######## design 1 ########
design_1/wire_density.png
Scale: 6 px per um. The die is cut into 13 by 13 equal tiles; white is low, dark blue is high, scaled to the fullest tile. Values are wire area over tile area, all layers added.
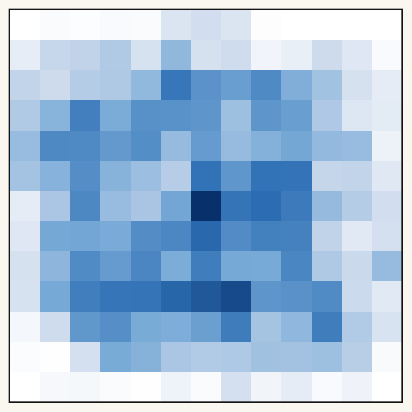

$ cat src/rtl/blackjack_turn_ctrl_if.sv
// Player buttons, card-source handshake and game result signals of blackjack_turn_ctrl.
// The controller uses the slave modport and the driving environment uses the master modport.
interface blackjack_turn_ctrl_if;
    logic       start;
    logic       player1_go;
    logic       player1_stop;
    logic       player2_go;
    logic       player2_stop;
    logic       card_req;
    logic       card_valid;
    logic [3:0] card_value;
    logic [5:0] player1_card;
    logic [5:0] player2_card;
    logic       player1_surrender;
    logic       player2_surrender;
    logic [1:0] active_player;
    logic       done;
    logic [1:0] winner;

    modport master (
        output start, player1_go, player1_stop, player2_go, player2_stop,
        output card_valid, card_value,
        input  card_req, player1_card, player2_card,
        input  player1_surrender, player2_surrender,
        input  active_player, done, winner
    );

    modport slave (
        input  start, player1_go, player1_stop, player2_go, player2_stop,
        input  card_valid, card_value,
        output card_req, player1_card, player2_card,
        output player1_surrender, player2_surrender,
        output active_player, done, winner
    );
endinterface

$ cat src/rtl/blackjack_turn_ctrl.sv
// Two-player blackjack turn sequencer: deals the opening hand, runs each player's turn,
// pulls cards over a request/valid handshake and declares the winner.
module blackjack_turn_ctrl #(
    parameter int BUST_LIMIT = 21,
    parameter int TIMEOUT    = 15
) (
    input  logic                 i_clk,
    input  logic                 i_clr,
    blackjack_turn_ctrl_if.slave bus
);
    localparam int TW = $clog2(TIMEOUT + 1);
    localparam logic [5:0]    LIMIT   = 6'(BUST_LIMIT);
    localparam logic [TW-1:0] TO_LAST = TW'(TIMEOUT - 1);

    typedef enum logic [2:0] {
        S_IDLE,
        S_DEAL,
        S_P1_TURN,
        S_P1_DRAW,
        S_P2_TURN,
        S_P2_DRAW,
        S_RESOLVE,
        S_DONE
    } state_t;

    state_t        r_state;
    logic [1:0]    r_dealIdx;
    logic [TW-1:0] r_timeout;
    logic [5:0]    r_p1Total;
    logic [5:0]    r_p2Total;
    logic          r_p1Bust;
    logic          r_p2Bust;
    logic [1:0]    r_winner;

    logic [5:0] w_cardPts;
    logic [5:0] w_p1Sum;
    logic [5:0] w_p2Sum;
    logic       w_cardReq;
    logic       w_accept;

    // Rank 0 counts as an ace (1) and ranks 12-15 are face cards worth 10.
    assign w_cardPts = (bus.card_value == 4'd0)  ? 6'd1  :
                       (bus.card_value >= 4'd12) ? 6'd10 :
                       {2'b00, bus.card_value};
    assign w_p1Sum   = r_p1Total + w_cardPts;
    assign w_p2Sum   = r_p2Total + w_cardPts;
    assign w_cardReq = (r_state == S_DEAL) || (r_state == S_P1_DRAW) || (r_state == S_P2_DRAW);
    assign w_accept  = w_cardReq && bus.card_valid;

    assign bus.card_req          = w_cardReq;
    assign bus.player1_card      = r_p1Total;
    assign bus.player2_card      = r_p2Total;
    assign bus.player1_surrender = r_p1Bust;
    assign bus.player2_surrender = r_p2Bust;
    assign bus.done              = (r_state == S_DONE);
    assign bus.winner            = r_winner;
    assign bus.active_player     = ((r_state == S_P1_TURN) || (r_state == S_P1_DRAW)) ? 2'b01 :
                                   ((r_state == S_P2_TURN) || (r_state == S_P2_DRAW)) ? 2'b10 :
                                   2'b00;

    always_ff @(posedge i_clk or posedge i_clr) begin
        if (i_clr) begin
            r_state   <= S_IDLE;
            r_dealIdx <= '0;
            r_timeout <= '0;
            r_p1Total <= '0;
            r_p2Total <= '0;
            r_p1Bust  <= 1'b0;
            r_p2Bust  <= 1'b0;
            r_winner  <= 2'b00;
        end else begin
            case (r_state)
                S_IDLE, S_DONE: begin
                    if (bus.start) begin
                        r_state   <= S_DEAL;
                        r_dealIdx <= '0;
                        r_timeout <= '0;
                        r_p1Total <= '0;
                        r_p2Total <= '0;
                        r_p1Bust  <= 1'b0;
                        r_p2Bust  <= 1'b0;
                        r_winner  <= 2'b00;
                    end
                end

                // Even deal slots go to player 1, odd slots to player 2.
                S_DEAL: begin
                    if (w_accept) begin
                        if (r_dealIdx[0]) r_p2Total <= w_p2Sum;
                        else              r_p1Total <= w_p1Sum;
                        r_dealIdx <= r_dealIdx + 2'd1;
                        if (r_dealIdx == 2'd3) begin
                            r_state   <= S_P1_TURN;
                            r_timeout <= '0;
                        end
                    end
                end

                // A dealt 21 or dealt bust ends the turn before any button is honoured.
                S_P1_TURN: begin
                    if (r_p1Total >= LIMIT) begin
                        if (r_p1Total > LIMIT) r_p1Bust <= 1'b1;
                        r_state   <= S_P2_TURN;
                        r_timeout <= '0;
                    end else if (bus.player1_stop) begin
                        r_state   <= S_P2_TURN;
                        r_timeout <= '0;
                    end else if (bus.player1_go) begin
                        r_state   <= S_P1_DRAW;
                        r_timeout <= '0;
                    end else if (r_timeout == TO_LAST) begin
                        r_state   <= S_P2_TURN;
                        r_timeout <= '0;
                    end else begin
                        r_timeout <= r_timeout + 1'b1;
                    end
                end

                S_P1_DRAW: begin
                    if (w_accept) begin
                        r_p1Total <= w_p1Sum;
                        r_timeout <= '0;
                        if (w_p1Sum > LIMIT) begin
                            r_p1Bust <= 1'b1;
                            r_state  <= S_P2_TURN;
                        end else if (w_p1Sum == LIMIT) begin
                            r_state  <= S_P2_TURN;
                        end else begin
                            r_state  <= S_P1_TURN;
                        end
                    end
                end

                S_P2_TURN: begin
                    if (r_p2Total >= LIMIT) begin
                        if (r_p2Total > LIMIT) r_p2Bust <= 1'b1;
                        r_state   <= S_RESOLVE;
                        r_timeout <= '0;
                    end else if (bus.player2_stop) begin
                        r_state   <= S_RESOLVE;
                        r_timeout <= '0;
                    end else if (bus.player2_go) begin
                        r_state   <= S_P2_DRAW;
                        r_timeout <= '0;
                    end else if (r_timeout == TO_LAST) begin
                        r_state   <= S_RESOLVE;
                        r_timeout <= '0;
                    end else begin
                        r_timeout <= r_timeout + 1'b1;
                    end
                end

                S_P2_DRAW: begin
                    if (w_accept) begin
                        r_p2Total <= w_p2Sum;
                        r_timeout <= '0;
                        if (w_p2Sum > LIMIT) begin
                            r_p2Bust <= 1'b1;
                            r_state  <= S_RESOLVE;
                        end else if (w_p2Sum == LIMIT) begin
                            r_state  <= S_RESOLVE;
                        end else begin
                            r_state  <= S_P2_TURN;
                        end
                    end
                end

                S_RESOLVE: begin
                    if (r_p1Bust && r_p2Bust)   r_winner <= 2'b00;
                    else if (r_p1Bust)          r_winner <= 2'b10;
                    else if (r_p2Bust)          r_winner <= 2'b01;
                    else if (r_p1Total > r_p2Total) r_winner <= 2'b01;
                    else if (r_p2Total > r_p1Total) r_winner <= 2'b10;
                    else                        r_winner <= 2'b11;
                    r_state <= S_DONE;
                end

                default: r_state <= S_IDLE;
            endcase
        end
    end
endmodule

$ cat src/flat_wrapper.sv
// flat-port wrapper written by rule: the top's interface ports become plain ports
module blackjack_turn_ctrl_flat 
#(
    parameter int BUST_LIMIT = 21,
    parameter int TIMEOUT    = 15
)
  (i_clk, i_clr, bus_start, bus_player1_go, bus_player1_stop, bus_player2_go, bus_player2_stop, bus_card_valid, bus_card_value, bus_card_req, bus_player1_card, bus_player2_card, bus_player1_surrender, bus_player2_surrender, bus_active_player, bus_done, bus_winner);
  blackjack_turn_ctrl_if bus_i ();
  input  logic i_clk;
  input  logic i_clr;
  input wire logic [$bits(bus_i.start)-1:0] bus_start;
  input wire logic [$bits(bus_i.player1_go)-1:0] bus_player1_go;
  input wire logic [$bits(bus_i.player1_stop)-1:0] bus_player1_stop;
  input wire logic [$bits(bus_i.player2_go)-1:0] bus_player2_go;
  input wire logic [$bits(bus_i.player2_stop)-1:0] bus_player2_stop;
  input wire logic [$bits(bus_i.card_valid)-1:0] bus_card_valid;
  input wire logic [$bits(bus_i.card_value)-1:0] bus_card_value;
  output wire logic [$bits(bus_i.card_req)-1:0] bus_card_req;
  output wire logic [$bits(bus_i.player1_card)-1:0] bus_player1_card;
  output wire logic [$bits(bus_i.player2_card)-1:0] bus_player2_card;
  output wire logic [$bits(bus_i.player1_surrender)-1:0] bus_player1_surrender;
  output wire logic [$bits(bus_i.player2_surrender)-1:0] bus_player2_surrender;
  output wire logic [$bits(bus_i.active_player)-1:0] bus_active_player;
  output wire logic [$bits(bus_i.done)-1:0] bus_done;
  output wire logic [$bits(bus_i.winner)-1:0] bus_winner;
  assign bus_i.start = bus_start;
  assign bus_i.player1_go = bus_player1_go;
  assign bus_i.player1_stop = bus_player1_stop;
  assign bus_i.player2_go = bus_player2_go;
  assign bus_i.player2_stop = bus_player2_stop;
  assign bus_i.card_valid = bus_card_valid;
  assign bus_i.card_value = bus_card_value;
  assign bus_card_req = bus_i.card_req;
  assign bus_player1_card = bus_i.player1_card;
  assign bus_player2_card = bus_i.player2_card;
  assign bus_player1_surrender = bus_i.player1_surrender;
  assign bus_player2_surrender = bus_i.player2_surrender;
  assign bus_active_player = bus_i.active_player;
  assign bus_done = bus_i.done;
  assign bus_winner = bus_i.winner;
  blackjack_turn_ctrl #(.BUST_LIMIT(BUST_LIMIT), .TIMEOUT(TIMEOUT)) u_core (.i_clk(i_clk), .i_clr(i_clr), .bus(bus_i));
endmodule
$ cat config.mk
export PLATFORM = sky130hd
export DESIGN_NAME = blackjack_turn_ctrl_flat
export DESIGN_NICKNAME = d
export VERILOG_FILES = /design/src/rtl/blackjack_turn_ctrl_if.sv /design/src/rtl/blackjack_turn_ctrl.sv /design/src/flat_wrapper.sv
export SDC_FILE = /design/constraint.sdc
export NUM_CORES = 1
export LEC_CHECK = 0
export ABC_CLOCK_PERIOD_IN_PS = 6600
export CORE_MARGIN = 2
export CORE_UTILIZATION = 59
export CTS_CLUSTER_DIAMETER = 150
export DETAILED_ROUTE_END_ITERATION = 8
export PLACE_DENSITY_LB_ADDON = 0.15
export SLEW_MARGIN = 5
export SYNTH_ARGS = -nofsm -noshare
export SYNTH_HDL_FRONTEND = slang
export SYNTH_SLANG_ARGS = --single-unit
$ cat constraint.sdc
create_clock -name i_clk -period 6.6 [get_ports i_clk]
set_clock_uncertainty 0.05 [all_clocks]
set_input_delay 1.32 -clock i_clk [delete_from_list [all_inputs] [get_ports i_clk]]
set_output_delay 1.32 -clock i_clk [all_outputs]
set_load 0.02 [all_outputs]
######## design 2 ########
<file path="config.mk">
export PLATFORM = sky130hd
export DESIGN_NAME = seek_controller_flat
export DESIGN_NICKNAME = d
export VERILOG_FILES = /design/src/rtl/seek_controller_if.sv /design/src/rtl/seek_controller.sv /design/src/flat_wrapper.sv
export SDC_FILE = /design/constraint.sdc
export NUM_CORES = 1
export LEC_CHECK = 0
export ABC_AREA = 1
export ABC_CLOCK_PERIOD_IN_PS = 2650
export CORE_AREA = 2 2 84 86
export DETAILED_ROUTE_END_ITERATION = 8
export DIE_AREA = 0 0 86 88
export PLACE_DENSITY = 0.78
export SKIP_LAST_GASP = 1
export SYNTH_ARGS = -nofsm -noshare
export SYNTH_HDL_FRONTEND = slang
export SYNTH_SLANG_ARGS = --single-unit
</file>
<file path="constraint.sdc">
create_clock -name CLK -period 2.65 [get_ports CLK]
set_clock_uncertainty 0.15 [all_clocks]
set_input_delay 0.53 -clock CLK [delete_from_list [all_inputs] [get_ports CLK]]
set_output_delay 0.53 -clock CLK [all_outputs]
set_load 0.05 [all_outputs]
</file>
<file path="src/rtl/seek_controller_if.sv">
// Signal bundle between the host register file / step controller and the seek sequencer.
// Handshake: CMD_SEEK/CMD_RECAL are 1-cycle strobes honoured only while BUSY=0; DONE and SC_WRITE are 1-cycle strobes.
interface seek_controller_if;
  logic       CMD_SEEK;
  logic       CMD_RECAL;
  logic [6:0] TARGET;
  logic [7:0] SETTLE_COUNT;
  logic       SETTLE_TICK;
  logic       TRACK0_IN;
  logic       SC_BUSY;
  logic [7:0] SC_CTLBYTE;
  logic       SC_WRITE;
  logic       BUSY;
  logic       DONE;
  logic       ERROR;
  logic [6:0] CUR_TRACK;
  logic       TRACK_VALID;
  logic [2:0] STATE_DBG;

  modport slave (
    input  CMD_SEEK, CMD_RECAL, TARGET, SETTLE_COUNT, SETTLE_TICK, TRACK0_IN, SC_BUSY,
    output SC_CTLBYTE, SC_WRITE, BUSY, DONE, ERROR, CUR_TRACK, TRACK_VALID, STATE_DBG
  );

  modport master (
    output CMD_SEEK, CMD_RECAL, TARGET, SETTLE_COUNT, SETTLE_TICK, TRACK0_IN, SC_BUSY,
    input  SC_CTLBYTE, SC_WRITE, BUSY, DONE, ERROR, CUR_TRACK, TRACK_VALID, STATE_DBG
  );
endinterface

</file>
<file path="src/rtl/seek_controller.sv">
// Turns absolute seek / recalibrate commands into relative step-controller bursts,
// tracks the head position and enforces head-settle time before DONE.
module seek_controller #(
  parameter int MAX_TRACK   = 83,
  parameter int RECAL_TRIES = 2
) (
  input logic              CLK,
  input logic              RESET_n,
  seek_controller_if.slave bus
);
  typedef enum logic [2:0] {
    IDLE, ISSUE, WAIT_START, WAIT_DONE, EVAL, SETTLE, FINISH
  } state_t;

  state_t     state, state_nx;
  logic       is_recal, dir_q, settle_first, error_q, track_valid_q;
  logic [6:0] target_q, cur_track_q, delta;
  logic [2:0] retry_q;
  logic [7:0] settle_q, settle_next, ctlbyte_q;
  logic       accept_recal, accept_seek, seek_bad, seek_same, seek_dir;
  logic       sc_write, busy, done;

  always_comb begin
    accept_recal = (state == IDLE) && bus.CMD_RECAL;
    accept_seek  = (state == IDLE) && bus.CMD_SEEK && !bus.CMD_RECAL;
    seek_bad     = !track_valid_q || (bus.TARGET > 7'(MAX_TRACK));
    seek_same    = (bus.TARGET == cur_track_q);
    seek_dir     = (bus.TARGET < cur_track_q);
    delta        = seek_dir ? (cur_track_q - bus.TARGET) : (bus.TARGET - cur_track_q);
    // First settle cycle only loads the count, so a tick landing there is ignored.
    settle_next  = settle_first ? bus.SETTLE_COUNT : (settle_q - {7'd0, bus.SETTLE_TICK});

    state_nx = state;
    sc_write = 1'b0;
    busy     = 1'b0;
    done     = 1'b0;
    case (state)
      IDLE: begin
        if (accept_recal)
          state_nx = bus.TRACK0_IN ? SETTLE : ISSUE;
        else if (accept_seek)
          state_nx = (seek_bad || seek_same) ? FINISH : ISSUE;
      end
      ISSUE: begin
        busy     = 1'b1;
        sc_write = 1'b1;
        state_nx = WAIT_START;
      end
      WAIT_START: begin
        busy = 1'b1;
        if (bus.SC_BUSY) state_nx = WAIT_DONE;
      end
      WAIT_DONE: begin
        busy = 1'b1;
        if (!bus.SC_BUSY) state_nx = EVAL;
      end
      EVAL: begin
        busy = 1'b1;
        if (!is_recal || bus.TRACK0_IN) state_nx = SETTLE;
        else if (retry_q == 3'd1)       state_nx = FINISH;
        else                            state_nx = ISSUE;
      end
      SETTLE: begin
        busy = 1'b1;
        if (settle_next == 8'd0) state_nx = FINISH;
      end
      FINISH: begin
        done     = 1'b1;
        state_nx = IDLE;
      end
      default: state_nx = IDLE;
    endcase
  end

  always_ff @(posedge CLK) begin
    if (!RESET_n) state <= IDLE;
    else          state <= state_nx;
  end

  always_ff @(posedge CLK) begin
    if (!RESET_n) begin
      is_recal      <= 1'b0;
      dir_q         <= 1'b0;
      target_q      <= 7'd0;
      retry_q       <= 3'd0;
      settle_q      <= 8'd0;
      settle_first  <= 1'b0;
      ctlbyte_q     <= 8'd0;
      error_q       <= 1'b0;
      cur_track_q   <= 7'd0;
      track_valid_q <= 1'b0;
    end else begin
      settle_first <= (state_nx == SETTLE) && (state != SETTLE);
      if (state == SETTLE) settle_q <= settle_next;
      case (state)
        IDLE: begin
          if (accept_recal) begin
            is_recal <= 1'b1;
            error_q  <= 1'b0;
            if (bus.TRACK0_IN) begin
              cur_track_q   <= 7'd0;
              track_valid_q <= 1'b1;
            end else begin
              track_valid_q <= 1'b0;
              retry_q       <= 3'(RECAL_TRIES);
              ctlbyte_q     <= 8'hFF;
            end
          end else if (accept_seek) begin
            is_recal <= 1'b0;
            target_q <= bus.TARGET;
            dir_q    <= seek_dir;
            error_q  <= seek_bad;
            if (!seek_bad && !seek_same) ctlbyte_q <= {seek_dir, delta - 7'd1};
          end
        end
        EVAL: begin
          if (is_recal) begin
            if (bus.TRACK0_IN) begin
              cur_track_q   <= 7'd0;
              track_valid_q <= 1'b1;
            end else begin
              retry_q <= retry_q - 3'd1;
              if (retry_q == 3'd1) begin
                error_q       <= 1'b1;
                track_valid_q <= 1'b0;
              end
            end
          end else if (dir_q && bus.TRACK0_IN && (target_q != 7'd0)) begin
            // Hit the track-0 stop before the expected track: position was wrong.
            cur_track_q <= 7'd0;
            error_q     <= 1'b1;
          end else begin
            cur_track_q <= target_q;
          end
        end
        default: ;
      endcase
    end
  end

  assign bus.SC_CTLBYTE  = ctlbyte_q;
  assign bus.SC_WRITE    = sc_write;
  assign bus.BUSY        = busy;
  assign bus.DONE        = done;
  assign bus.ERROR       = error_q;
  assign bus.CUR_TRACK   = cur_track_q;
  assign bus.TRACK_VALID = track_valid_q;
  assign bus.STATE_DBG   = state;
endmodule

</file>
<file path="src/flat_wrapper.sv">
// flat-port wrapper written by rule: the top's interface ports become plain ports
module seek_controller_flat 
#(
  parameter int MAX_TRACK   = 83,
  parameter int RECAL_TRIES = 2
)
  (CLK, RESET_n, bus_CMD_SEEK, bus_CMD_RECAL, bus_TARGET, bus_SETTLE_COUNT, bus_SETTLE_TICK, bus_TRACK0_IN, bus_SC_BUSY, bus_SC_CTLBYTE, bus_SC_WRITE, bus_BUSY, bus_DONE, bus_ERROR, bus_CUR_TRACK, bus_TRACK_VALID, bus_STATE_DBG);
  seek_controller_if bus_i ();
  input logic CLK;
  input logic RESET_n;
  input wire logic [$bits(bus_i.CMD_SEEK)-1:0] bus_CMD_SEEK;
  input wire logic [$bits(bus_i.CMD_RECAL)-1:0] bus_CMD_RECAL;
  input wire logic [$bits(bus_i.TARGET)-1:0] bus_TARGET;
  input wire logic [$bits(bus_i.SETTLE_COUNT)-1:0] bus_SETTLE_COUNT;
  input wire logic [$bits(bus_i.SETTLE_TICK)-1:0] bus_SETTLE_TICK;
  input wire logic [$bits(bus_i.TRACK0_IN)-1:0] bus_TRACK0_IN;
  input wire logic [$bits(bus_i.SC_BUSY)-1:0] bus_SC_BUSY;
  output wire logic [$bits(bus_i.SC_CTLBYTE)-1:0] bus_SC_CTLBYTE;
  output wire logic [$bits(bus_i.SC_WRITE)-1:0] bus_SC_WRITE;
  output wire logic [$bits(bus_i.BUSY)-1:0] bus_BUSY;
  output wire logic [$bits(bus_i.DONE)-1:0] bus_DONE;
  output wire logic [$bits(bus_i.ERROR)-1:0] bus_ERROR;
  output wire logic [$bits(bus_i.CUR_TRACK)-1:0] bus_CUR_TRACK;
  output wire logic [$bits(bus_i.TRACK_VALID)-1:0] bus_TRACK_VALID;
  output wire logic [$bits(bus_i.STATE_DBG)-1:0] bus_STATE_DBG;
  assign bus_i.CMD_SEEK = bus_CMD_SEEK;
  assign bus_i.CMD_RECAL = bus_CMD_RECAL;
  assign bus_i.TARGET = bus_TARGET;
  assign bus_i.SETTLE_COUNT = bus_SETTLE_COUNT;
  assign bus_i.SETTLE_TICK = bus_SETTLE_TICK;
  assign bus_i.TRACK0_IN = bus_TRACK0_IN;
  assign bus_i.SC_BUSY = bus_SC_BUSY;
  assign bus_SC_CTLBYTE = bus_i.SC_CTLBYTE;
  assign bus_SC_WRITE = bus_i.SC_WRITE;
  assign bus_BUSY = bus_i.BUSY;
  assign bus_DONE = bus_i.DONE;
  assign bus_ERROR = bus_i.ERROR;
  assign bus_CUR_TRACK = bus_i.CUR_TRACK;
  assign bus_TRACK_VALID = bus_i.TRACK_VALID;
  assign bus_STATE_DBG = bus_i.STATE_DBG;
  seek_controller #(.MAX_TRACK(MAX_TRACK), .RECAL_TRIES(RECAL_TRIES)) u_core (.CLK(CLK), .RESET_n(RESET_n), .bus(bus_i));
endmodule
</file>
######## design 3 ########
==> src/rtl/des_key_schedule.sv <==
// DES subkey generator: emits the sixteen 48-bit round keys of FIPS 46-3
// one per handshake, forward (K1..K16) for encryption or reversed
// (K16..K1) for decryption, using left or right rotations of C/D.
module des_key_schedule (
    input  logic        clk,
    input  logic        rst,
    input  logic        start,
    input  logic        decrypt,
    input  logic [63:0] key_in,
    input  logic        subkey_ready,
    output logic [47:0] subkey,
    output logic        subkey_valid,
    output logic [3:0]  key_num,
    output logic        busy,
    output logic        done
);

    typedef enum logic [1:0] {
        S_IDLE  = 2'd0,
        S_ROUND = 2'd1,
        S_DONE  = 2'd2
    } state_t;

    // Rotation amount that produces Kn from Kn-1, indexed 0 = K1 .. 15 = K16.
    localparam logic [1:0] SHIFT [16] = '{
        2'd1, 2'd1, 2'd2, 2'd2, 2'd2, 2'd2, 2'd2, 2'd2,
        2'd1, 2'd2, 2'd2, 2'd2, 2'd2, 2'd2, 2'd2, 2'd1
    };

    state_t      state_q;
    logic [27:0] c_q, d_q;
    logic [27:0] c_d, d_d;
    logic        dir_q;
    logic        valid_q;
    logic        busy_q;
    logic        done_q;
    logic [3:0]  key_num_q;
    logic [3:0]  key_num_inc;
    logic [55:0] cd_load;
    logic        hs;
    logic        last;
    logic        parity_unused;

    // Permuted choice 1: bit n of the result (DES numbering) is key bit PC1[n].
    // DES bit b lives at key_in[64-b]; the literal indices below are 64-b.
    function automatic logic [55:0] pc1(input logic [63:0] k);
        return {
            // C half: 57 49 41 33 25 17 9 1 58 50 42 34 26 18 10 2 59 51 43 35 27 19 11 3 60 52 44 36
            k[7],  k[15], k[23], k[31], k[39], k[47], k[55], k[63],
            k[6],  k[14], k[22], k[30], k[38], k[46], k[54], k[62],
            k[5],  k[13], k[21], k[29], k[37], k[45], k[53], k[61],
            k[4],  k[12], k[20], k[28],
            // D half: 63 55 47 39 31 23 15 7 62 54 46 38 30 22 14 6 61 53 45 37 29 21 13 5 28 20 12 4
            k[1],  k[9],  k[17], k[25], k[33], k[41], k[49], k[57],
            k[2],  k[10], k[18], k[26], k[34], k[42], k[50], k[58],
            k[3],  k[11], k[19], k[27], k[35], k[43], k[51], k[59],
            k[36], k[44], k[52], k[60]
        };
    endfunction

    // Permuted choice 2 over {C,D}: CD bit b lives at cd[56-b].
    function automatic logic [47:0] pc2(input logic [55:0] cd);
        return {
            // 14 17 11 24 1 5 3 28 15 6 21 10 23 19 12 4 26 8 16 7 27 20 13 2
            cd[42], cd[39], cd[45], cd[32], cd[55], cd[51], cd[53], cd[28],
            cd[41], cd[50], cd[35], cd[46], cd[33], cd[37], cd[44], cd[52],
            cd[30], cd[48], cd[40], cd[49], cd[29], cd[36], cd[43], cd[54],
            // 41 52 31 37 47 55 30 40 51 45 33 48 44 49 39 56 34 53 46 42 50 36 29 32
            cd[15], cd[4],  cd[25], cd[19], cd[9],  cd[1],  cd[26], cd[16],
            cd[5],  cd[11], cd[23], cd[8],  cd[12], cd[7],  cd[17], cd[0],
            cd[22], cd[3],  cd[10], cd[14], cd[6],  cd[20], cd[27], cd[24]
        };
    endfunction

    function automatic logic [27:0] rotl(input logic [27:0] x, input logic [1:0] n);
        return (n == 2'd2) ? {x[25:0], x[27:26]} : {x[26:0], x[27]};
    endfunction

    function automatic logic [27:0] rotr(input logic [27:0] x, input logic [1:0] n);
        return (n == 2'd2) ? {x[1:0], x[27:2]} : {x[0], x[27:1]};
    endfunction

    assign cd_load       = pc1(key_in);
    // Parity bits take no part in the schedule.
    assign parity_unused = ^{key_in[56], key_in[48], key_in[40], key_in[32],
                             key_in[24], key_in[16], key_in[8],  key_in[0]};

    assign hs          = valid_q & subkey_ready;
    assign last        = dir_q ? (key_num_q == 4'd0) : (key_num_q == 4'd15);
    assign key_num_inc = key_num_q + 4'd1;

    // Next C/D: load (pre-rotated once for K1 when encrypting), then step on each accepted key.
    always_comb begin
        c_d = c_q;
        d_d = d_q;
        if (state_q == S_IDLE && start) begin
            if (decrypt) begin
                // C16/D16 equal C0/D0, so K16 comes straight from the load.
                c_d = cd_load[55:28];
                d_d = cd_load[27:0];
            end else begin
                c_d = rotl(cd_load[55:28], 2'd1);
                d_d = rotl(cd_load[27:0], 2'd1);
            end
        end else if (state_q == S_ROUND && hs && !last) begin
            if (dir_q) begin
                // Undo the rotation that produced the current key.
                c_d = rotr(c_q, SHIFT[key_num_q]);
                d_d = rotr(d_q, SHIFT[key_num_q]);
            end else begin
                c_d = rotl(c_q, SHIFT[key_num_inc]);
                d_d = rotl(d_q, SHIFT[key_num_inc]);
            end
        end
    end

    // Control FSM with registered handshake/status outputs and C/D state.
    always_ff @(posedge clk) begin
        if (rst) begin
            state_q   <= S_IDLE;
            c_q       <= 28'd0;
            d_q       <= 28'd0;
            dir_q     <= 1'b0;
            valid_q   <= 1'b0;
            busy_q    <= 1'b0;
            done_q    <= 1'b0;
            key_num_q <= 4'd0;
        end else begin
            c_q <= c_d;
            d_q <= d_d;
            unique case (state_q)
                S_IDLE: begin
                    done_q <= 1'b0;
                    if (start) begin
                        dir_q     <= decrypt;
                        key_num_q <= decrypt ? 4'd15 : 4'd0;
                        valid_q   <= 1'b1;
                        busy_q    <= 1'b1;
                        state_q   <= S_ROUND;
                    end
                end
                S_ROUND: begin
                    if (hs) begin
                        if (last) begin
                            valid_q <= 1'b0;
                            done_q  <= 1'b1;
                            state_q <= S_DONE;
                        end else begin
                            key_num_q <= dir_q ? (key_num_q - 4'd1) : key_num_inc;
                        end
                    end
                end
                S_DONE: begin
                    done_q  <= 1'b0;
                    busy_q  <= 1'b0;
                    state_q <= S_IDLE;
                end
                default: begin
                    state_q <= S_IDLE;
                end
            endcase
        end
    end

    assign subkey       = pc2({c_q, d_q});
    assign subkey_valid = valid_q;
    assign key_num      = key_num_q;
    assign busy         = busy_q;
    assign done         = done_q;

endmodule
==> config.mk <==
export PLATFORM = sky130hd
export DESIGN_NAME = des_key_schedule
export DESIGN_NICKNAME = d
export VERILOG_FILES = /design/src/rtl/des_key_schedule.sv
export SDC_FILE = /design/constraint.sdc
export NUM_CORES = 1
export LEC_CHECK = 0
export CORE_MARGIN = 5
export CORE_UTILIZATION = 53
export CTS_CLUSTER_DIAMETER = 150
export DETAILED_ROUTE_END_ITERATION = 8
export PLACE_DENSITY = 0.82
export SETUP_SLACK_MARGIN = 0.05
export SYNTH_ARGS = -nofsm -noshare
export SYNTH_HDL_FRONTEND = slang
export SYNTH_SLANG_ARGS = --single-unit
==> constraint.sdc <==
create_clock -name clk -period 2.9 [get_ports clk]
set_input_delay 0.58 -clock clk [delete_from_list [all_inputs] [get_ports clk]]
set_output_delay 0.58 -clock clk [all_outputs]
set_load 0.05 [all_outputs]
design_2/final_congestion.png
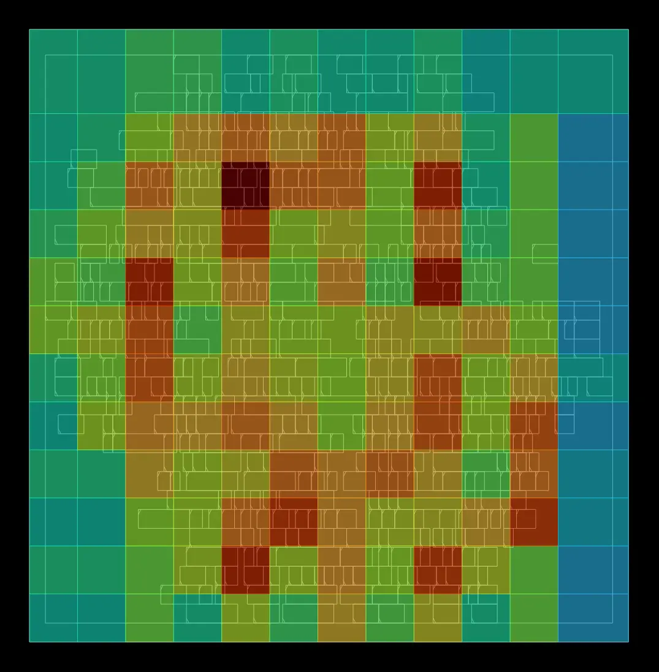
post-layout util: 0.5697
routed len/inst: 12.35 um
met2 usage: 0.3467

design_2/clock_map.png
Scale: 6 px per um.
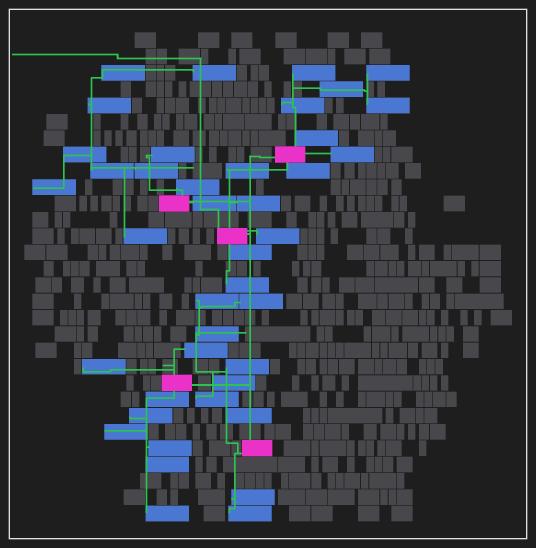
[blue] flip-flops | count: 41
[green] clock wires | length: 469 um
[magenta] cells driving clock nets | count: 5
routed clock nets: 6

==> deck_impl_summary.md, design 2 <==
Synthesis and Place & Route Summary

Final layout
  • Largest class: combinational gates
  • Gate Area: 1762 um2
  • Synth-to-layout area growth: 33.67%
  • Flop count: 41
  • Non-CTS inverters: 76

Detailed routing
  • WL met3: 289 um
  • Routed wl met2: 3619 um
  • DRC Markers: 0

Worst setup path
  • CP Buf/Inv Count: 6
  • Top delay family on crit path: buffers and inverters
  • Critical-path top delay cell: clkdlybuf4s50_1

STA
  • Max Freq: 397.5 MHz
  • Fin Hold WS: 0.3204 ns
  • Final Setup Violations: 0

Synthesis
  • Post-synthesis register bit count: 41
  • Ys async rst share: 0
  • Aoi share: 0.1905

Pwr
  • Net Sw Frac: 0.4388
  • Comb pwr: 1.39 mW

Outcome
  • Status: finished clean

Die
  • Die Y: 88 um
  • I/O Pins: 45

Clocking
  • CTS buffer count: 5

Job
  • Number of max-cap violations: 0
==> design 2: placed cells by master (no fill, tap or decap), types with 3 or more instances in the layout <==
cell type / instances
inv_1: 70
nand4_1: 10
ha_1: 14
nand2_1: 114
nor3_1: 5
buf_4: 36
nor2_1: 25
o21ai_1: 5
a21oi_1: 38
dfxtp_1: 40
clkbuf_8: 6
o21ai_0: 25
ha_4: 3
nand3_1: 34
inv_2: 4
nor2_2: 5
a21oi_2: 3
clkdlybuf4s50_1: 40
nand2_2: 6
a211oi_1: 3
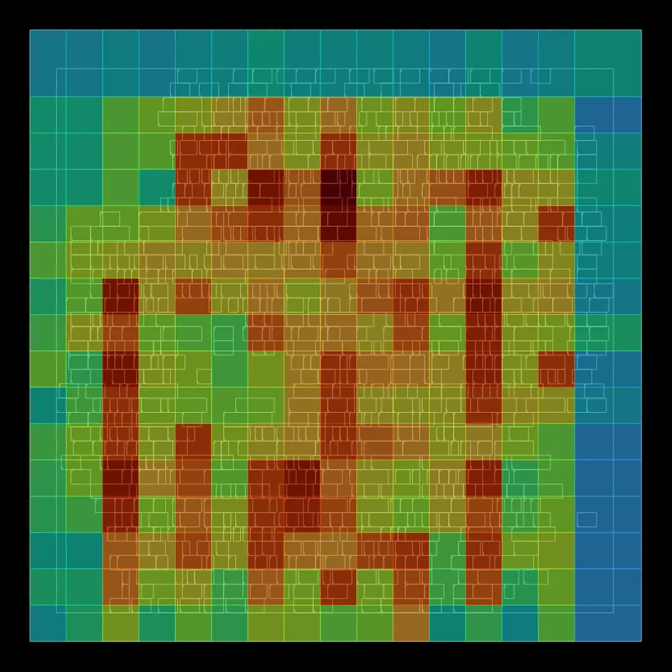
design_3/final_congestion.png
busiest grt layer: met2
post-layout util: 0.6458
met3 GRT Util: 0.05130
routed len/inst: 17.21 um

==> deck_impl_summary.md, design 3 <==
Synthesis and Place & Route Summary

Worst setup path
  • CP endpoint: key_num[2]
  • Critical Path Source: key_num[2]
  • R2r startpoint: key_num[1]
  • R2R Setup Slk: 0.56 ns
  • Worst r2r dst: c_q[20]
  • Instance count on the critical path: 1
  • CP Buf/Inv Count: 1

Final layout
  • # clk buffers: 14
  • Largest class: combinational gates
  • Combinational Gates: 627
  • Fraction of area in multi-input gates: 0.5546
  • Synth-to-layout area growth: 18.17%
  • Non-clock buffers, area share: 0.1885

STA
  • Worst slew margin: 0.5100
  • RSZ-0062 raised after global routing: false

Detailed routing
  • Metal-1 WL: 7001 um
  • Vias per inst: 6.315

Die
  • Die W: 116.2 um

Outcome
  • Status: finished clean

Synthesis
  • Synth warn: 0
  • Synth Seq Share: 0.2211
  • Aoi share: 0.2678
  • Count leader, synth: nand2_1
  • Ys cells: 822
  • Mean post-synth cell area: 7.270 um2

Clocking
  • Clk sinks: 66

Pwr
  • NetSw: 1.426 mW
  • Pwr dens: 524.9 nW/um2

Placement
  • Post-DP HPWL: 11,010 um
## design 3: per-stage QoR
stage               power (mW)  cells  hold slack [ns]  setup WS (ns)    util
floorplan                2.285    822           0.4551         0.4327       -
global placement         2.568    967           0.4750         0.5420  0.6184
detailed placement       2.601    967           0.4972         0.4972  0.6184
CTS                      3.709    983           0.5079         0.5064  0.6458
global route             3.887    983           0.5205         0.3386  0.6458
finish                   3.707    983           0.5063         0.5222  0.6458
## design 3: sequential cells by signal, summed over array words and instances (netlist names)
name          cells
c_q              28
key_num           4
done              1
subkey_valid      1
state_q           2
d_q              28
busy              1
dir_q             1
design_1/final_congestion.png
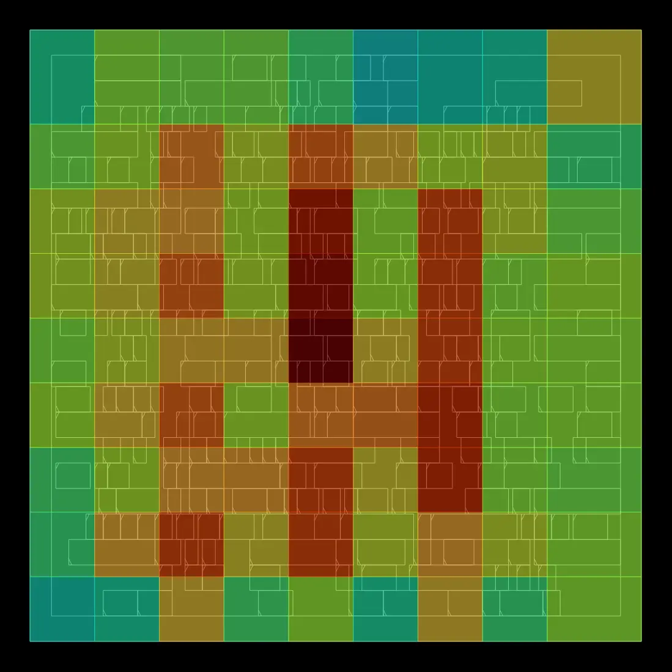
busiest grt layer: met2
routed len/inst: 16.27 um
met2 usage: 0.4732

About design_1/wire_density.png:
nearly empty tiles: 7.1%
emptiest ninth of the die: upper right
mean over tiles: 0.21
fullest tile: 0.57
tiles over half the peak: 34%

==> deck_impl_summary.md, design 1 <==
Synthesis and Place & Route Summary

Final layout
  • Combinational Gates: 221
  • Fin nets: 328
  • Layout cells sized above 1: 0.03356

Placement
  • GP Congestion: 0.9049
  • Placed cell area: 2522 um2

Clocking
  • Clock transition at path regs: 0.10 ns
  • Resize count post-CTS: 0
  • Clock Tree Root: clkbuf_8

Worst setup path
  • Instance count on the critical path: 12
  • WP data required: 6.71 ns

Detailed routing
  • DRT Pass-1 Iters: 4
  • DR vias: 2,165
  • Highest routed layer: met4
  • DRC Markers: 0
  • Routed wl met2: 2710 um
  • Vias per inst: 6.257

STA
  • Worst slew margin: 0.3447
  • Worst Tran Pin Value: 0.9819 ns

GRT
  • Largest net degree at the start of global routing: 26
  • Total Routing Usage GR: 0.2805

Synthesis
  • Cells after synthesis: 276
  • Top-area cell share: 0.2826
  • Ys async rst share: 1.000
  • XORs/XNORs by Area: 0.02374

Outcome
  • Status: finished clean

Job
  • OpenROAD warnings: 27

Min path
  • Worst hold path class: flip-flop to flip-flop
[design 1: where the power goes]
part,switching (mW),internal (mW),total [mW],leakage (nW)
Clock,0.0541,0.0434,0.0975,0.0228
Combinational,0.406,0.305,0.710,0.701
Sequential,0.127,0.203,0.330,0.335
[design 1: worst reg2reg max path: stages (launching register included)]
cell and delay [ns]:
dfrtp_1 0.73, clkinv_1 0.47, nand2_1 0.36, nor2_1 0.09
a21oi_1 0.69, nor2_1 0.08, a22o_1 0.22

######## design 4 ########
design_4/final_congestion.png
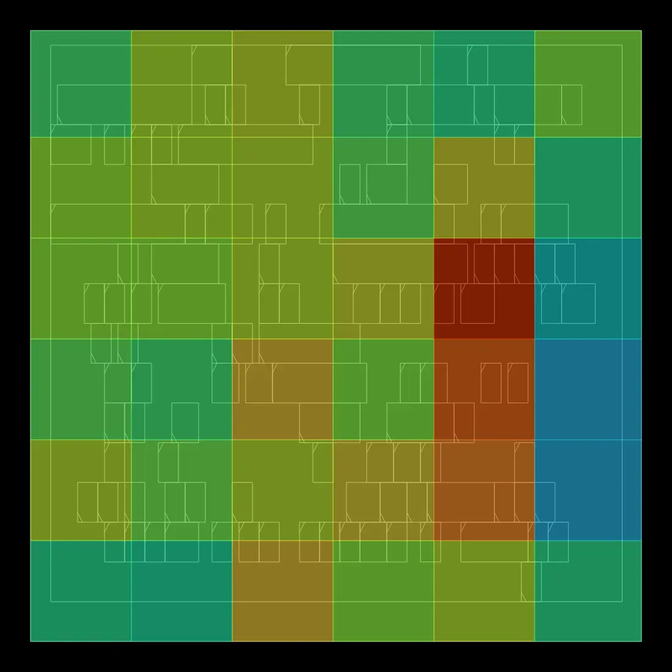

`config.mk`:
```
export PLATFORM = sky130hd
export DESIGN_NAME = pipe_ctrl
export DESIGN_NICKNAME = d
export VERILOG_FILES = /design/src/rtl/pipe_ctrl_pkg.sv /design/src/rtl/pipe_ctrl_stall_counter.sv /design/src/rtl/pipe_ctrl.sv
export SDC_FILE = /design/constraint.sdc
export NUM_CORES = 1
export LEC_CHECK = 0
export ABC_AREA = 1
export ABC_CLOCK_PERIOD_IN_PS = 5350
export CAP_MARGIN = 10
export CELL_PAD_IN_SITES_DETAIL_PLACEMENT = 0
export CELL_PAD_IN_SITES_GLOBAL_PLACEMENT = 1
export CORE_UTILIZATION = 44
export DETAILED_ROUTE_END_ITERATION = 10
export DONT_BUFFER_PORTS = 1
export MAX_ROUTING_LAYER = met4
export PLACE_DENSITY_LB_ADDON = 0.1
export SLEW_MARGIN = 20
export SYNTH_ARGS = -nofsm -noshare
export SYNTH_HDL_FRONTEND = slang
export SYNTH_SLANG_ARGS = --single-unit
```
`constraint.sdc`:
```
create_clock -name clk -period 5.35 [get_ports clk]
set_input_delay 1.07 -clock clk [delete_from_list [all_inputs] [get_ports clk]]
set_output_delay 1.07 -clock clk [all_outputs]
set_load 0.01 [all_outputs]
```
`src/rtl/pipe_ctrl_pkg.sv`:
```
// rtl/pipe_ctrl_pkg.sv - shared types and defaults for the pipeline control block
package pipe_ctrl_pkg;

  localparam int CNT_W_DEF        = 3;
  localparam int DRAIN_CYCLES_DEF = 4;
  localparam int PERF_W_DEF       = 16;

  // Instruction word loaded into a pipeline register when it is bubbled or flushed.
  localparam logic [15:0] NOP_INSTR = 16'h0000;

  typedef enum logic [1:0] {
    ST_RUN    = 2'd0,
    ST_STALL  = 2'd1,
    ST_DRAIN  = 2'd2,
    ST_HALTED = 2'd3
  } state_e;

  typedef enum logic [1:0] {
    GRP_NORMAL  = 2'd0,
    GRP_STALLED = 2'd1,
    GRP_FROZEN  = 2'd2,
    GRP_FLUSH   = 2'd3
  } grp_e;

  // {en_PC, en_IF_ID, en_ID_EX, en_EX_MEM, en_MEM_WB, bubble_ID_EX, flush_IF_ID}
  function automatic logic [6:0] grp_controls(grp_e grp);
    logic [6:0] ctl;
    ctl = 7'b0000000;
    case (grp)
      GRP_NORMAL:  ctl = 7'b1111100;
      GRP_STALLED: ctl = 7'b0011110;
      GRP_FROZEN:  ctl = 7'b0000000;
      GRP_FLUSH:   ctl = 7'b1111111;
      default:     ctl = 7'b0000000;
    endcase
    return ctl;
  endfunction

endpackage

```
`src/rtl/pipe_ctrl_stall_counter.sv`:
```
// rtl/pipe_ctrl_stall_counter.sv - loadable, holdable down-counter shared by STALL and DRAIN
module stall_counter
  import pipe_ctrl_pkg::*;
#(
  parameter int CNT_W = CNT_W_DEF
) (
  input  logic             clk,
  input  logic             rst_n,
  input  logic             clr_i,
  input  logic             load_i,
  input  logic [CNT_W-1:0] load_val_i,
  input  logic             dec_i,
  output logic             one_o
);

  logic [CNT_W-1:0] cnt_q;
  logic [CNT_W-1:0] cnt_d;

  // Decrement stops at zero so the count can never wrap.
  always_comb begin
    cnt_d = cnt_q;
    if (clr_i) begin
      cnt_d = '0;
    end else if (load_i) begin
      cnt_d = load_val_i;
    end else if (dec_i && (cnt_q != '0)) begin
      cnt_d = cnt_q - CNT_W'(1);
    end
  end

  always_ff @(posedge clk or negedge rst_n) begin
    if (!rst_n) begin
      cnt_q <= '0;
    end else begin
      cnt_q <= cnt_d;
    end
  end

  assign one_o = (cnt_q == CNT_W'(1));

endmodule

```
`src/rtl/pipe_ctrl.sv`:
```
// rtl/pipe_ctrl.sv - stall/flush/halt sequencer driving pipeline register controls; PIPE_CTRL_PERF_EN adds perf counters
module pipe_ctrl
  import pipe_ctrl_pkg::*;
#(
  parameter int CNT_W        = CNT_W_DEF,
  parameter int DRAIN_CYCLES = DRAIN_CYCLES_DEF,
  parameter int PERF_W       = PERF_W_DEF
) (
  input  logic             clk,
  input  logic             rst_n,
  input  logic             stall_req,
  input  logic [CNT_W-1:0] stall_len,
  input  logic             flush_req,
  input  logic             halt_req,
  input  logic             mem_busy,
  output logic             en_PC,
  output logic             en_IF_ID,
  output logic             en_ID_EX,
  output logic             en_EX_MEM,
  output logic             en_MEM_WB,
  output logic             bubble_ID_EX,
  output logic             flush_IF_ID,
`ifdef PIPE_CTRL_PERF_EN
  output logic [PERF_W-1:0] stall_cnt,
  output logic [PERF_W-1:0] flush_cnt,
`endif
  output logic             halted
);

  if ((DRAIN_CYCLES < 1) || (DRAIN_CYCLES >= (1 << CNT_W)) || (PERF_W < 1)) begin : g_bad_params
    $error("pipe_ctrl: DRAIN_CYCLES must fit in CNT_W bits and PERF_W must be positive");
  end

  state_e           state_q;
  state_e           state_d;
  grp_e             grp;
  logic             halted_q;
  logic             cnt_clr;
  logic             cnt_load;
  logic [CNT_W-1:0] cnt_load_val;
  logic             cnt_dec;
  logic             cnt_one;
  logic [CNT_W-1:0] eff_len;
  logic [6:0]       ctl;

  assign eff_len = (stall_len == '0) ? CNT_W'(1) : stall_len;

  stall_counter #(
    .CNT_W (CNT_W)
  ) u_stall_counter (
    .clk        (clk),
    .rst_n      (rst_n),
    .clr_i      (cnt_clr),
    .load_i     (cnt_load),
    .load_val_i (cnt_load_val),
    .dec_i      (cnt_dec),
    .one_o      (cnt_one)
  );

  // Fixed priority: halted > mem_busy > flush_req > stall_req > halt_req.
  always_comb begin
    state_d      = state_q;
    grp          = GRP_NORMAL;
    cnt_clr      = 1'b0;
    cnt_load     = 1'b0;
    cnt_load_val = '0;
    cnt_dec      = 1'b0;
    if (state_q == ST_HALTED) begin
      grp = GRP_FROZEN;
    end else if (mem_busy) begin
      grp = GRP_FROZEN;
    end else if (flush_req) begin
      grp     = GRP_FLUSH;
      state_d = ST_RUN;
      cnt_clr = 1'b1;
    end else begin
      case (state_q)
        ST_RUN: begin
          if (stall_req) begin
            grp = GRP_STALLED;
            if (eff_len > CNT_W'(1)) begin
              cnt_load     = 1'b1;
              cnt_load_val = eff_len - CNT_W'(1);
              state_d      = ST_STALL;
            end
          end else if (halt_req) begin
            grp          = GRP_STALLED;
            cnt_load     = 1'b1;
            cnt_load_val = CNT_W'(DRAIN_CYCLES);
            state_d      = ST_DRAIN;
          end
        end
        ST_STALL: begin
          grp     = GRP_STALLED;
          cnt_dec = 1'b1;
          if (cnt_one) begin
            state_d = ST_RUN;
          end
        end
        ST_DRAIN: begin
          grp     = GRP_STALLED;
          cnt_dec = 1'b1;
          if (cnt_one) begin
            state_d = ST_HALTED;
          end
        end
        default: begin
          grp     = GRP_FROZEN;
          state_d = ST_RUN;
        end
      endcase
    end
  end

  always_ff @(posedge clk or negedge rst_n) begin
    if (!rst_n) begin
      state_q  <= ST_RUN;
      halted_q <= 1'b0;
    end else begin
      state_q  <= state_d;
      halted_q <= (state_d == ST_HALTED);
    end
  end

  // Controls are forced inactive while reset is held so no register loads garbage.
  always_comb begin
    ctl = grp_controls(grp);
    if (!rst_n) begin
      ctl = 7'b0000000;
    end
    {en_PC, en_IF_ID, en_ID_EX, en_EX_MEM, en_MEM_WB, bubble_ID_EX, flush_IF_ID} = ctl;
  end

  assign halted = halted_q;

`ifdef PIPE_CTRL_PERF_EN
  logic [PERF_W-1:0] stall_cnt_q;
  logic [PERF_W-1:0] flush_cnt_q;

  always_ff @(posedge clk or negedge rst_n) begin
    if (!rst_n) begin
      stall_cnt_q <= '0;
      flush_cnt_q <= '0;
    end else begin
      if ((grp == GRP_STALLED) && (stall_cnt_q != '1)) begin
        stall_cnt_q <= stall_cnt_q + PERF_W'(1);
      end
      if ((grp == GRP_FLUSH) && (flush_cnt_q != '1)) begin
        flush_cnt_q <= flush_cnt_q + PERF_W'(1);
      end
    end
  end

  assign stall_cnt = stall_cnt_q;
  assign flush_cnt = flush_cnt_q;
`endif

endmodule
```
######## design 5 ########
<file path="src/rtl/lib_counter_snapshot_reader.sv">
// Coherent snapshot/delta capture of a wide multicycle counter, served to software
// as narrow word-serial reads so 64-bit counts never tear across 32-bit CSR reads.
module lib_counter_snapshot_reader #(
  parameter int unsigned NUM_BITS      = 64,
  parameter int unsigned RD_BITS       = 32,
  parameter int unsigned SETTLE_CYCLES = 2,
  localparam int unsigned NUM_WORDS    = (NUM_BITS + RD_BITS - 1) / RD_BITS,
  localparam int unsigned WORD_BITS    = $clog2(NUM_WORDS) + 1
) (
  input  logic                 clk,
  input  logic                 reset_n,
  input  logic [NUM_BITS-1:0]  counter_value,
  input  logic                 snap_req,
  output logic                 snap_busy,
  output logic                 snap_done,
  input  logic                 rd_req,
  input  logic                 rd_sel,
  input  logic [WORD_BITS-1:0] rd_word,
  output logic                 rd_valid,
  output logic [RD_BITS-1:0]   rd_data
);

  localparam int unsigned CntW = $clog2(SETTLE_CYCLES) + 1;

  typedef enum logic [1:0] {StIdle, StSettle, StCapture} state_e;

  state_e              state_q;
  logic [CntW-1:0]     settle_cnt_q;
  logic [NUM_BITS-1:0] snapshot;
  logic [NUM_BITS-1:0] prev;
  logic [NUM_BITS-1:0] delta;

  logic [NUM_WORDS*RD_BITS-1:0] rd_src;
  logic [RD_BITS-1:0]           rd_word_data;

  // Top partial word is zero-extended; out-of-range word indices fall through to 0.
  always_comb begin
    rd_src                = '0;
    rd_src[NUM_BITS-1:0]  = rd_sel ? delta : snapshot;
    rd_word_data          = '0;
    for (int unsigned w = 0; w < NUM_WORDS; w++) begin
      if (rd_word == WORD_BITS'(w)) begin
        rd_word_data = rd_src[w*RD_BITS +: RD_BITS];
      end
    end
  end

  always_ff @(posedge clk or negedge reset_n) begin
    if (!reset_n) begin
      state_q      <= StIdle;
      settle_cnt_q <= '0;
      snap_busy    <= 1'b0;
      snap_done    <= 1'b0;
      snapshot     <= '0;
      prev         <= '0;
      delta        <= '0;
      rd_valid     <= 1'b0;
      rd_data      <= '0;
    end else begin
      snap_done <= 1'b0;
      unique case (state_q)
        StIdle: begin
          if (snap_req) begin
            state_q      <= StSettle;
            settle_cnt_q <= CntW'(SETTLE_CYCLES - 1);
            snap_busy    <= 1'b1;
          end
        end
        StSettle: begin
          if (settle_cnt_q == '0) begin
            state_q <= StCapture;
          end else begin
            settle_cnt_q <= settle_cnt_q - 1'b1;
          end
        end
        StCapture: begin
          // Modular subtraction yields the correct delta across counter wrap.
          snapshot  <= counter_value;
          delta     <= counter_value - prev;
          prev      <= counter_value;
          snap_done <= 1'b1;
          snap_busy <= 1'b0;
          state_q   <= StIdle;
        end
        default: state_q <= StIdle;
      endcase
      // Reads see the registers as they were before this edge's capture.
      rd_valid <= rd_req;
      rd_data  <= rd_req ? rd_word_data : '0;
    end
  end

endmodule

</file>
<file path="config.mk">
export PLATFORM = sky130hd
export DESIGN_NAME = lib_counter_snapshot_reader
export DESIGN_NICKNAME = d
export VERILOG_FILES = /design/src/rtl/lib_counter_snapshot_reader.sv
export SDC_FILE = /design/constraint.sdc
export NUM_CORES = 1
export LEC_CHECK = 0
export ABC_CLOCK_PERIOD_IN_PS = 4200
export CAP_MARGIN = 15
export CORE_MARGIN = 8
export CORE_UTILIZATION = 30
export DETAILED_ROUTE_END_ITERATION = 10
export GPL_TIMING_DRIVEN = 0
export PLACE_DENSITY = 0.44
export SETUP_SLACK_MARGIN = 0.3
export SKIP_CTS_REPAIR_TIMING = 1
export SYNTH_ARGS = -nofsm -noshare
export SYNTH_HDL_FRONTEND = slang
export SYNTH_SLANG_ARGS = --single-unit
</file>
<file path="constraint.sdc">
create_clock -name clk -period 4.2 [get_ports clk]
set_input_delay 0.84 -clock clk [delete_from_list [all_inputs] [get_ports clk]]
set_output_delay 0.84 -clock clk [all_outputs]
set_load 0.005 [all_outputs]
</file>
######## design 6 ########
`src/rtl/alarm_ctrl_multizone_pkg.sv`:
```
// ---------------------------------------------------------------------------
// alarm_pkg
// Shared definitions for the multizone alarm controller:
//   - state_t      : 3-bit binary state encoding, IDLE=0 .. FIRE=6
//   - N_STATES     : number of states, also the width of the one-hot vector
//   - state_onehot : binary state -> one-hot display vector (bit0 = IDLE)
//   - is_timed     : states that run the delay timer
//   - max_of4      : helper used to size the delay timer
// ---------------------------------------------------------------------------
package alarm_pkg;

    localparam int N_STATES = 7;

    typedef enum logic [2:0] {
        ST_IDLE  = 3'd0,
        ST_EXIT  = 3'd1,
        ST_ARMED = 3'd2,
        ST_ENTRY = 3'd3,
        ST_ALARM = 3'd4,
        ST_LOCK  = 3'd5,
        ST_FIRE  = 3'd6
    } state_t;

    function automatic logic [N_STATES-1:0] state_onehot(input state_t s);
        return N_STATES'(1) << s;
    endfunction

    function automatic logic is_timed(input state_t s);
        return (s == ST_EXIT) || (s == ST_ENTRY) || (s == ST_ALARM) || (s == ST_LOCK);
    endfunction

    function automatic int max_of4(input int a, input int b, input int c, input int d);
        int m;
        m = a;
        if (b > m) m = b;
        if (c > m) m = c;
        if (d > m) m = d;
        return m;
    endfunction

endpackage

```
`src/rtl/alarm_ctrl_multizone_if.sv`:
```
// ---------------------------------------------------------------------------
// alarm_ctrl_multizone_if
// Bundles the keypad, sensor and indicator signals of the alarm controller.
//   master : the surrounding system (keypad checker, sensors, LED/siren logic)
//   slave  : the alarm controller itself
// Inputs to the controller : load, arm_req, pw_valid, pw_ok, fire, zone_trip
// Outputs of the controller: state_oh, siren, fire_alarm, armed, zone_latch,
//                            fail_cnt, arm_fault
// ---------------------------------------------------------------------------
interface alarm_ctrl_multizone_if #(
    parameter int N_ZONES   = 4,
    parameter int MAX_TRIES = 3
);
    localparam int FCW = $clog2(MAX_TRIES + 1);

    logic               load;
    logic               arm_req;
    logic               pw_valid;
    logic               pw_ok;
    logic               fire;
    logic [N_ZONES-1:0] zone_trip;

    logic [6:0]         state_oh;
    logic               siren;
    logic               fire_alarm;
    logic               armed;
    logic [N_ZONES-1:0] zone_latch;
    logic [FCW-1:0]     fail_cnt;
    logic               arm_fault;

    modport master (
        output load, arm_req, pw_valid, pw_ok, fire, zone_trip,
        input  state_oh, siren, fire_alarm, armed, zone_latch, fail_cnt, arm_fault
    );

    modport slave (
        input  load, arm_req, pw_valid, pw_ok, fire, zone_trip,
        output state_oh, siren, fire_alarm, armed, zone_latch, fail_cnt, arm_fault
    );

endinterface

```
`src/rtl/alarm_ctrl_multizone_sec_timer.sv`:
```
// ---------------------------------------------------------------------------
// sec_timer
// Loadable down counter used for the exit, entry, alarm and lockout delays.
//   clk        : clock
//   reset      : synchronous active-low reset, clears the count
//   ld_i       : load load_val_i (takes precedence over counting)
//   en_i       : decrement enable; the count stops at zero
//   load_val_i : delay minus one, so a state lasts exactly the delay
//   zero_o     : count is zero (delay expired)
// ---------------------------------------------------------------------------
module sec_timer #(
    parameter int W = 6
) (
    input  logic         clk,
    input  logic         reset,
    input  logic         ld_i,
    input  logic         en_i,
    input  logic [W-1:0] load_val_i,
    output logic         zero_o
);

    logic [W-1:0] cnt_q;

    // Count down towards zero and park there until the next load.
    always_ff @(posedge clk) begin
        if (!reset) begin
            cnt_q <= '0;
        end else if (ld_i) begin
            cnt_q <= load_val_i;
        end else if (en_i && (cnt_q != '0)) begin
            cnt_q <= cnt_q - W'(1);
        end
    end

    assign zero_o = (cnt_q == '0);

endmodule

```
`src/rtl/alarm_ctrl_multizone.sv`:
```
// ---------------------------------------------------------------------------
// alarm_ctrl_multizone
// Home-security control FSM with N intrusion zones, exit/entry/alarm delays,
// wrong-code counter with keypad lockout and fire override.
//   clk   : clock, all updates on the rising edge
//   reset : synchronous active-low reset (overrides load)
//   bus   : slave side of alarm_ctrl_multizone_if
//           in : load (advance enable), arm_req, pw_valid, pw_ok, fire,
//                zone_trip
//           out: state_oh, siren, fire_alarm, armed, zone_latch, fail_cnt,
//                arm_fault -- all registered
// ---------------------------------------------------------------------------
module alarm_ctrl_multizone
    import alarm_pkg::*;
#(
    parameter int                 N_ZONES      = 4,
    parameter logic [N_ZONES-1:0] INSTANT_MASK = 4'b0001,
    parameter int                 EXIT_DLY     = 16,
    parameter int                 ENTRY_DLY    = 8,
    parameter int                 ALARM_TIME   = 32,
    parameter int                 MAX_TRIES    = 3,
    parameter int                 LOCK_TIME    = 64
) (
    input logic                  clk,
    input logic                  reset,
    alarm_ctrl_multizone_if.slave bus
);

    localparam int MAX_DLY = max_of4(EXIT_DLY, ENTRY_DLY, ALARM_TIME, LOCK_TIME);
    localparam int TW      = (MAX_DLY > 1) ? $clog2(MAX_DLY) : 1;
    localparam int FCW     = $clog2(MAX_TRIES + 1);

    state_t                state_q, state_d;
    logic [FCW-1:0]        fail_q, fail_d, fail_inc;
    logic [N_ZONES-1:0]    latch_q, latch_d;
    logic                  fault_q, fault_d;
    logic [N_STATES-1:0]   state_oh_q;
    logic                  siren_q, fire_alarm_q, armed_q;

    logic                  good, bad, any_zone, inst_zone, expired;
    logic                  timer_ld, timer_zero;
    logic [TW-1:0]         timer_val;

    assign good      = bus.pw_valid &  bus.pw_ok;
    assign bad       = bus.pw_valid & ~bus.pw_ok;
    assign any_zone  = (bus.zone_trip != '0);
    assign inst_zone = ((bus.zone_trip & INSTANT_MASK) != '0);
    assign expired   = timer_zero;
    assign fail_inc  = fail_q + FCW'(1);

    // Next-state decision. The if/else chain encodes the event priority:
    // fire, good code, wrong code, then the per-state timer/zone/arm events.
    always_comb begin
        state_d = state_q;
        fail_d  = fail_q;
        latch_d = latch_q;
        fault_d = 1'b0;

        if (bus.fire && (state_q != ST_FIRE)) begin
            state_d = ST_FIRE;
        end else begin
            case (state_q)
                ST_FIRE: begin
                    if (!bus.fire && good) state_d = ST_IDLE;
                end
                ST_LOCK: begin
                    if (expired) state_d = ST_ARMED;
                end
                ST_IDLE, ST_EXIT, ST_ARMED, ST_ENTRY, ST_ALARM: begin
                    if (good) begin
                        fail_d  = '0;
                        state_d = ST_IDLE;
                    end else if (bad) begin
                        if (fail_inc == FCW'(MAX_TRIES)) begin
                            fail_d  = '0;
                            state_d = ST_LOCK;
                        end else begin
                            fail_d = fail_inc;
                        end
                    end else begin
                        case (state_q)
                            ST_IDLE: begin
                                if (bus.arm_req) begin
                                    if (any_zone) begin
                                        fault_d = 1'b1;
                                    end else begin
                                        state_d = ST_EXIT;
                                        latch_d = '0;
                                    end
                                end
                            end
                            ST_EXIT: begin
                                if (expired) state_d = ST_ARMED;
                            end
                            ST_ARMED: begin
                                if (any_zone) begin
                                    latch_d = latch_q | bus.zone_trip;
                                    state_d = inst_zone ? ST_ALARM : ST_ENTRY;
                                end
                            end
                            ST_ENTRY: begin
                                if (expired) begin
                                    state_d = ST_ALARM;
                                end else if (any_zone) begin
                                    latch_d = latch_q | bus.zone_trip;
                                    if (inst_zone) state_d = ST_ALARM;
                                end
                            end
                            default: begin
                                if (expired) state_d = ST_ARMED;
                                else         latch_d = latch_q | bus.zone_trip;
                            end
                        endcase
                    end
                end
                default: state_d = ST_IDLE;
            endcase
        end
    end

    // The delay timer is reloaded only when a timed state is freshly entered.
    always_comb begin
        case (state_d)
            ST_EXIT:  timer_val = TW'(EXIT_DLY - 1);
            ST_ENTRY: timer_val = TW'(ENTRY_DLY - 1);
            ST_ALARM: timer_val = TW'(ALARM_TIME - 1);
            ST_LOCK:  timer_val = TW'(LOCK_TIME - 1);
            default:  timer_val = '0;
        endcase
    end

    assign timer_ld = bus.load && (state_d != state_q) && is_timed(state_d);

    sec_timer #(.W(TW)) u_timer (
        .clk        (clk),
        .reset      (reset),
        .ld_i       (timer_ld),
        .en_i       (bus.load),
        .load_val_i (timer_val),
        .zero_o     (timer_zero)
    );

    // State and all outputs are registered together; the outputs are decoded
    // from the next state so they line up with the state register.
    always_ff @(posedge clk) begin
        if (!reset) begin
            state_q      <= ST_IDLE;
            fail_q       <= '0;
            latch_q      <= '0;
            fault_q      <= 1'b0;
            state_oh_q   <= state_onehot(ST_IDLE);
            siren_q      <= 1'b0;
            fire_alarm_q <= 1'b0;
            armed_q      <= 1'b0;
        end else if (bus.load) begin
            state_q      <= state_d;
            fail_q       <= fail_d;
            latch_q      <= latch_d;
            fault_q      <= fault_d;
            state_oh_q   <= state_onehot(state_d);
            siren_q      <= (state_d == ST_FIRE) || (state_d == ST_LOCK) || (state_d == ST_ALARM);
            fire_alarm_q <= (state_d == ST_FIRE);
            armed_q      <= (state_d == ST_ARMED) || (state_d == ST_ENTRY) || (state_d == ST_ALARM);
        end
    end

    assign bus.state_oh   = state_oh_q;
    assign bus.siren      = siren_q;
    assign bus.fire_alarm = fire_alarm_q;
    assign bus.armed      = armed_q;
    assign bus.zone_latch = latch_q;
    assign bus.fail_cnt   = fail_q;
    assign bus.arm_fault  = fault_q;

endmodule

```
`src/flat_wrapper.sv`:
```
// flat-port wrapper written by rule: the top's interface ports become plain ports
module alarm_ctrl_multizone_flat import alarm_pkg::*;
#(
    parameter int                 N_ZONES      = 4,
    parameter logic [N_ZONES-1:0] INSTANT_MASK = 4'b0001,
    parameter int                 EXIT_DLY     = 16,
    parameter int                 ENTRY_DLY    = 8,
    parameter int                 ALARM_TIME   = 32,
    parameter int                 MAX_TRIES    = 3,
    parameter int                 LOCK_TIME    = 64
)
  (clk, reset, bus_load, bus_arm_req, bus_pw_valid, bus_pw_ok, bus_fire, bus_zone_trip, bus_state_oh, bus_siren, bus_fire_alarm, bus_armed, bus_zone_latch, bus_fail_cnt, bus_arm_fault);
  alarm_ctrl_multizone_if #(.N_ZONES(N_ZONES), .MAX_TRIES(MAX_TRIES)) bus_i ();
  input logic clk;
  input logic reset;
  input wire logic [$bits(bus_i.load)-1:0] bus_load;
  input wire logic [$bits(bus_i.arm_req)-1:0] bus_arm_req;
  input wire logic [$bits(bus_i.pw_valid)-1:0] bus_pw_valid;
  input wire logic [$bits(bus_i.pw_ok)-1:0] bus_pw_ok;
  input wire logic [$bits(bus_i.fire)-1:0] bus_fire;
  input wire logic [$bits(bus_i.zone_trip)-1:0] bus_zone_trip;
  output wire logic [$bits(bus_i.state_oh)-1:0] bus_state_oh;
  output wire logic [$bits(bus_i.siren)-1:0] bus_siren;
  output wire logic [$bits(bus_i.fire_alarm)-1:0] bus_fire_alarm;
  output wire logic [$bits(bus_i.armed)-1:0] bus_armed;
  output wire logic [$bits(bus_i.zone_latch)-1:0] bus_zone_latch;
  output wire logic [$bits(bus_i.fail_cnt)-1:0] bus_fail_cnt;
  output wire logic [$bits(bus_i.arm_fault)-1:0] bus_arm_fault;
  assign bus_i.load = bus_load;
  assign bus_i.arm_req = bus_arm_req;
  assign bus_i.pw_valid = bus_pw_valid;
  assign bus_i.pw_ok = bus_pw_ok;
  assign bus_i.fire = bus_fire;
  assign bus_i.zone_trip = bus_zone_trip;
  assign bus_state_oh = bus_i.state_oh;
  assign bus_siren = bus_i.siren;
  assign bus_fire_alarm = bus_i.fire_alarm;
  assign bus_armed = bus_i.armed;
  assign bus_zone_latch = bus_i.zone_latch;
  assign bus_fail_cnt = bus_i.fail_cnt;
  assign bus_arm_fault = bus_i.arm_fault;
  alarm_ctrl_multizone #(.N_ZONES(N_ZONES), .INSTANT_MASK(INSTANT_MASK), .EXIT_DLY(EXIT_DLY), .ENTRY_DLY(ENTRY_DLY), .ALARM_TIME(ALARM_TIME), .MAX_TRIES(MAX_TRIES), .LOCK_TIME(LOCK_TIME)) u_core (.clk(clk), .reset(reset), .bus(bus_i));
endmodule
```
`config.mk`:
```
export PLATFORM = sky130hd
export DESIGN_NAME = alarm_ctrl_multizone_flat
export DESIGN_NICKNAME = d
export VERILOG_FILES = /design/src/rtl/alarm_ctrl_multizone_pkg.sv /design/src/rtl/alarm_ctrl_multizone_if.sv /design/src/rtl/alarm_ctrl_multizone_sec_timer.sv /design/src/rtl/alarm_ctrl_multizone.sv /design/src/flat_wrapper.sv
export SDC_FILE = /design/constraint.sdc
export NUM_CORES = 1
export LEC_CHECK = 0
export ABC_AREA = 1
export CORE_ASPECT_RATIO = 0.8
export CORE_MARGIN = 5
export CORE_UTILIZATION = 32
export CTS_CLUSTER_SIZE = 24
export DETAILED_ROUTE_END_ITERATION = 8
export PLACE_DENSITY = 0.5
export RECOVER_POWER = 100
export SLEW_MARGIN = 20
export SYNTH_ARGS = -nofsm -noshare
export SYNTH_HDL_FRONTEND = slang
export SYNTH_HIERARCHICAL = 1
export SYNTH_SLANG_ARGS = --single-unit
```
`constraint.sdc`:
```
create_clock -name clk -period 3.6 [get_ports clk]
set_clock_uncertainty 0.2 [all_clocks]
set_input_delay 0.72 -clock clk [delete_from_list [all_inputs] [get_ports clk]]
set_output_delay 0.72 -clock clk [all_outputs]
set_load 0.1 [all_outputs]
```
######## design 7 ########
--- config.mk ---
export PLATFORM = sky130hd
export DESIGN_NAME = video_dvi_encoder
export DESIGN_NICKNAME = d
export VERILOG_FILES = /design/src/rtl/video_dvi_encoder_pkg.sv /design/src/rtl/video_dvi_encoder_tmds_channel_encoder.sv /design/src/rtl/video_dvi_encoder.sv
export SDC_FILE = /design/constraint.sdc
export NUM_CORES = 1
export LEC_CHECK = 0
export CAP_MARGIN = 10
export CORE_ASPECT_RATIO = 0.9
export CORE_MARGIN = 1.5
export CORE_UTILIZATION = 35
export DETAILED_ROUTE_END_ITERATION = 12
export PLACE_DENSITY_LB_ADDON = 0.12
export SKIP_LAST_GASP = 1
export SYNTH_ARGS = -nofsm -noshare
export SYNTH_HDL_FRONTEND = slang
export SYNTH_SLANG_ARGS = --single-unit
--- constraint.sdc ---
create_clock -name clk -period 4.06 [get_ports clk]
set_clock_uncertainty 0.1 [all_clocks]
set_input_delay 0.406 -clock clk [delete_from_list [all_inputs] [get_ports clk]]
set_output_delay 0.406 -clock clk [all_outputs]
set_load 0.005 [all_outputs]
--- src/rtl/video_dvi_encoder_pkg.sv ---
// Shared TMDS constants and helpers for the DVI encoder.
// DVI_OUTPUT_REG_EN selects the 3-clock latency variant.
package video_dvi_encoder_pkg;

  localparam logic [9:0] TMDS_CTRL_00 = 10'h354;
  localparam logic [9:0] TMDS_CTRL_01 = 10'h0AB;
  localparam logic [9:0] TMDS_CTRL_10 = 10'h154;
  localparam logic [9:0] TMDS_CTRL_11 = 10'h2AB;

`ifdef DVI_OUTPUT_REG_EN
  localparam int unsigned DVI_LATENCY = 3;
`else
  localparam int unsigned DVI_LATENCY = 2;
`endif

  function automatic logic [9:0] tmds_token(input logic [1:0] ctrl);
    logic [9:0] tok;
    case (ctrl)
      2'b01:   tok = TMDS_CTRL_01;
      2'b10:   tok = TMDS_CTRL_10;
      2'b11:   tok = TMDS_CTRL_11;
      default: tok = TMDS_CTRL_00;
    endcase
    return tok;
  endfunction

  function automatic logic [3:0] popcount8(input logic [7:0] v);
    logic [3:0] n;
    n = '0;
    for (int i = 0; i < 8; i++) begin
      n = n + {3'b000, v[i]};
    end
    return n;
  endfunction

endpackage

--- src/rtl/video_dvi_encoder_tmds_channel_encoder.sv ---
// One TMDS channel: transition-minimising stage, then DC-balancing stage with running disparity.
// Emits the control token selected by ctrl_i whenever the stage-2 pixel is blanking.
module video_dvi_encoder_tmds_channel_encoder
  import video_dvi_encoder_pkg::*;
(
  input  logic       clk,
  input  logic       reset_n_i,
  input  logic [7:0] data_i,
  input  logic       visible_i,
  input  logic [1:0] ctrl_i,
  output logic [9:0] symbol_o
);

  logic [3:0] n1_data;
  logic       use_xnor;
  logic [8:0] q_m_d;

  logic [8:0] q_m_q;
  logic [3:0] n1q_q;
  logic       visible_q;
  logic [1:0] ctrl_q;

  logic signed [5:0] diff;
  logic signed [5:0] delta;
  logic signed [5:0] sum;
  logic signed [4:0] cnt_q, cnt_d;
  logic [9:0]        symbol_d, symbol_q;

  always_comb begin
    n1_data  = popcount8(data_i);
    use_xnor = (n1_data > 4'd4) || ((n1_data == 4'd4) && !data_i[0]);
    q_m_d    = '0;
    q_m_d[0] = data_i[0];
    for (int i = 1; i < 8; i++) begin
      q_m_d[i] = use_xnor ? ~(q_m_d[i-1] ^ data_i[i]) : (q_m_d[i-1] ^ data_i[i]);
    end
    q_m_d[8] = ~use_xnor;
  end

  always_ff @(posedge clk or negedge reset_n_i) begin
    if (!reset_n_i) begin
      q_m_q     <= '0;
      n1q_q     <= '0;
      visible_q <= 1'b0;
      ctrl_q    <= 2'b00;
    end else begin
      q_m_q     <= q_m_d;
      n1q_q     <= popcount8(q_m_d[7:0]);
      visible_q <= visible_i;
      ctrl_q    <= ctrl_i;
    end
  end

  // diff = ones - zeros of the 8 payload bits
  always_comb begin
    diff     = $signed({1'b0, n1q_q, 1'b0}) - 6'sd8;
    delta    = '0;
    sum      = '0;
    cnt_d    = '0;
    symbol_d = tmds_token(ctrl_q);
    if (visible_q) begin
      if ((cnt_q == 5'sd0) || (diff == 6'sd0)) begin
        symbol_d = {~q_m_q[8], q_m_q[8], q_m_q[8] ? q_m_q[7:0] : ~q_m_q[7:0]};
        delta    = q_m_q[8] ? diff : -diff;
      end else if (((cnt_q > 5'sd0) && (diff > 6'sd0)) ||
                   ((cnt_q < 5'sd0) && (diff < 6'sd0))) begin
        symbol_d = {1'b1, q_m_q[8], ~q_m_q[7:0]};
        delta    = (q_m_q[8] ? 6'sd2 : 6'sd0) - diff;
      end else begin
        symbol_d = {1'b0, q_m_q[8], q_m_q[7:0]};
        delta    = diff - (q_m_q[8] ? 6'sd0 : 6'sd2);
      end
      sum   = {cnt_q[4], cnt_q} + delta;
      cnt_d = sum[4:0];
    end
  end

  always_ff @(posedge clk or negedge reset_n_i) begin
    if (!reset_n_i) begin
      cnt_q    <= '0;
      symbol_q <= TMDS_CTRL_00;
    end else begin
      cnt_q    <= cnt_d;
      symbol_q <= symbol_d;
    end
  end

  assign symbol_o = symbol_q;

endmodule

--- src/rtl/video_dvi_encoder.sv ---
// DVI 1.0 TMDS encoder: expands RGB to 8 bits, routes sync to blue, aligns visible_o.
// Define DVI_OUTPUT_REG_EN to add an output register stage (latency 3 instead of 2).
module video_dvi_encoder
  import video_dvi_encoder_pkg::*;
#(
  parameter int unsigned COLOR_BITS = 4
) (
  input  logic                  clk,
  input  logic                  reset_n_i,
  input  logic [COLOR_BITS-1:0] red_i,
  input  logic [COLOR_BITS-1:0] green_i,
  input  logic [COLOR_BITS-1:0] blue_i,
  input  logic                  hsync_i,
  input  logic                  vsync_i,
  input  logic                  visible_i,
  output logic [9:0]            tmds_r_o,
  output logic [9:0]            tmds_g_o,
  output logic [9:0]            tmds_b_o,
  output logic                  visible_o
);

  localparam int unsigned Reps   = (8 + COLOR_BITS - 1) / COLOR_BITS;
  localparam int unsigned RepW   = Reps * COLOR_BITS;

  logic [RepW-1:0] red_rep, green_rep, blue_rep;
  logic [7:0]      red8, green8, blue8;
  logic [9:0]      sym_r, sym_g, sym_b;

  // Replicate the colour MSB-first so full scale maps to 8'hFF
  assign red_rep   = {Reps{red_i}};
  assign green_rep = {Reps{green_i}};
  assign blue_rep  = {Reps{blue_i}};
  assign red8      = red_rep[RepW-1 -: 8];
  assign green8    = green_rep[RepW-1 -: 8];
  assign blue8     = blue_rep[RepW-1 -: 8];

  video_dvi_encoder_tmds_channel_encoder u_enc_r (
    .clk       (clk),
    .reset_n_i (reset_n_i),
    .data_i    (red8),
    .visible_i (visible_i),
    .ctrl_i    (2'b00),
    .symbol_o  (sym_r)
  );

  video_dvi_encoder_tmds_channel_encoder u_enc_g (
    .clk       (clk),
    .reset_n_i (reset_n_i),
    .data_i    (green8),
    .visible_i (visible_i),
    .ctrl_i    (2'b00),
    .symbol_o  (sym_g)
  );

  video_dvi_encoder_tmds_channel_encoder u_enc_b (
    .clk       (clk),
    .reset_n_i (reset_n_i),
    .data_i    (blue8),
    .visible_i (visible_i),
    .ctrl_i    ({vsync_i, hsync_i}),
    .symbol_o  (sym_b)
  );

  logic [DVI_LATENCY-1:0] vis_pipe_q;

  always_ff @(posedge clk or negedge reset_n_i) begin
    if (!reset_n_i) begin
      vis_pipe_q <= '0;
    end else begin
      vis_pipe_q <= {vis_pipe_q[DVI_LATENCY-2:0], visible_i};
    end
  end

  assign visible_o = vis_pipe_q[DVI_LATENCY-1];

`ifdef DVI_OUTPUT_REG_EN
  logic [9:0] tmds_r_q, tmds_g_q, tmds_b_q;

  always_ff @(posedge clk or negedge reset_n_i) begin
    if (!reset_n_i) begin
      tmds_r_q <= TMDS_CTRL_00;
      tmds_g_q <= TMDS_CTRL_00;
      tmds_b_q <= TMDS_CTRL_00;
    end else begin
      tmds_r_q <= sym_r;
      tmds_g_q <= sym_g;
      tmds_b_q <= sym_b;
    end
  end

  assign tmds_r_o = tmds_r_q;
  assign tmds_g_o = tmds_g_q;
  assign tmds_b_o = tmds_b_q;
`else
  assign tmds_r_o = sym_r;
  assign tmds_g_o = sym_g;
  assign tmds_b_o = sym_b;
`endif

endmodule

design_5/final_congestion.png
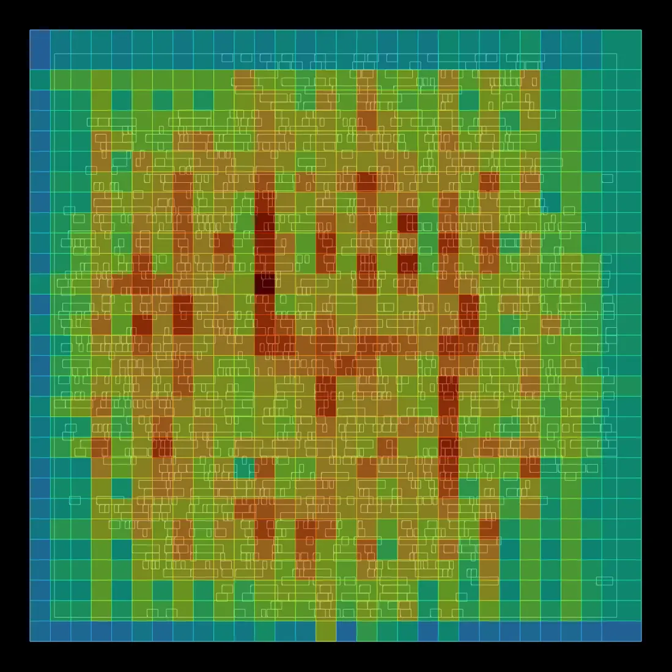
met3 GRT Util: 0.02341
met1 usage: 0.2471
met2 usage: 0.2978
busiest grt layer: met2

==> deck_impl_summary.md, design 5 <==
Synthesis and Place & Route Summary

Final layout
  • Flop count: 167
  • Non-CTS inverters: 82
  • Layout cells sized above 1: 0.05493
  • Seq/total area: 0.3133
  • Fraction of area in multi-input gates: 0.4637

Pwr
  • Maximum VDD drop: 0.0003726 V
  • Clk. pwr: 1.76 mW
  • Internal: 5.444 mW
  • Pwr dens: 746.2 nW/um2
  • Net Sw Frac: 0.4530

Die
  • Core ar.: 36,170 um2
  • Die W: 206.6 um

Detailed routing
  • WL met3: 1247 um
  • Highest routed layer: met4
  • DR vias: 9,673

Synthesis
  • Synth Net Count: 1,412
  • Synth area leaders: dfrtp_1 38%, ha_1 7.3%, o21ai_0 6.7%, nand2_1 6.4%, mux2i_1 5.7%
  • Synth Seq Share: 0.3835
  • Aoi share: 0.2199
  • Cell Type Count: 70

Worst setup path
  • R2r startpoint: prev[7]

Outcome
  • Status: finished clean

STA
  • Final setup margin: 0.4058 ns

Job
  • Number of max-cap violations: 0
design 5: worst max path at each step:
| stage | start | end | slack (ns) | cells past startpoint |
|---|---|---|---|---|
| after detailed placement | counter_value[0] | delta[58] | -0.55 | 13 |
| after floorplan | counter_value[27] | delta[55] | 0.86 | 11 |
| after CTS | counter_value[0] | delta[46] | -0.08 | 13 |
| after global placement | reset_n | prev[20] | -5.53 | 1 |
| final | counter_value[30] | delta[55] | 0.41 | 11 |
| after global routing | counter_value[0] | delta[58] | 0.26 | 13 |
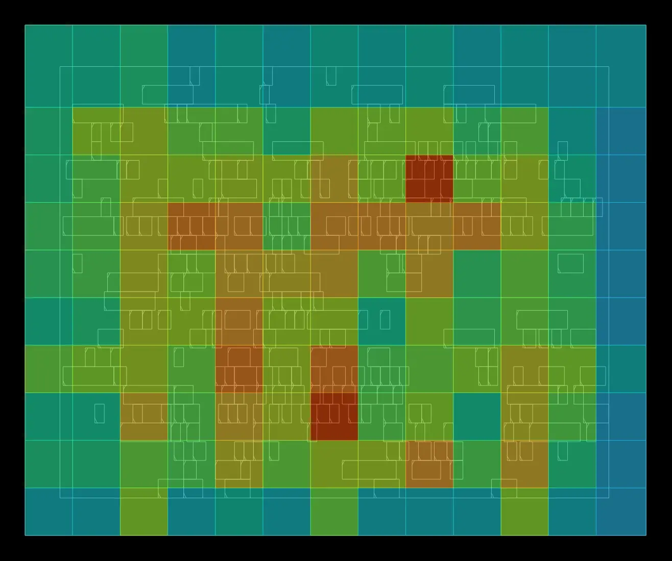
design_6/final_congestion.png
busiest grt layer: met1
routed len/inst: 11.97 um
Total Routing Usage GR: 0.1269

==> deck_impl_summary.md, design 6 <==
Synthesis and Place & Route Summary

STA
  • RSZ-0062 raised after global routing: false

Synthesis
  • Synth warn: 6
  • MUX share of area: 0
  • Ys async rst share: 0
  • Count leader, synth: nand2_1
  • Mean post-synth cell area: 6.509 um2

Worst setup path
  • CP max stage delay: 0.55 ns
  • CP Buf/Inv Count: 4
  • WP data required: 3.61 ns
  • Crit path max fanout: 11
  • Cell Chain, Critical Path: dlygate4sd3_1 > inv_1 > nor2_1 > nand3_1 > nand2_1 > nand2_1 > nand3_1 > clkinv_2 > nand2_2 > nand2_1 > nand2_1 > a21oi_1 > buf_4 > nand2_1 > o21ai_0 > nand2_1 > a21oi_1
  • Kind of critical path: input port to flip-flop

Final layout
  • Non-filler cells, final: 343
  • Combinational Gates: 186
  • Clk cell area share: 0.02437
  • Non-CTS inverters: 35
  • Most frequent logic cell in the layout: nand2_1

GRT
  • Met1 usage: 0.1984

Die
  • Die Y: 74.04 um

Clocking
  • Clock transition at path regs: 0.09 ns
  • Clk buf depth: 2

Outcome
  • Status: finished clean
## design 6: where the power goes
part           switching, mW  leakage [nW]  internal, mW
clock                 0.0895        0.0255        0.0774
combinational          0.402         0.603         0.186
sequential            0.0467         0.205         0.322
total                  0.538         0.833         0.585
## design 6: per-stage QoR
stage	util	setup slack [ns]
final	0.3815	0.4577
after global routing	0.3815	0.1549
after CTS	0.4004	0.5857
after detailed placement	0.3911	0.2931
after global placement	0.3911	0.2979
after floorplan	-	0.7427
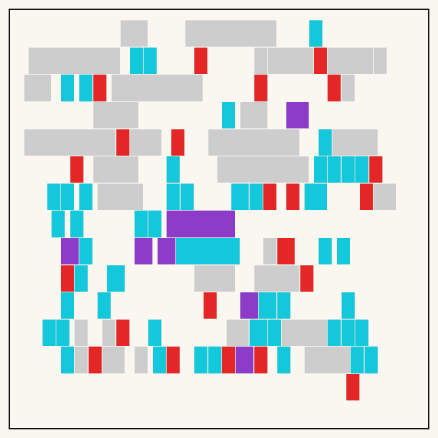
design_4/gate_families.png
Scale: 10 px per um.
[purple] inverting AOI/OAI gates | cells: 7
[cyan] NAND gates | cells: 50
[red] inverters | cells: 22 | where: all over the die

design_4/port_nets.png
Scale: 12 px per um.
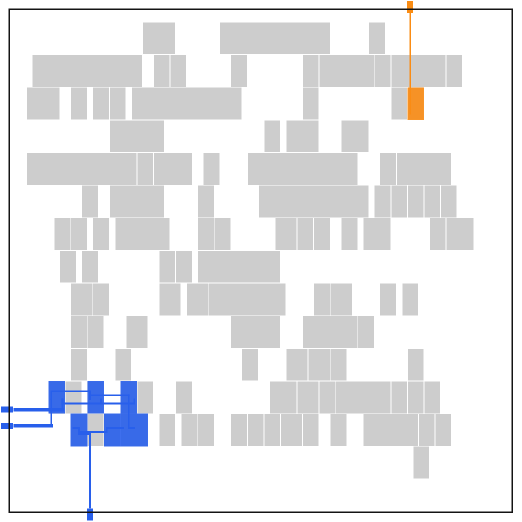
[blue] stall_len | bits: 3 | direction: input | edge: 2 left, 1 bottom | end cells: 6 | buffers: 0 | wire: 40.3 um
[orange] bubble_ID_EX | bits: 1 | direction: output | edge: top | end cells: 1 | buffers: 0 | wire: 8.40 um

Notes on design_4/final_congestion.png above:
post-layout util: 0.4815
routed len/inst: 9.587 um

==> deck_impl_summary.md, design 4 <==
Synthesis and Place & Route Summary

Pwr
  • Design Power: 0.2461 mW
  • Comb pwr share: 0.546

Worst setup path
  • CP endpoint: en_ID_EX

Placement
  • GP Congestion: 0.7772

STA
  • Max Freq: 312.1 MHz
  • Clock Skews: 0.001053 ns

Outcome
  • Status: finished clean

GRT
  • Overflow after GRT: 0
  • Met2 usage: 0.2906

Final layout
  • Non-CTS inverters: 22
  • Most flops, register: u_stall_counter.cnt_q
  • Non-filler cells, final: 126
  • Most frequent logic cell in the layout: nand2_1
  • Combinational Gates: 79
  • Design area: 716.9 um2

Die
  • Row count: 14
  • Die area: 1747 um2

Detailed routing
  • Final WL: 1208 um
  • WL met3: 71 um

Synthesis
  • Synth Area in Adders: 0.1616
  • Top logic family: simple AND/OR/NAND/NOR gates
-- design 4: synth_stat cells --
master,n,area (um2)
ha_1,9,112.6
buf_4,3,22.52
a21boi_4,1,18.77
nor2_4,1,11.26
nand2_2,1,6.260
dfrtp_1,6,150.1
nand3_4,1,17.52
nor2_2,3,18.77
xor2_1,1,8.760
inv_1,21,78.83
nor2_1,8,30.03
nand3_1,4,20.02
o21ai_0,3,15.01
clkinv_2,1,5.000
nand2_1,44,165.2
a21oi_1,2,10.01
a31oi_1,1,6.260
design_7/final_congestion.png
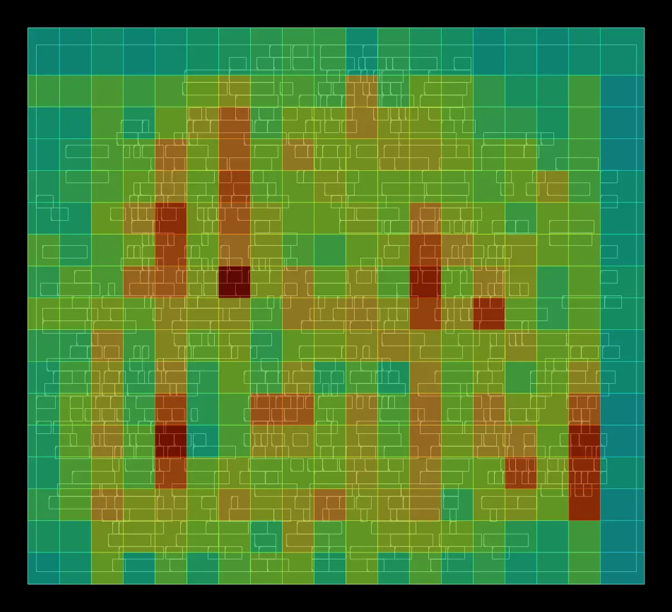
met3 GRT Util: 0.03774
busiest grt layer: met2
routed len/inst: 13.84 um
met2 usage: 0.2378
Total Routing Usage GR: 0.1521

==> deck_impl_summary.md, design 7 <==
Synthesis and Place & Route Summary

Final layout
  • Post-layout util: 0.4603
  • Non-filler cells, final: 816
  • Design area: 6845 um2

Placement
  • GP Congestion: 0.8456
  • Pre-CTS setup slack: -0.8610 ns

Pwr
  • Comb pwr share: 0.605
  • Leakage: 3.212 nW

Synthesis
  • Synth warn: 0
  • Top logic family: adder cells
  • Top FF cell, synth: dfrtp_1
  • Post-synthesis register bit count: 85
  • YS chip area: 5384 um2

STA
  • Worst Tran Pin Value: 0.9249 ns
  • Final Setup Violations: 3
  • Final setup margin: -0.1281 ns

Detailed routing
  • WL met3: 324 um

Outcome
  • Failing checks: setup timing
  • Status: finished, violations left

Worst setup path
  • R2r startpoint: u_enc_g.n1q_q[2]
  • WP data required: 4.20 ns
  • Critical path's most frequent cell: fa_1

Die
  • I/O Pins: 48
  • Die area: 16,140 um2

Job
  • Number of max-cap violations: 0

GRT
  • Vias in the first global route: 3,985
## design 7: final cells by class
cell class              instances  area [um2]  share of cell area
flip-flops and latches         85        2146              0.3135
repair buffers                 98       860.8              0.1258
clock buffers                  12       266.5             0.03893
well taps                     198       247.7             0.03619
clock inverters                 4       31.28            0.004570
multi-input cells             352        3042              0.4443
inverters                      67       251.5             0.03674
## design 7: power groups by stage
stage	registers, mW	clock network, mW	logic [mW]
after floorplan	1.39	0	2.48
after global placement	1.44	0	3.26
after detailed placement	1.45	0	3.35
after CTS	1.43	0.844	3.42
after global routing	1.48	0.872	3.91
final	1.43	0.808	3.43

######## design 8 ########
design_8/clock_map.png
Scale: 8 px per um.
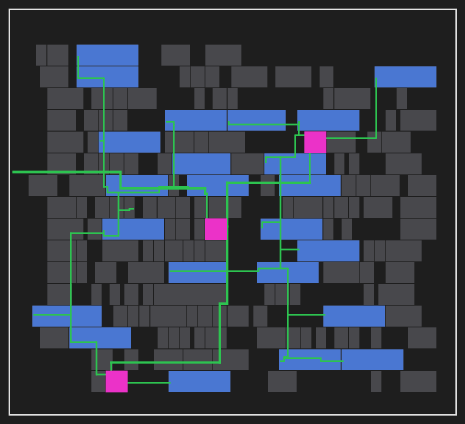

[config.mk]
export PLATFORM = sky130hd
export DESIGN_NAME = wb_initiator
export DESIGN_NICKNAME = d
export VERILOG_FILES = /design/src/rtl/wb_initiator.sv
export SDC_FILE = /design/constraint.sdc
export NUM_CORES = 1
export LEC_CHECK = 0
export ABC_AREA = 1
export CORE_ASPECT_RATIO = 0.9
export CORE_MARGIN = 2
export CORE_UTILIZATION = 38
export DETAILED_ROUTE_END_ITERATION = 10
export GPL_TIMING_DRIVEN = 0
export PLACE_DENSITY = 0.77
export SLEW_MARGIN = 10
export SYNTH_ARGS = -nofsm -noshare
export SYNTH_HDL_FRONTEND = slang
export SYNTH_SLANG_ARGS = --single-unit
[constraint.sdc]
create_clock -name clk -period 1.5 [get_ports clk]
set_input_delay 0.3 -clock clk [delete_from_list [all_inputs] [get_ports clk]]
set_output_delay 0.3 -clock clk [all_outputs]
set_load 0.005 [all_outputs]
[src/rtl/wb_initiator.sv]
// wb_initiator: single-command bus master for the uart register bus.
// Takes one command on a valid/ready port, runs one stb/ack cycle and
// returns read data and status as a one-cycle response pulse.
// Optional feature: define WB_INIT_TIMEOUT_EN to abort strobes that are
// not acknowledged within TIMEOUT cycles (response flagged with rsp_err).
module wb_initiator #(
  parameter int ADDR_W  = 2,
  parameter int DATA_W  = 8,
  parameter int TIMEOUT = 255
) (
  input  logic              clk,
  input  logic              reset,
  input  logic              cmd_valid,
  output logic              cmd_ready,
  input  logic              cmd_we,
  input  logic [ADDR_W-1:0] cmd_addr,
  input  logic [DATA_W-1:0] cmd_wdata,
  output logic              rsp_valid,
  output logic [DATA_W-1:0] rsp_rdata,
  output logic              rsp_err,
  output logic [ADDR_W-1:0] wb_addr,
  output logic [DATA_W-1:0] wb_data_out,
  input  logic [DATA_W-1:0] wb_data_in,
  output logic              wb_we,
  output logic              wb_stb,
  input  logic              wb_ack
);

  typedef enum logic [1:0] {
    IDLE   = 2'd0,
    STROBE = 2'd1,
    RESP   = 2'd2
  } state_t;

  state_t              state_q, state_d;
  logic [ADDR_W-1:0]   wb_addr_q, wb_addr_d;
  logic [DATA_W-1:0]   wb_data_q, wb_data_d;
  logic                wb_we_q, wb_we_d;
  logic                wb_stb_q, wb_stb_d;
  logic                rsp_valid_q, rsp_valid_d;
  logic [DATA_W-1:0]   rsp_rdata_q, rsp_rdata_d;
  logic                rsp_err_q, rsp_err_d;
  logic                stale_q, stale_d;
  logic                ack_ok;
  logic                timeout_hit;

  // An ack still high at the end of the previous response belongs to the
  // old transfer, so it is ignored during the first strobe cycle.
  assign ack_ok = wb_ack & ~stale_q;

`ifdef WB_INIT_TIMEOUT_EN
  logic [15:0] cnt_q, cnt_d;

  assign timeout_hit = (cnt_q == 16'(TIMEOUT - 1));

  // Timeout counter: zero while idle, counts unacknowledged strobe cycles.
  always_comb begin
    cnt_d = cnt_q;
    if (state_q == IDLE) begin
      cnt_d = '0;
    end else if (state_q == STROBE && !ack_ok) begin
      cnt_d = timeout_hit ? 16'd0 : cnt_q + 16'd1;
    end
  end

  // Timeout counter register.
  always_ff @(posedge clk) begin
    if (reset) cnt_q <= '0;
    else       cnt_q <= cnt_d;
  end
`else
  logic unused_timeout;
  assign unused_timeout = (TIMEOUT == 0);
  assign timeout_hit    = 1'b0;
`endif

  // Next-state and next-output logic for the IDLE -> STROBE -> RESP cycle.
  always_comb begin
    state_d     = state_q;
    wb_addr_d   = wb_addr_q;
    wb_data_d   = wb_data_q;
    wb_we_d     = wb_we_q;
    wb_stb_d    = wb_stb_q;
    rsp_valid_d = 1'b0;
    rsp_rdata_d = rsp_rdata_q;
    rsp_err_d   = rsp_err_q;
    stale_d     = stale_q;
    case (state_q)
      IDLE: begin
        if (cmd_valid) begin
          wb_addr_d = cmd_addr;
          wb_data_d = cmd_wdata;
          wb_we_d   = cmd_we;
          wb_stb_d  = 1'b1;
          state_d   = STROBE;
        end
      end
      STROBE: begin
        stale_d = 1'b0;
        if (ack_ok) begin
          wb_stb_d    = 1'b0;
          rsp_valid_d = 1'b1;
          rsp_rdata_d = wb_we_q ? '0 : wb_data_in;
          rsp_err_d   = 1'b0;
          state_d     = RESP;
        end else if (timeout_hit) begin
          wb_stb_d    = 1'b0;
          rsp_valid_d = 1'b1;
          rsp_rdata_d = '0;
          rsp_err_d   = 1'b1;
          state_d     = RESP;
        end
      end
      RESP: begin
        wb_stb_d = 1'b0;
        wb_we_d  = 1'b0;
        stale_d  = wb_ack;
        state_d  = IDLE;
      end
      default: begin
        wb_stb_d = 1'b0;
        state_d  = IDLE;
      end
    endcase
  end

  // State and output registers with synchronous reset.
  always_ff @(posedge clk) begin
    if (reset) begin
      state_q     <= IDLE;
      wb_addr_q   <= '0;
      wb_data_q   <= '0;
      wb_we_q     <= 1'b0;
      wb_stb_q    <= 1'b0;
      rsp_valid_q <= 1'b0;
      rsp_rdata_q <= '0;
      rsp_err_q   <= 1'b0;
      stale_q     <= 1'b0;
    end else begin
      state_q     <= state_d;
      wb_addr_q   <= wb_addr_d;
      wb_data_q   <= wb_data_d;
      wb_we_q     <= wb_we_d;
      wb_stb_q    <= wb_stb_d;
      rsp_valid_q <= rsp_valid_d;
      rsp_rdata_q <= rsp_rdata_d;
      rsp_err_q   <= rsp_err_d;
      stale_q     <= stale_d;
    end
  end

  assign cmd_ready   = (state_q == IDLE);
  assign wb_addr     = wb_addr_q;
  assign wb_data_out = wb_data_q;
  assign wb_we       = wb_we_q;
  assign wb_stb      = wb_stb_q;
  assign rsp_valid   = rsp_valid_q;
  assign rsp_rdata   = rsp_rdata_q;
  assign rsp_err     = rsp_err_q;

endmodule

######## design 9 ########
[src/rtl/core_pkg.sv]
// Shared definitions for the boot-time instruction memory loader.
package core_pkg;

    // Loader frame-parser states.
    typedef enum logic [2:0] {
        LD_WAIT_MAGIC,
        LD_HDR_LO,
        LD_HDR_HI,
        LD_PAYLOAD,
        LD_CHECK,
        LD_DONE,
        LD_ERR
    } loader_state_e;

    // First byte of every load frame.
    localparam logic [7:0] LOADER_MAGIC = 8'hA5;

    // Width of the word-count field in the frame header.
    localparam int LOADER_LEN_WIDTH = 16;

endpackage

[src/rtl/byte_packer.sv]
// Packs a byte stream into 32-bit little-endian words; byte k of a word
// lands in bits [8k+7:8k]. word_valid_o strobes alongside the 4th byte so
// the caller can register the complete word on that same edge.
module byte_packer (
    input  logic        clk,
    input  logic        rst,
    input  logic        clear_i,
    input  logic        byte_valid_i,
    input  logic [7:0]  byte_i,
    output logic        word_valid_o,
    output logic [31:0] word_o
);

    logic [1:0]  lane_q, lane_d;
    logic [23:0] word_q, word_d;

    // Lane counter / partial-word assembly; the top byte is never stored,
    // it is merged combinationally into the outgoing word.
    always_comb begin
        lane_d       = lane_q;
        word_d       = word_q;
        word_valid_o = 1'b0;
        word_o       = {byte_i, word_q};
        if (clear_i) begin
            lane_d = 2'd0;
            word_d = '0;
        end else if (byte_valid_i) begin
            if (lane_q == 2'd3) begin
                word_valid_o = 1'b1;
                lane_d       = 2'd0;
                word_d       = '0;
            end else begin
                lane_d = lane_q + 2'd1;
                case (lane_q)
                    2'd0:    word_d[7:0]   = byte_i;
                    2'd1:    word_d[15:8]  = byte_i;
                    default: word_d[23:16] = byte_i;
                endcase
            end
        end
    end

    // Partial-word state; reset discards any half-assembled word.
    always_ff @(posedge clk) begin
        if (rst) begin
            lane_q <= 2'd0;
            word_q <= '0;
        end else begin
            lane_q <= lane_d;
            word_q <= word_d;
        end
    end

endmodule

[src/rtl/imem_loader.sv]
// Boot loader: parses a framed byte stream, writes the payload into
// instruction memory from word 0 and releases the core only after the
// frame checksum matches.
module imem_loader
    import core_pkg::*;
#(
    parameter int DATA_WIDTH      = 32,
    parameter int IMEM_ADDR_WIDTH = 10
) (
    input  logic                       clk,
    input  logic                       rst,
    input  logic                       rx_valid_i,
    input  logic [7:0]                 rx_data_i,
    output logic                       rx_ready_o,
    output logic                       imem_we_o,
    output logic [IMEM_ADDR_WIDTH-1:0] imem_addr_o,
    output logic [DATA_WIDTH-1:0]      imem_wdata_o,
    output logic                       core_rst_n_o,
    output logic                       busy_o,
    output logic                       done_o,
    output logic                       err_o
);

    // Largest word count that fits in memory without wrapping onto word 0.
    localparam logic [LOADER_LEN_WIDTH:0] LEN_MAX = (LOADER_LEN_WIDTH+1)'(2 ** IMEM_ADDR_WIDTH);

    loader_state_e                 state_q, state_d;
    logic [LOADER_LEN_WIDTH-1:0]   len_q, len_d;
    logic [LOADER_LEN_WIDTH-1:0]   word_cnt_q, word_cnt_d;
    logic [7:0]                    chk_q, chk_d;
    logic [IMEM_ADDR_WIDTH-1:0]    addr_q, addr_d;
    logic                          we_q, we_d;
    logic [DATA_WIDTH-1:0]         wdata_q, wdata_d;
    logic                          rx_ready_q, rx_ready_d;

    logic                          accept;
    logic                          restart;
    logic [LOADER_LEN_WIDTH-1:0]   hdr_len;
    logic                          pk_word_valid;
    logic [31:0]                   pk_word;

    assign accept  = rx_valid_i && rx_ready_q;
    assign hdr_len = {rx_data_i, len_q[7:0]};
    assign restart = accept && (rx_data_i == LOADER_MAGIC) &&
                     ((state_q == LD_WAIT_MAGIC) || (state_q == LD_DONE) || (state_q == LD_ERR));

    byte_packer u_packer (
        .clk          (clk),
        .rst          (rst),
        .clear_i      (restart),
        .byte_valid_i (accept && (state_q == LD_PAYLOAD)),
        .byte_i       (rx_data_i),
        .word_valid_o (pk_word_valid),
        .word_o       (pk_word)
    );

    // Frame parser: next state, counters, checksum and write strobe.
    always_comb begin
        state_d    = state_q;
        len_d      = len_q;
        word_cnt_d = word_cnt_q;
        chk_d      = chk_q;
        addr_d     = addr_q;
        we_d       = 1'b0;
        wdata_d    = wdata_q;
        rx_ready_d = 1'b1;

        // The address steps only after the write cycle has used it.
        if (we_q) begin
            addr_d = addr_q + 1'b1;
        end

        if (accept) begin
            case (state_q)
                LD_WAIT_MAGIC, LD_DONE, LD_ERR: begin
                    if (restart) begin
                        state_d    = LD_HDR_LO;
                        addr_d     = '0;
                        chk_d      = '0;
                        word_cnt_d = '0;
                    end
                end
                LD_HDR_LO: begin
                    len_d[7:0] = rx_data_i;
                    state_d    = LD_HDR_HI;
                end
                LD_HDR_HI: begin
                    len_d[15:8] = rx_data_i;
                    if ({1'b0, hdr_len} > LEN_MAX) begin
                        state_d = LD_ERR;
                    end else if (hdr_len == '0) begin
                        state_d = LD_CHECK;
                    end else begin
                        state_d = LD_PAYLOAD;
                    end
                end
                LD_PAYLOAD: begin
                    chk_d = chk_q ^ rx_data_i;
                    if (pk_word_valid) begin
                        we_d       = 1'b1;
                        wdata_d    = pk_word;
                        word_cnt_d = word_cnt_q + 1'b1;
                        if (word_cnt_d == len_q) begin
                            state_d = LD_CHECK;
                        end
                    end
                end
                LD_CHECK: begin
                    state_d = (rx_data_i == chk_q) ? LD_DONE : LD_ERR;
                end
                default: state_d = LD_WAIT_MAGIC;
            endcase
        end
    end

    // State and output registers.
    always_ff @(posedge clk) begin
        if (rst) begin
            state_q    <= LD_WAIT_MAGIC;
            len_q      <= '0;
            word_cnt_q <= '0;
            chk_q      <= '0;
            addr_q     <= '0;
            we_q       <= 1'b0;
            wdata_q    <= '0;
            rx_ready_q <= 1'b0;
        end else begin
            state_q    <= state_d;
            len_q      <= len_d;
            word_cnt_q <= word_cnt_d;
            chk_q      <= chk_d;
            addr_q     <= addr_d;
            we_q       <= we_d;
            wdata_q    <= wdata_d;
            rx_ready_q <= rx_ready_d;
        end
    end

    assign rx_ready_o   = rx_ready_q;
    assign imem_we_o    = we_q;
    assign imem_addr_o  = addr_q;
    assign imem_wdata_o = wdata_q;
    assign busy_o       = (state_q == LD_HDR_LO) || (state_q == LD_HDR_HI) ||
                          (state_q == LD_PAYLOAD) || (state_q == LD_CHECK);
    assign done_o       = (state_q == LD_DONE);
    assign core_rst_n_o = (state_q == LD_DONE);
    assign err_o        = (state_q == LD_ERR);

endmodule

[config.mk]
export PLATFORM = sky130hd
export DESIGN_NAME = imem_loader
export DESIGN_NICKNAME = d
export VERILOG_FILES = /design/src/rtl/core_pkg.sv /design/src/rtl/byte_packer.sv /design/src/rtl/imem_loader.sv
export SDC_FILE = /design/constraint.sdc
export NUM_CORES = 1
export LEC_CHECK = 0
export CELL_PAD_IN_SITES_DETAIL_PLACEMENT = 0
export CELL_PAD_IN_SITES_GLOBAL_PLACEMENT = 1
export CORE_MARGIN = 2
export CORE_UTILIZATION = 45
export DETAILED_ROUTE_END_ITERATION = 12
export PLACE_DENSITY_LB_ADDON = 0.1
export SYNTH_ARGS = -nofsm -noshare
export SYNTH_HDL_FRONTEND = slang
export SYNTH_SLANG_ARGS = --single-unit
[constraint.sdc]
create_clock -name clk -period 5.3 [get_ports clk]
set_input_delay 0.53 -clock clk [delete_from_list [all_inputs] [get_ports clk]]
set_output_delay 0.53 -clock clk [all_outputs]
set_load 0.01 [all_outputs]
######## design 10 ########
File: config.mk
export PLATFORM = sky130hd
export DESIGN_NAME = ifetch_prefetch
export DESIGN_NICKNAME = d
export VERILOG_FILES = /design/src/rtl/ifetch_prefetch.sv
export SDC_FILE = /design/constraint.sdc
export NUM_CORES = 1
export LEC_CHECK = 0
export ABC_CLOCK_PERIOD_IN_PS = 3500
export CAP_MARGIN = 5
export CORE_MARGIN = 5
export CORE_UTILIZATION = 60
export CTS_CLUSTER_DIAMETER = 80
export DETAILED_ROUTE_END_ITERATION = 12
export PLACE_DENSITY = 0.88
export SYNTH_ARGS = -nofsm -noshare
export SYNTH_HDL_FRONTEND = slang
export SYNTH_SLANG_ARGS = --single-unit
File: constraint.sdc
create_clock -name clk -period 3.5 [get_ports clk]
set_clock_uncertainty 0.2 [all_clocks]
set_input_delay 0.35 -clock clk [delete_from_list [all_inputs] [get_ports clk]]
set_output_delay 0.35 -clock clk [all_outputs]
set_load 0.05 [all_outputs]
File: src/rtl/ifetch_prefetch.sv
// Instruction fetch stage: PC, credit-limited imem requests and a DEPTH-entry {pc, instr} prefetch FIFO.
// Define IFETCH_PERF_EN to add the perf_fetched / perf_flushed / perf_bubble counter ports.
module ifetch_prefetch #(
  parameter int              XLEN     = 32,
  parameter int              DEPTH    = 4,
  parameter logic [XLEN-1:0] RESET_PC = '0,
  parameter int              IMEM_AW  = 9
) (
  input  logic               clk,
  input  logic               reset_n,
  input  logic               redirect,
  input  logic [XLEN-1:0]    redirect_pc,
  output logic               imem_req,
  output logic [IMEM_AW-1:0] imem_addr,
  input  logic [XLEN-1:0]    imem_rdata,
  output logic               out_valid,
  input  logic               out_ready,
  output logic [XLEN-1:0]    out_pc,
  output logic [XLEN-1:0]    out_instr
`ifdef IFETCH_PERF_EN
  ,
  output logic [31:0]        perf_fetched,
  output logic [31:0]        perf_flushed,
  output logic [31:0]        perf_bubble
`endif
);

  localparam int PW = $clog2(DEPTH);
  localparam int CW = PW + 1;
  localparam logic [CW:0] DEPTH_W = (CW+1)'(DEPTH);

  logic [XLEN-1:0] r_fetch_pc;
  logic [XLEN-1:0] r_req_pc;
  logic            r_inflight;
  logic [PW-1:0]   r_rd_ptr;
  logic [PW-1:0]   r_wr_ptr;
  logic [CW-1:0]   r_count;
  logic [XLEN-1:0] r_pc_mem    [DEPTH];
  logic [XLEN-1:0] r_instr_mem [DEPTH];

  logic [CW:0]     w_credit;
  logic            w_req;
  logic            w_push;
  logic            w_pop;
  logic [XLEN-1:0] w_target;

  // Slots already promised = buffered entries plus the response still on its way.
  assign w_credit = {1'b0, r_count} + {{CW{1'b0}}, r_inflight};
  assign w_req    = reset_n && !redirect && (w_credit < DEPTH_W);
  assign w_push   = r_inflight && !redirect;
  assign w_pop    = out_valid && out_ready && !redirect;
  assign w_target = redirect_pc & ~XLEN'(3);

  assign imem_req  = w_req;
  assign imem_addr = r_fetch_pc[IMEM_AW+1:2];
  assign out_valid = (r_count != '0);
  assign out_pc    = r_pc_mem[r_rd_ptr];
  assign out_instr = r_instr_mem[r_rd_ptr];

  always_ff @(posedge clk or negedge reset_n) begin
    if (!reset_n) begin
      r_fetch_pc <= RESET_PC;
      r_req_pc   <= '0;
      r_inflight <= 1'b0;
    end else begin
      r_inflight <= w_req;
      if (redirect) begin
        r_fetch_pc <= w_target;
      end else if (w_req) begin
        r_fetch_pc <= r_fetch_pc + XLEN'(4);
        r_req_pc   <= r_fetch_pc;
      end
    end
  end

  always_ff @(posedge clk or negedge reset_n) begin
    if (!reset_n) begin
      r_rd_ptr <= '0;
      r_wr_ptr <= '0;
      r_count  <= '0;
    end else if (redirect) begin
      // Flush: the head and every buffered entry are dropped, write pointer stays put.
      r_rd_ptr <= r_wr_ptr;
      r_count  <= '0;
    end else begin
      if (w_push) begin
        r_wr_ptr <= r_wr_ptr + PW'(1);
      end
      if (w_pop) begin
        r_rd_ptr <= r_rd_ptr + PW'(1);
      end
      case ({w_push, w_pop})
        2'b10:   r_count <= r_count + CW'(1);
        2'b01:   r_count <= r_count - CW'(1);
        default: r_count <= r_count;
      endcase
    end
  end

  genvar gi;
  generate
    for (gi = 0; gi < DEPTH; gi++) begin : g_entry
      always_ff @(posedge clk or negedge reset_n) begin
        if (!reset_n) begin
          r_pc_mem[gi]    <= '0;
          r_instr_mem[gi] <= '0;
        end else if (w_push && (r_wr_ptr == PW'(gi))) begin
          r_pc_mem[gi]    <= r_req_pc;
          r_instr_mem[gi] <= imem_rdata;
        end
      end
    end
  endgenerate

`ifdef IFETCH_PERF_EN
  logic [31:0] r_perf_fetched;
  logic [31:0] r_perf_flushed;
  logic [31:0] r_perf_bubble;

  always_ff @(posedge clk or negedge reset_n) begin
    if (!reset_n) begin
      r_perf_fetched <= '0;
      r_perf_flushed <= '0;
      r_perf_bubble  <= '0;
    end else begin
      if (w_pop) begin
        r_perf_fetched <= r_perf_fetched + 32'd1;
      end
      if (redirect) begin
        r_perf_flushed <= r_perf_flushed + 32'(r_count) + 32'(r_inflight);
      end
      if (out_ready && !out_valid) begin
        r_perf_bubble <= r_perf_bubble + 32'd1;
      end
    end
  end

  assign perf_fetched = r_perf_fetched;
  assign perf_flushed = r_perf_flushed;
  assign perf_bubble  = r_perf_bubble;
`endif

endmodule

design_10/clock_map.png
Scale: 3 px per um.
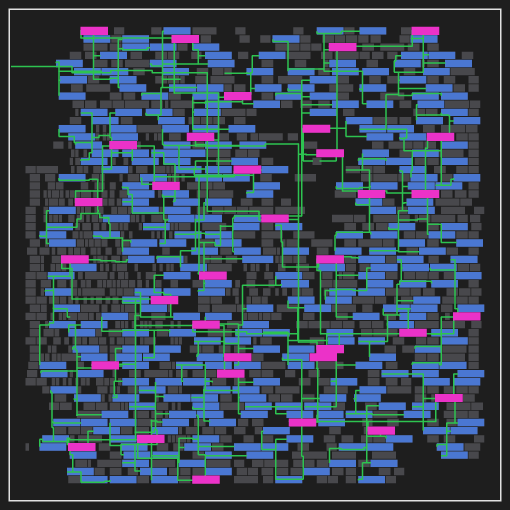
[magenta] cells driving clock nets | count: 34
[green] clock wires | length: 3,780 um
[blue] flip-flops | count: 316
routed clock nets: 35

==> deck_impl_summary.md, design 10 <==
Synthesis and Place & Route Summary

Pwr
  • Design Power: 17.25 mW

Final layout
  • Register area: 7913 um2
  • Layout cells sized above 1: 0.3505
  • Seq/total area: 0.4669
  • Synth-to-layout area growth: 20.13%
  • Fill count: 1,507
  • Top Layout Cells: 314 x dfrtp_1, 248 x mux2_2, 136 x clkdlybuf4s50_1, 117 x nand2_1, 62 x mux4_2

Synthesis
  • Synth Seq Share: 0.5605
  • Top-area cell share: 0.5605
  • Post-synth top cells: 316 x dfrtp_1, 248 x mux2_2, 121 x nand2_1

Worst setup path
  • Critical Path Sink Type: output pin
  • Worst r2r dst: r_count[2]
  • Kind of critical path: flip-flop to output pin

Placement
  • Port buffer count: 138
  • GP Congestion: 0.8499

STA
  • Final setup TNS: 0 ns

Die
  • Tapcells: 319

Outcome
  • Status: finished clean

Job
  • Number of max-cap violations: 0
-- design 10: per-layer routing --
metal | vias to the layer above | share of wire | track usage
met5 | - | 0 | 0
met4 | 0 | 0.020 | 0.05795
met3 | 54 | 0.054 | 0.04063
met2 | 275 | 0.50 | 0.3928
met1 | 4532 | 0.42 | 0.3235
li1 | 3892 | - | -
-- design 10: power breakdown --
group,leakage [nW],switching [mW],internal (mW)
sequential,3.98,1.10,5.19
combinational,3.08,4.03,3.45
clock,0.537,1.42,2.06
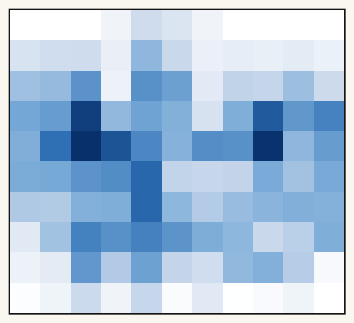
design_8/wire_density.png
Scale: 6 px per um. The die is cut into 11 by 10 equal tiles; white is low, dark blue is high, scaled to the fullest tile. Values are wire area over tile area, all layers added.
fullest tile: 0.39
nearly empty tiles: 9.1%
emptiest ninth of the die: upper right

## Picture notes: design_8/clock_map.png
[magenta] cells driving clock nets | count: 3
[blue] flip-flops | count: 23
[green] clock wires | length: 269 um
routed clock nets: 4

==> deck_impl_summary.md, design 8 <==
Synthesis and Place & Route Summary

Worst setup path
  • CP Buf/Inv Count: 1
  • Cell Chain, Critical Path: clkdlybuf4s50_1
  • Kind of critical path: flip-flop to output pin
  • Critical Path Sink Type: output pin

Detailed routing
  • Routed len/inst: 12.11 um
  • Routed wl met2: 1153 um
  • DRT Pass-1 Iters: 4
  • WL met3: 206 um
  • DR vias: 935
  • Metal-1 WL: 966 um

Die
  • Initial Util: 0.4110
  • Die W: 55.68 um

Outcome
  • Status: finished clean

STA
  • Final min period: 1.447 ns
  • Final setup TNS: 0 ns

Pwr
  • NetSw: 0.3518 mW
  • Sequential Power: 0.693 mW
  • Sequential Power Share: 0.527

Synthesis
  • Synth Net Count: 142
  • Ys cells: 115
  • Synth area leaders: dfxtp_1 50%, nor2_1 8.2%, o21ai_0 8.2%, nand2_1 7.0%, nand3_1 6.0%
  • Count leader, synth: dfxtp_1

Clocking
  • CTS H-tree lvls: 1

Final layout
  • Non-clock buffers, area share: 0.3628
  • Design area: 1528 um2
  • Flop count: 23

Min path
  • Hold path depth: 2

Job
  • OpenROAD warnings: 29

Placement
  • Cell Count Post-Placement: 186

GRT
  • Overflow after GRT: 0
## design 8: layer usage
layer  GRT usage  vias up
li1            -      475
met1      0.1955      417
met2      0.3214       40
met3     0.06701        3
met4     0.06098        0
met5           0        -
## design 8: cells in the final DEF (no fill, tap or decap), types with 2 or more instances in the layout
master,count
clkdlybuf4s50_1,23
nor2_1,20
dlymetal6s2s_1,19
dfxtp_2,19
nand2_1,17
o21ai_0,15
nand3_1,11
inv_1,6
buf_4,6
a21oi_1,4
o21ai_1,4
ha_1,3
clkbuf_4,3
dfxtp_1,3
inv_2,2
buf_6,2
buf_2,2
design_9/clock_map.png
Scale: 4 px per um.
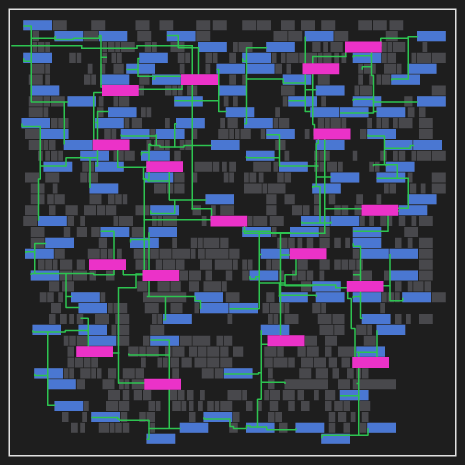
[blue] flip-flops | count: 113
[magenta] cells driving clock nets | count: 17
[green] clock wires | length: 1,520 um
routed clock nets: 18

==> deck_impl_summary.md, design 9 <==
Synthesis and Place & Route Summary

Outcome
  • Status: finished clean

Synthesis
  • Simple-Gate Area Share: 0.2391
  • Post-synthesis register bit count: 113
  • Ys cells: 629
  • YS chip area: 5176 um2
  • Top logic family: simple AND/OR/NAND/NOR gates
  • Synth Seq Share: 0.4370

Final layout
  • Non-CTS inverters: 6
  • Seq/total area: 0.3585
  • N_diodes: 0
  • Gate Area: 2679 um2

Worst setup path
  • Critical-path top delay cell: nand2_1
  • Worst r2r dst: state_q[0]
  • Instance count on the critical path: 7
  • Kind of critical path: input port to flip-flop

GRT
  • Total Routing Usage GR: 0.2213

Placement
  • Post-DP HPWL: 8475 um
  • Port buffer count: 58
  • Cell Count Post-Placement: 788

Die
  • Core ar.: 11,320 um2
  • Die W: 111.3 um

Clocking
  • Worst skew pair latency: 0.41 ns

Detailed routing
  • Routed Antenna Nets: 0
  • Routed wl met2: 5730 um

Pwr
  • Maximum VDD drop: 0.0001817 V
  • Design Power: 2.013 mW

STA
  • Fin crit share: 0.6412
  • Final setup margin: 1.902 ns
-- design 9: flip-flops by register name, summed over array words and instances (netlist names), 2 cells and up --
name             count
chk_q                8
imem_addr_o         10
imem_wdata_o        32
len_q               16
state_q              3
u_packer.lane_q      2
u_packer.word_q     24
word_cnt_q          16
-- design 9: where the power goes --
part           switching (mW)  internal (mW)  total (mW)  leakage (nW)
Clock                   0.372          0.743        1.12         0.274
Sequential           0.000669          0.851       0.852         0.910
Combinational          0.0335         0.0118      0.0453         0.835
Total                   0.406           1.61        2.01          2.02

==> layout pictures side by side <==
Wires at chosen ports, followed through buffers.
image #1
Scale: 4 px per um.
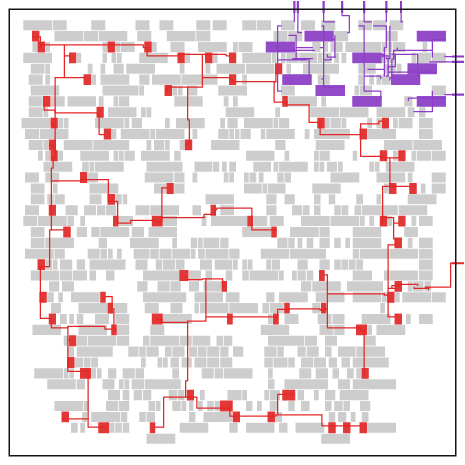
image #2
Scale: 8 px per um.
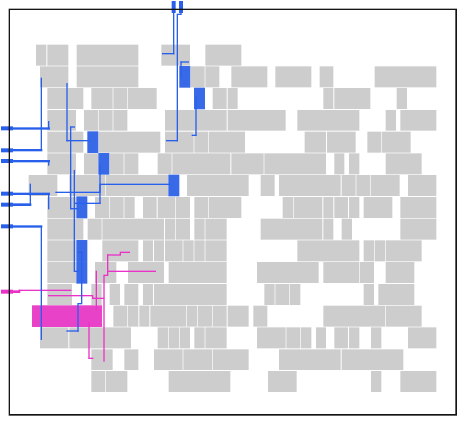
image #3
Scale: 3 px per um.
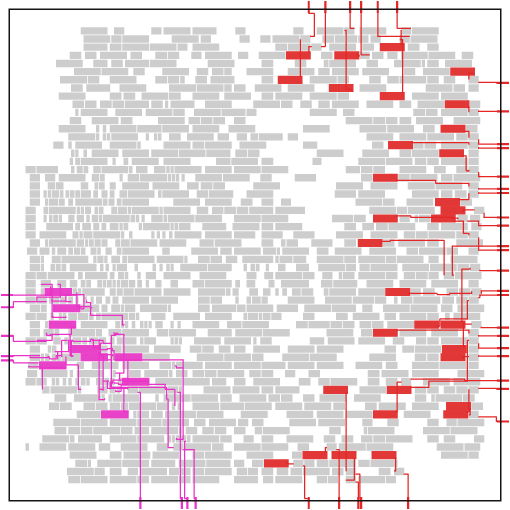
- largest die: image #3
Design 10 is image #3.
Design 8 is image #2.
Design 9 is image #1.

Key to image #2:
[blue] wb_data_in | bits: 8 | direction: input | edge: 6 left, 2 top | end cells: 8 | buffers: 8 | wire: 154 um
[magenta] wb_stb | bits: 1 | direction: output | edge: left | end cells: 1 | buffers: 2 | wire: 47.0 um



==> screenshots <==
Routed metal per tile.
panel A
Scale: 10 px per um. The die is cut into 8 by 8 equal tiles; white is low, dark blue is high, scaled to the fullest tile. Values are wire area over tile area, all layers added.
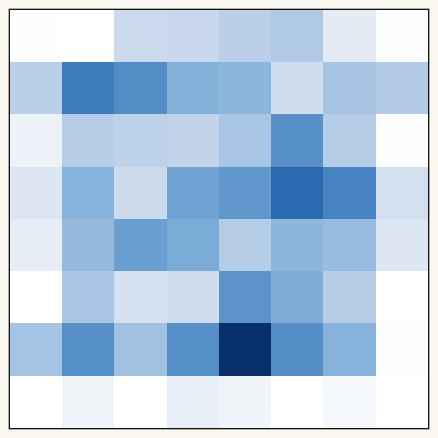
panel B
Scale: 4 px per um. The die is cut into 18 by 15 equal tiles; white is low, dark blue is high, scaled to the fullest tile. Values are wire area over tile area, all layers added.
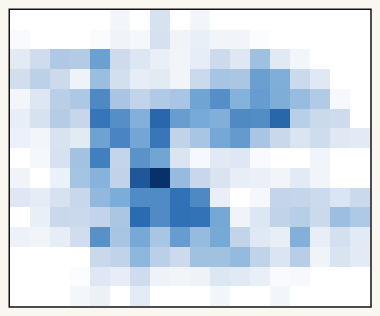
panel C
Scale: 3 px per um. The die is cut into 27 by 24 equal tiles; white is low, dark blue is high, scaled to the fullest tile. Values are wire area over tile area, all layers added.
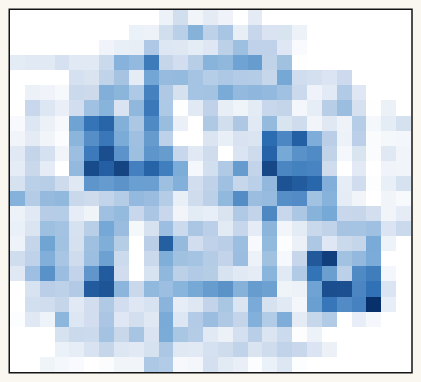
panel D
Scale: 2 px per um. The die is cut into 21 by 21 equal tiles; white is low, dark blue is high, scaled to the fullest tile. Values are wire area over tile area, all layers added.
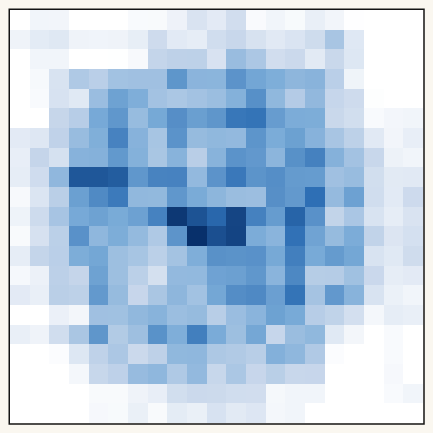
panel E
Scale: 2 px per um. The die is cut into 33 by 33 equal tiles; white is low, dark blue is high, scaled to the fullest tile. Values are wire area over tile area, all layers added.
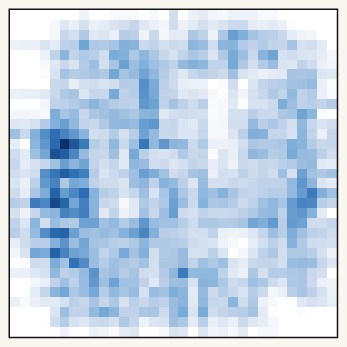
panel F
Scale: 3 px per um. The die is cut into 23 by 23 equal tiles; white is low, dark blue is high, scaled to the fullest tile. Values are wire area over tile area, all layers added.
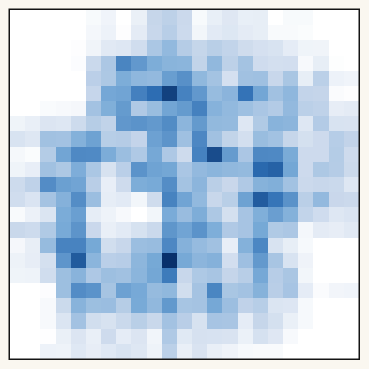
| from | picture |
|---|---|
| design 5 | panel D |
| design 10 | panel E |
| design 3 | panel F |
| design 6 | panel B |
| design 7 | panel C |
| design 4 | panel A |


==> gallery <==
Clock wires, drivers and flops.
picture 1
Scale: 4 px per um.
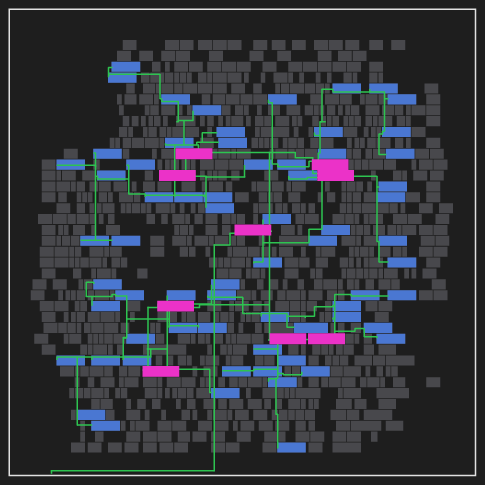
picture 2
Scale: 4 px per um.
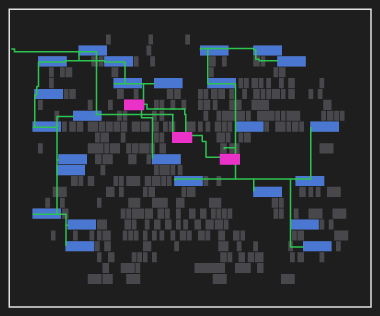
picture 3
Scale: 2 px per um.
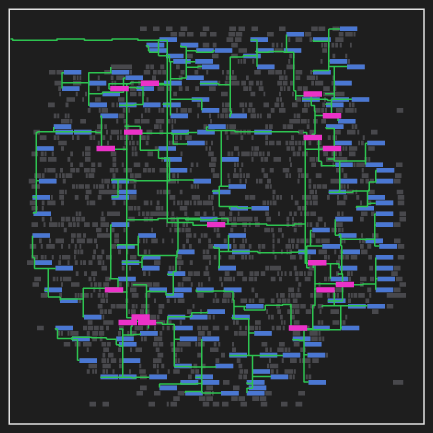
picture 4
Scale: 12 px per um.
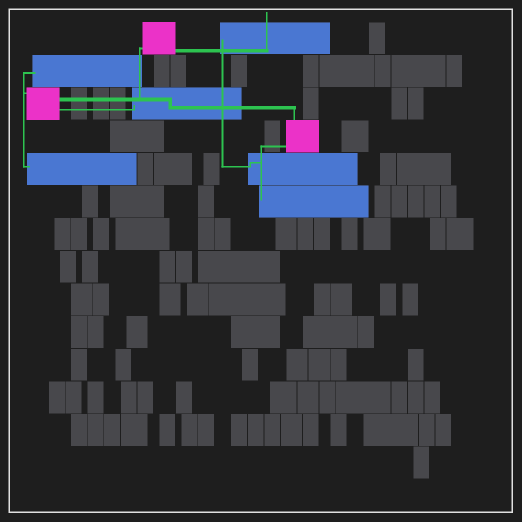
picture 5
Scale: 8 px per um.
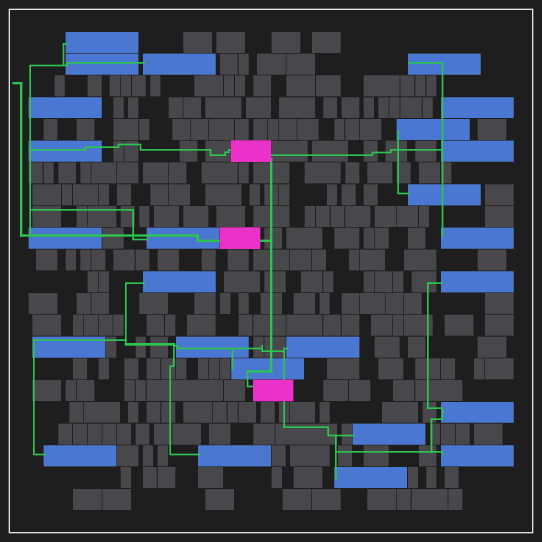
picture 6
Scale: 4 px per um.
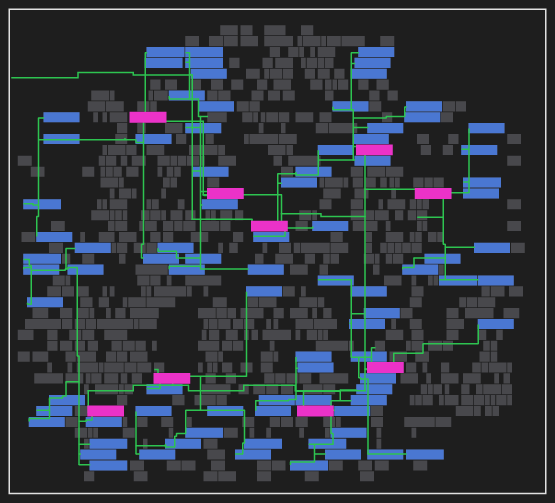
| from | picture |
|---|---|
| design 3 | picture 1 |
| design 4 | picture 4 |
| design 5 | picture 3 |
| design 6 | picture 2 |
| design 1 | picture 5 |
| design 7 | picture 6 |

Power figures rest on the tool's default switching activity, not on a simulated workload.
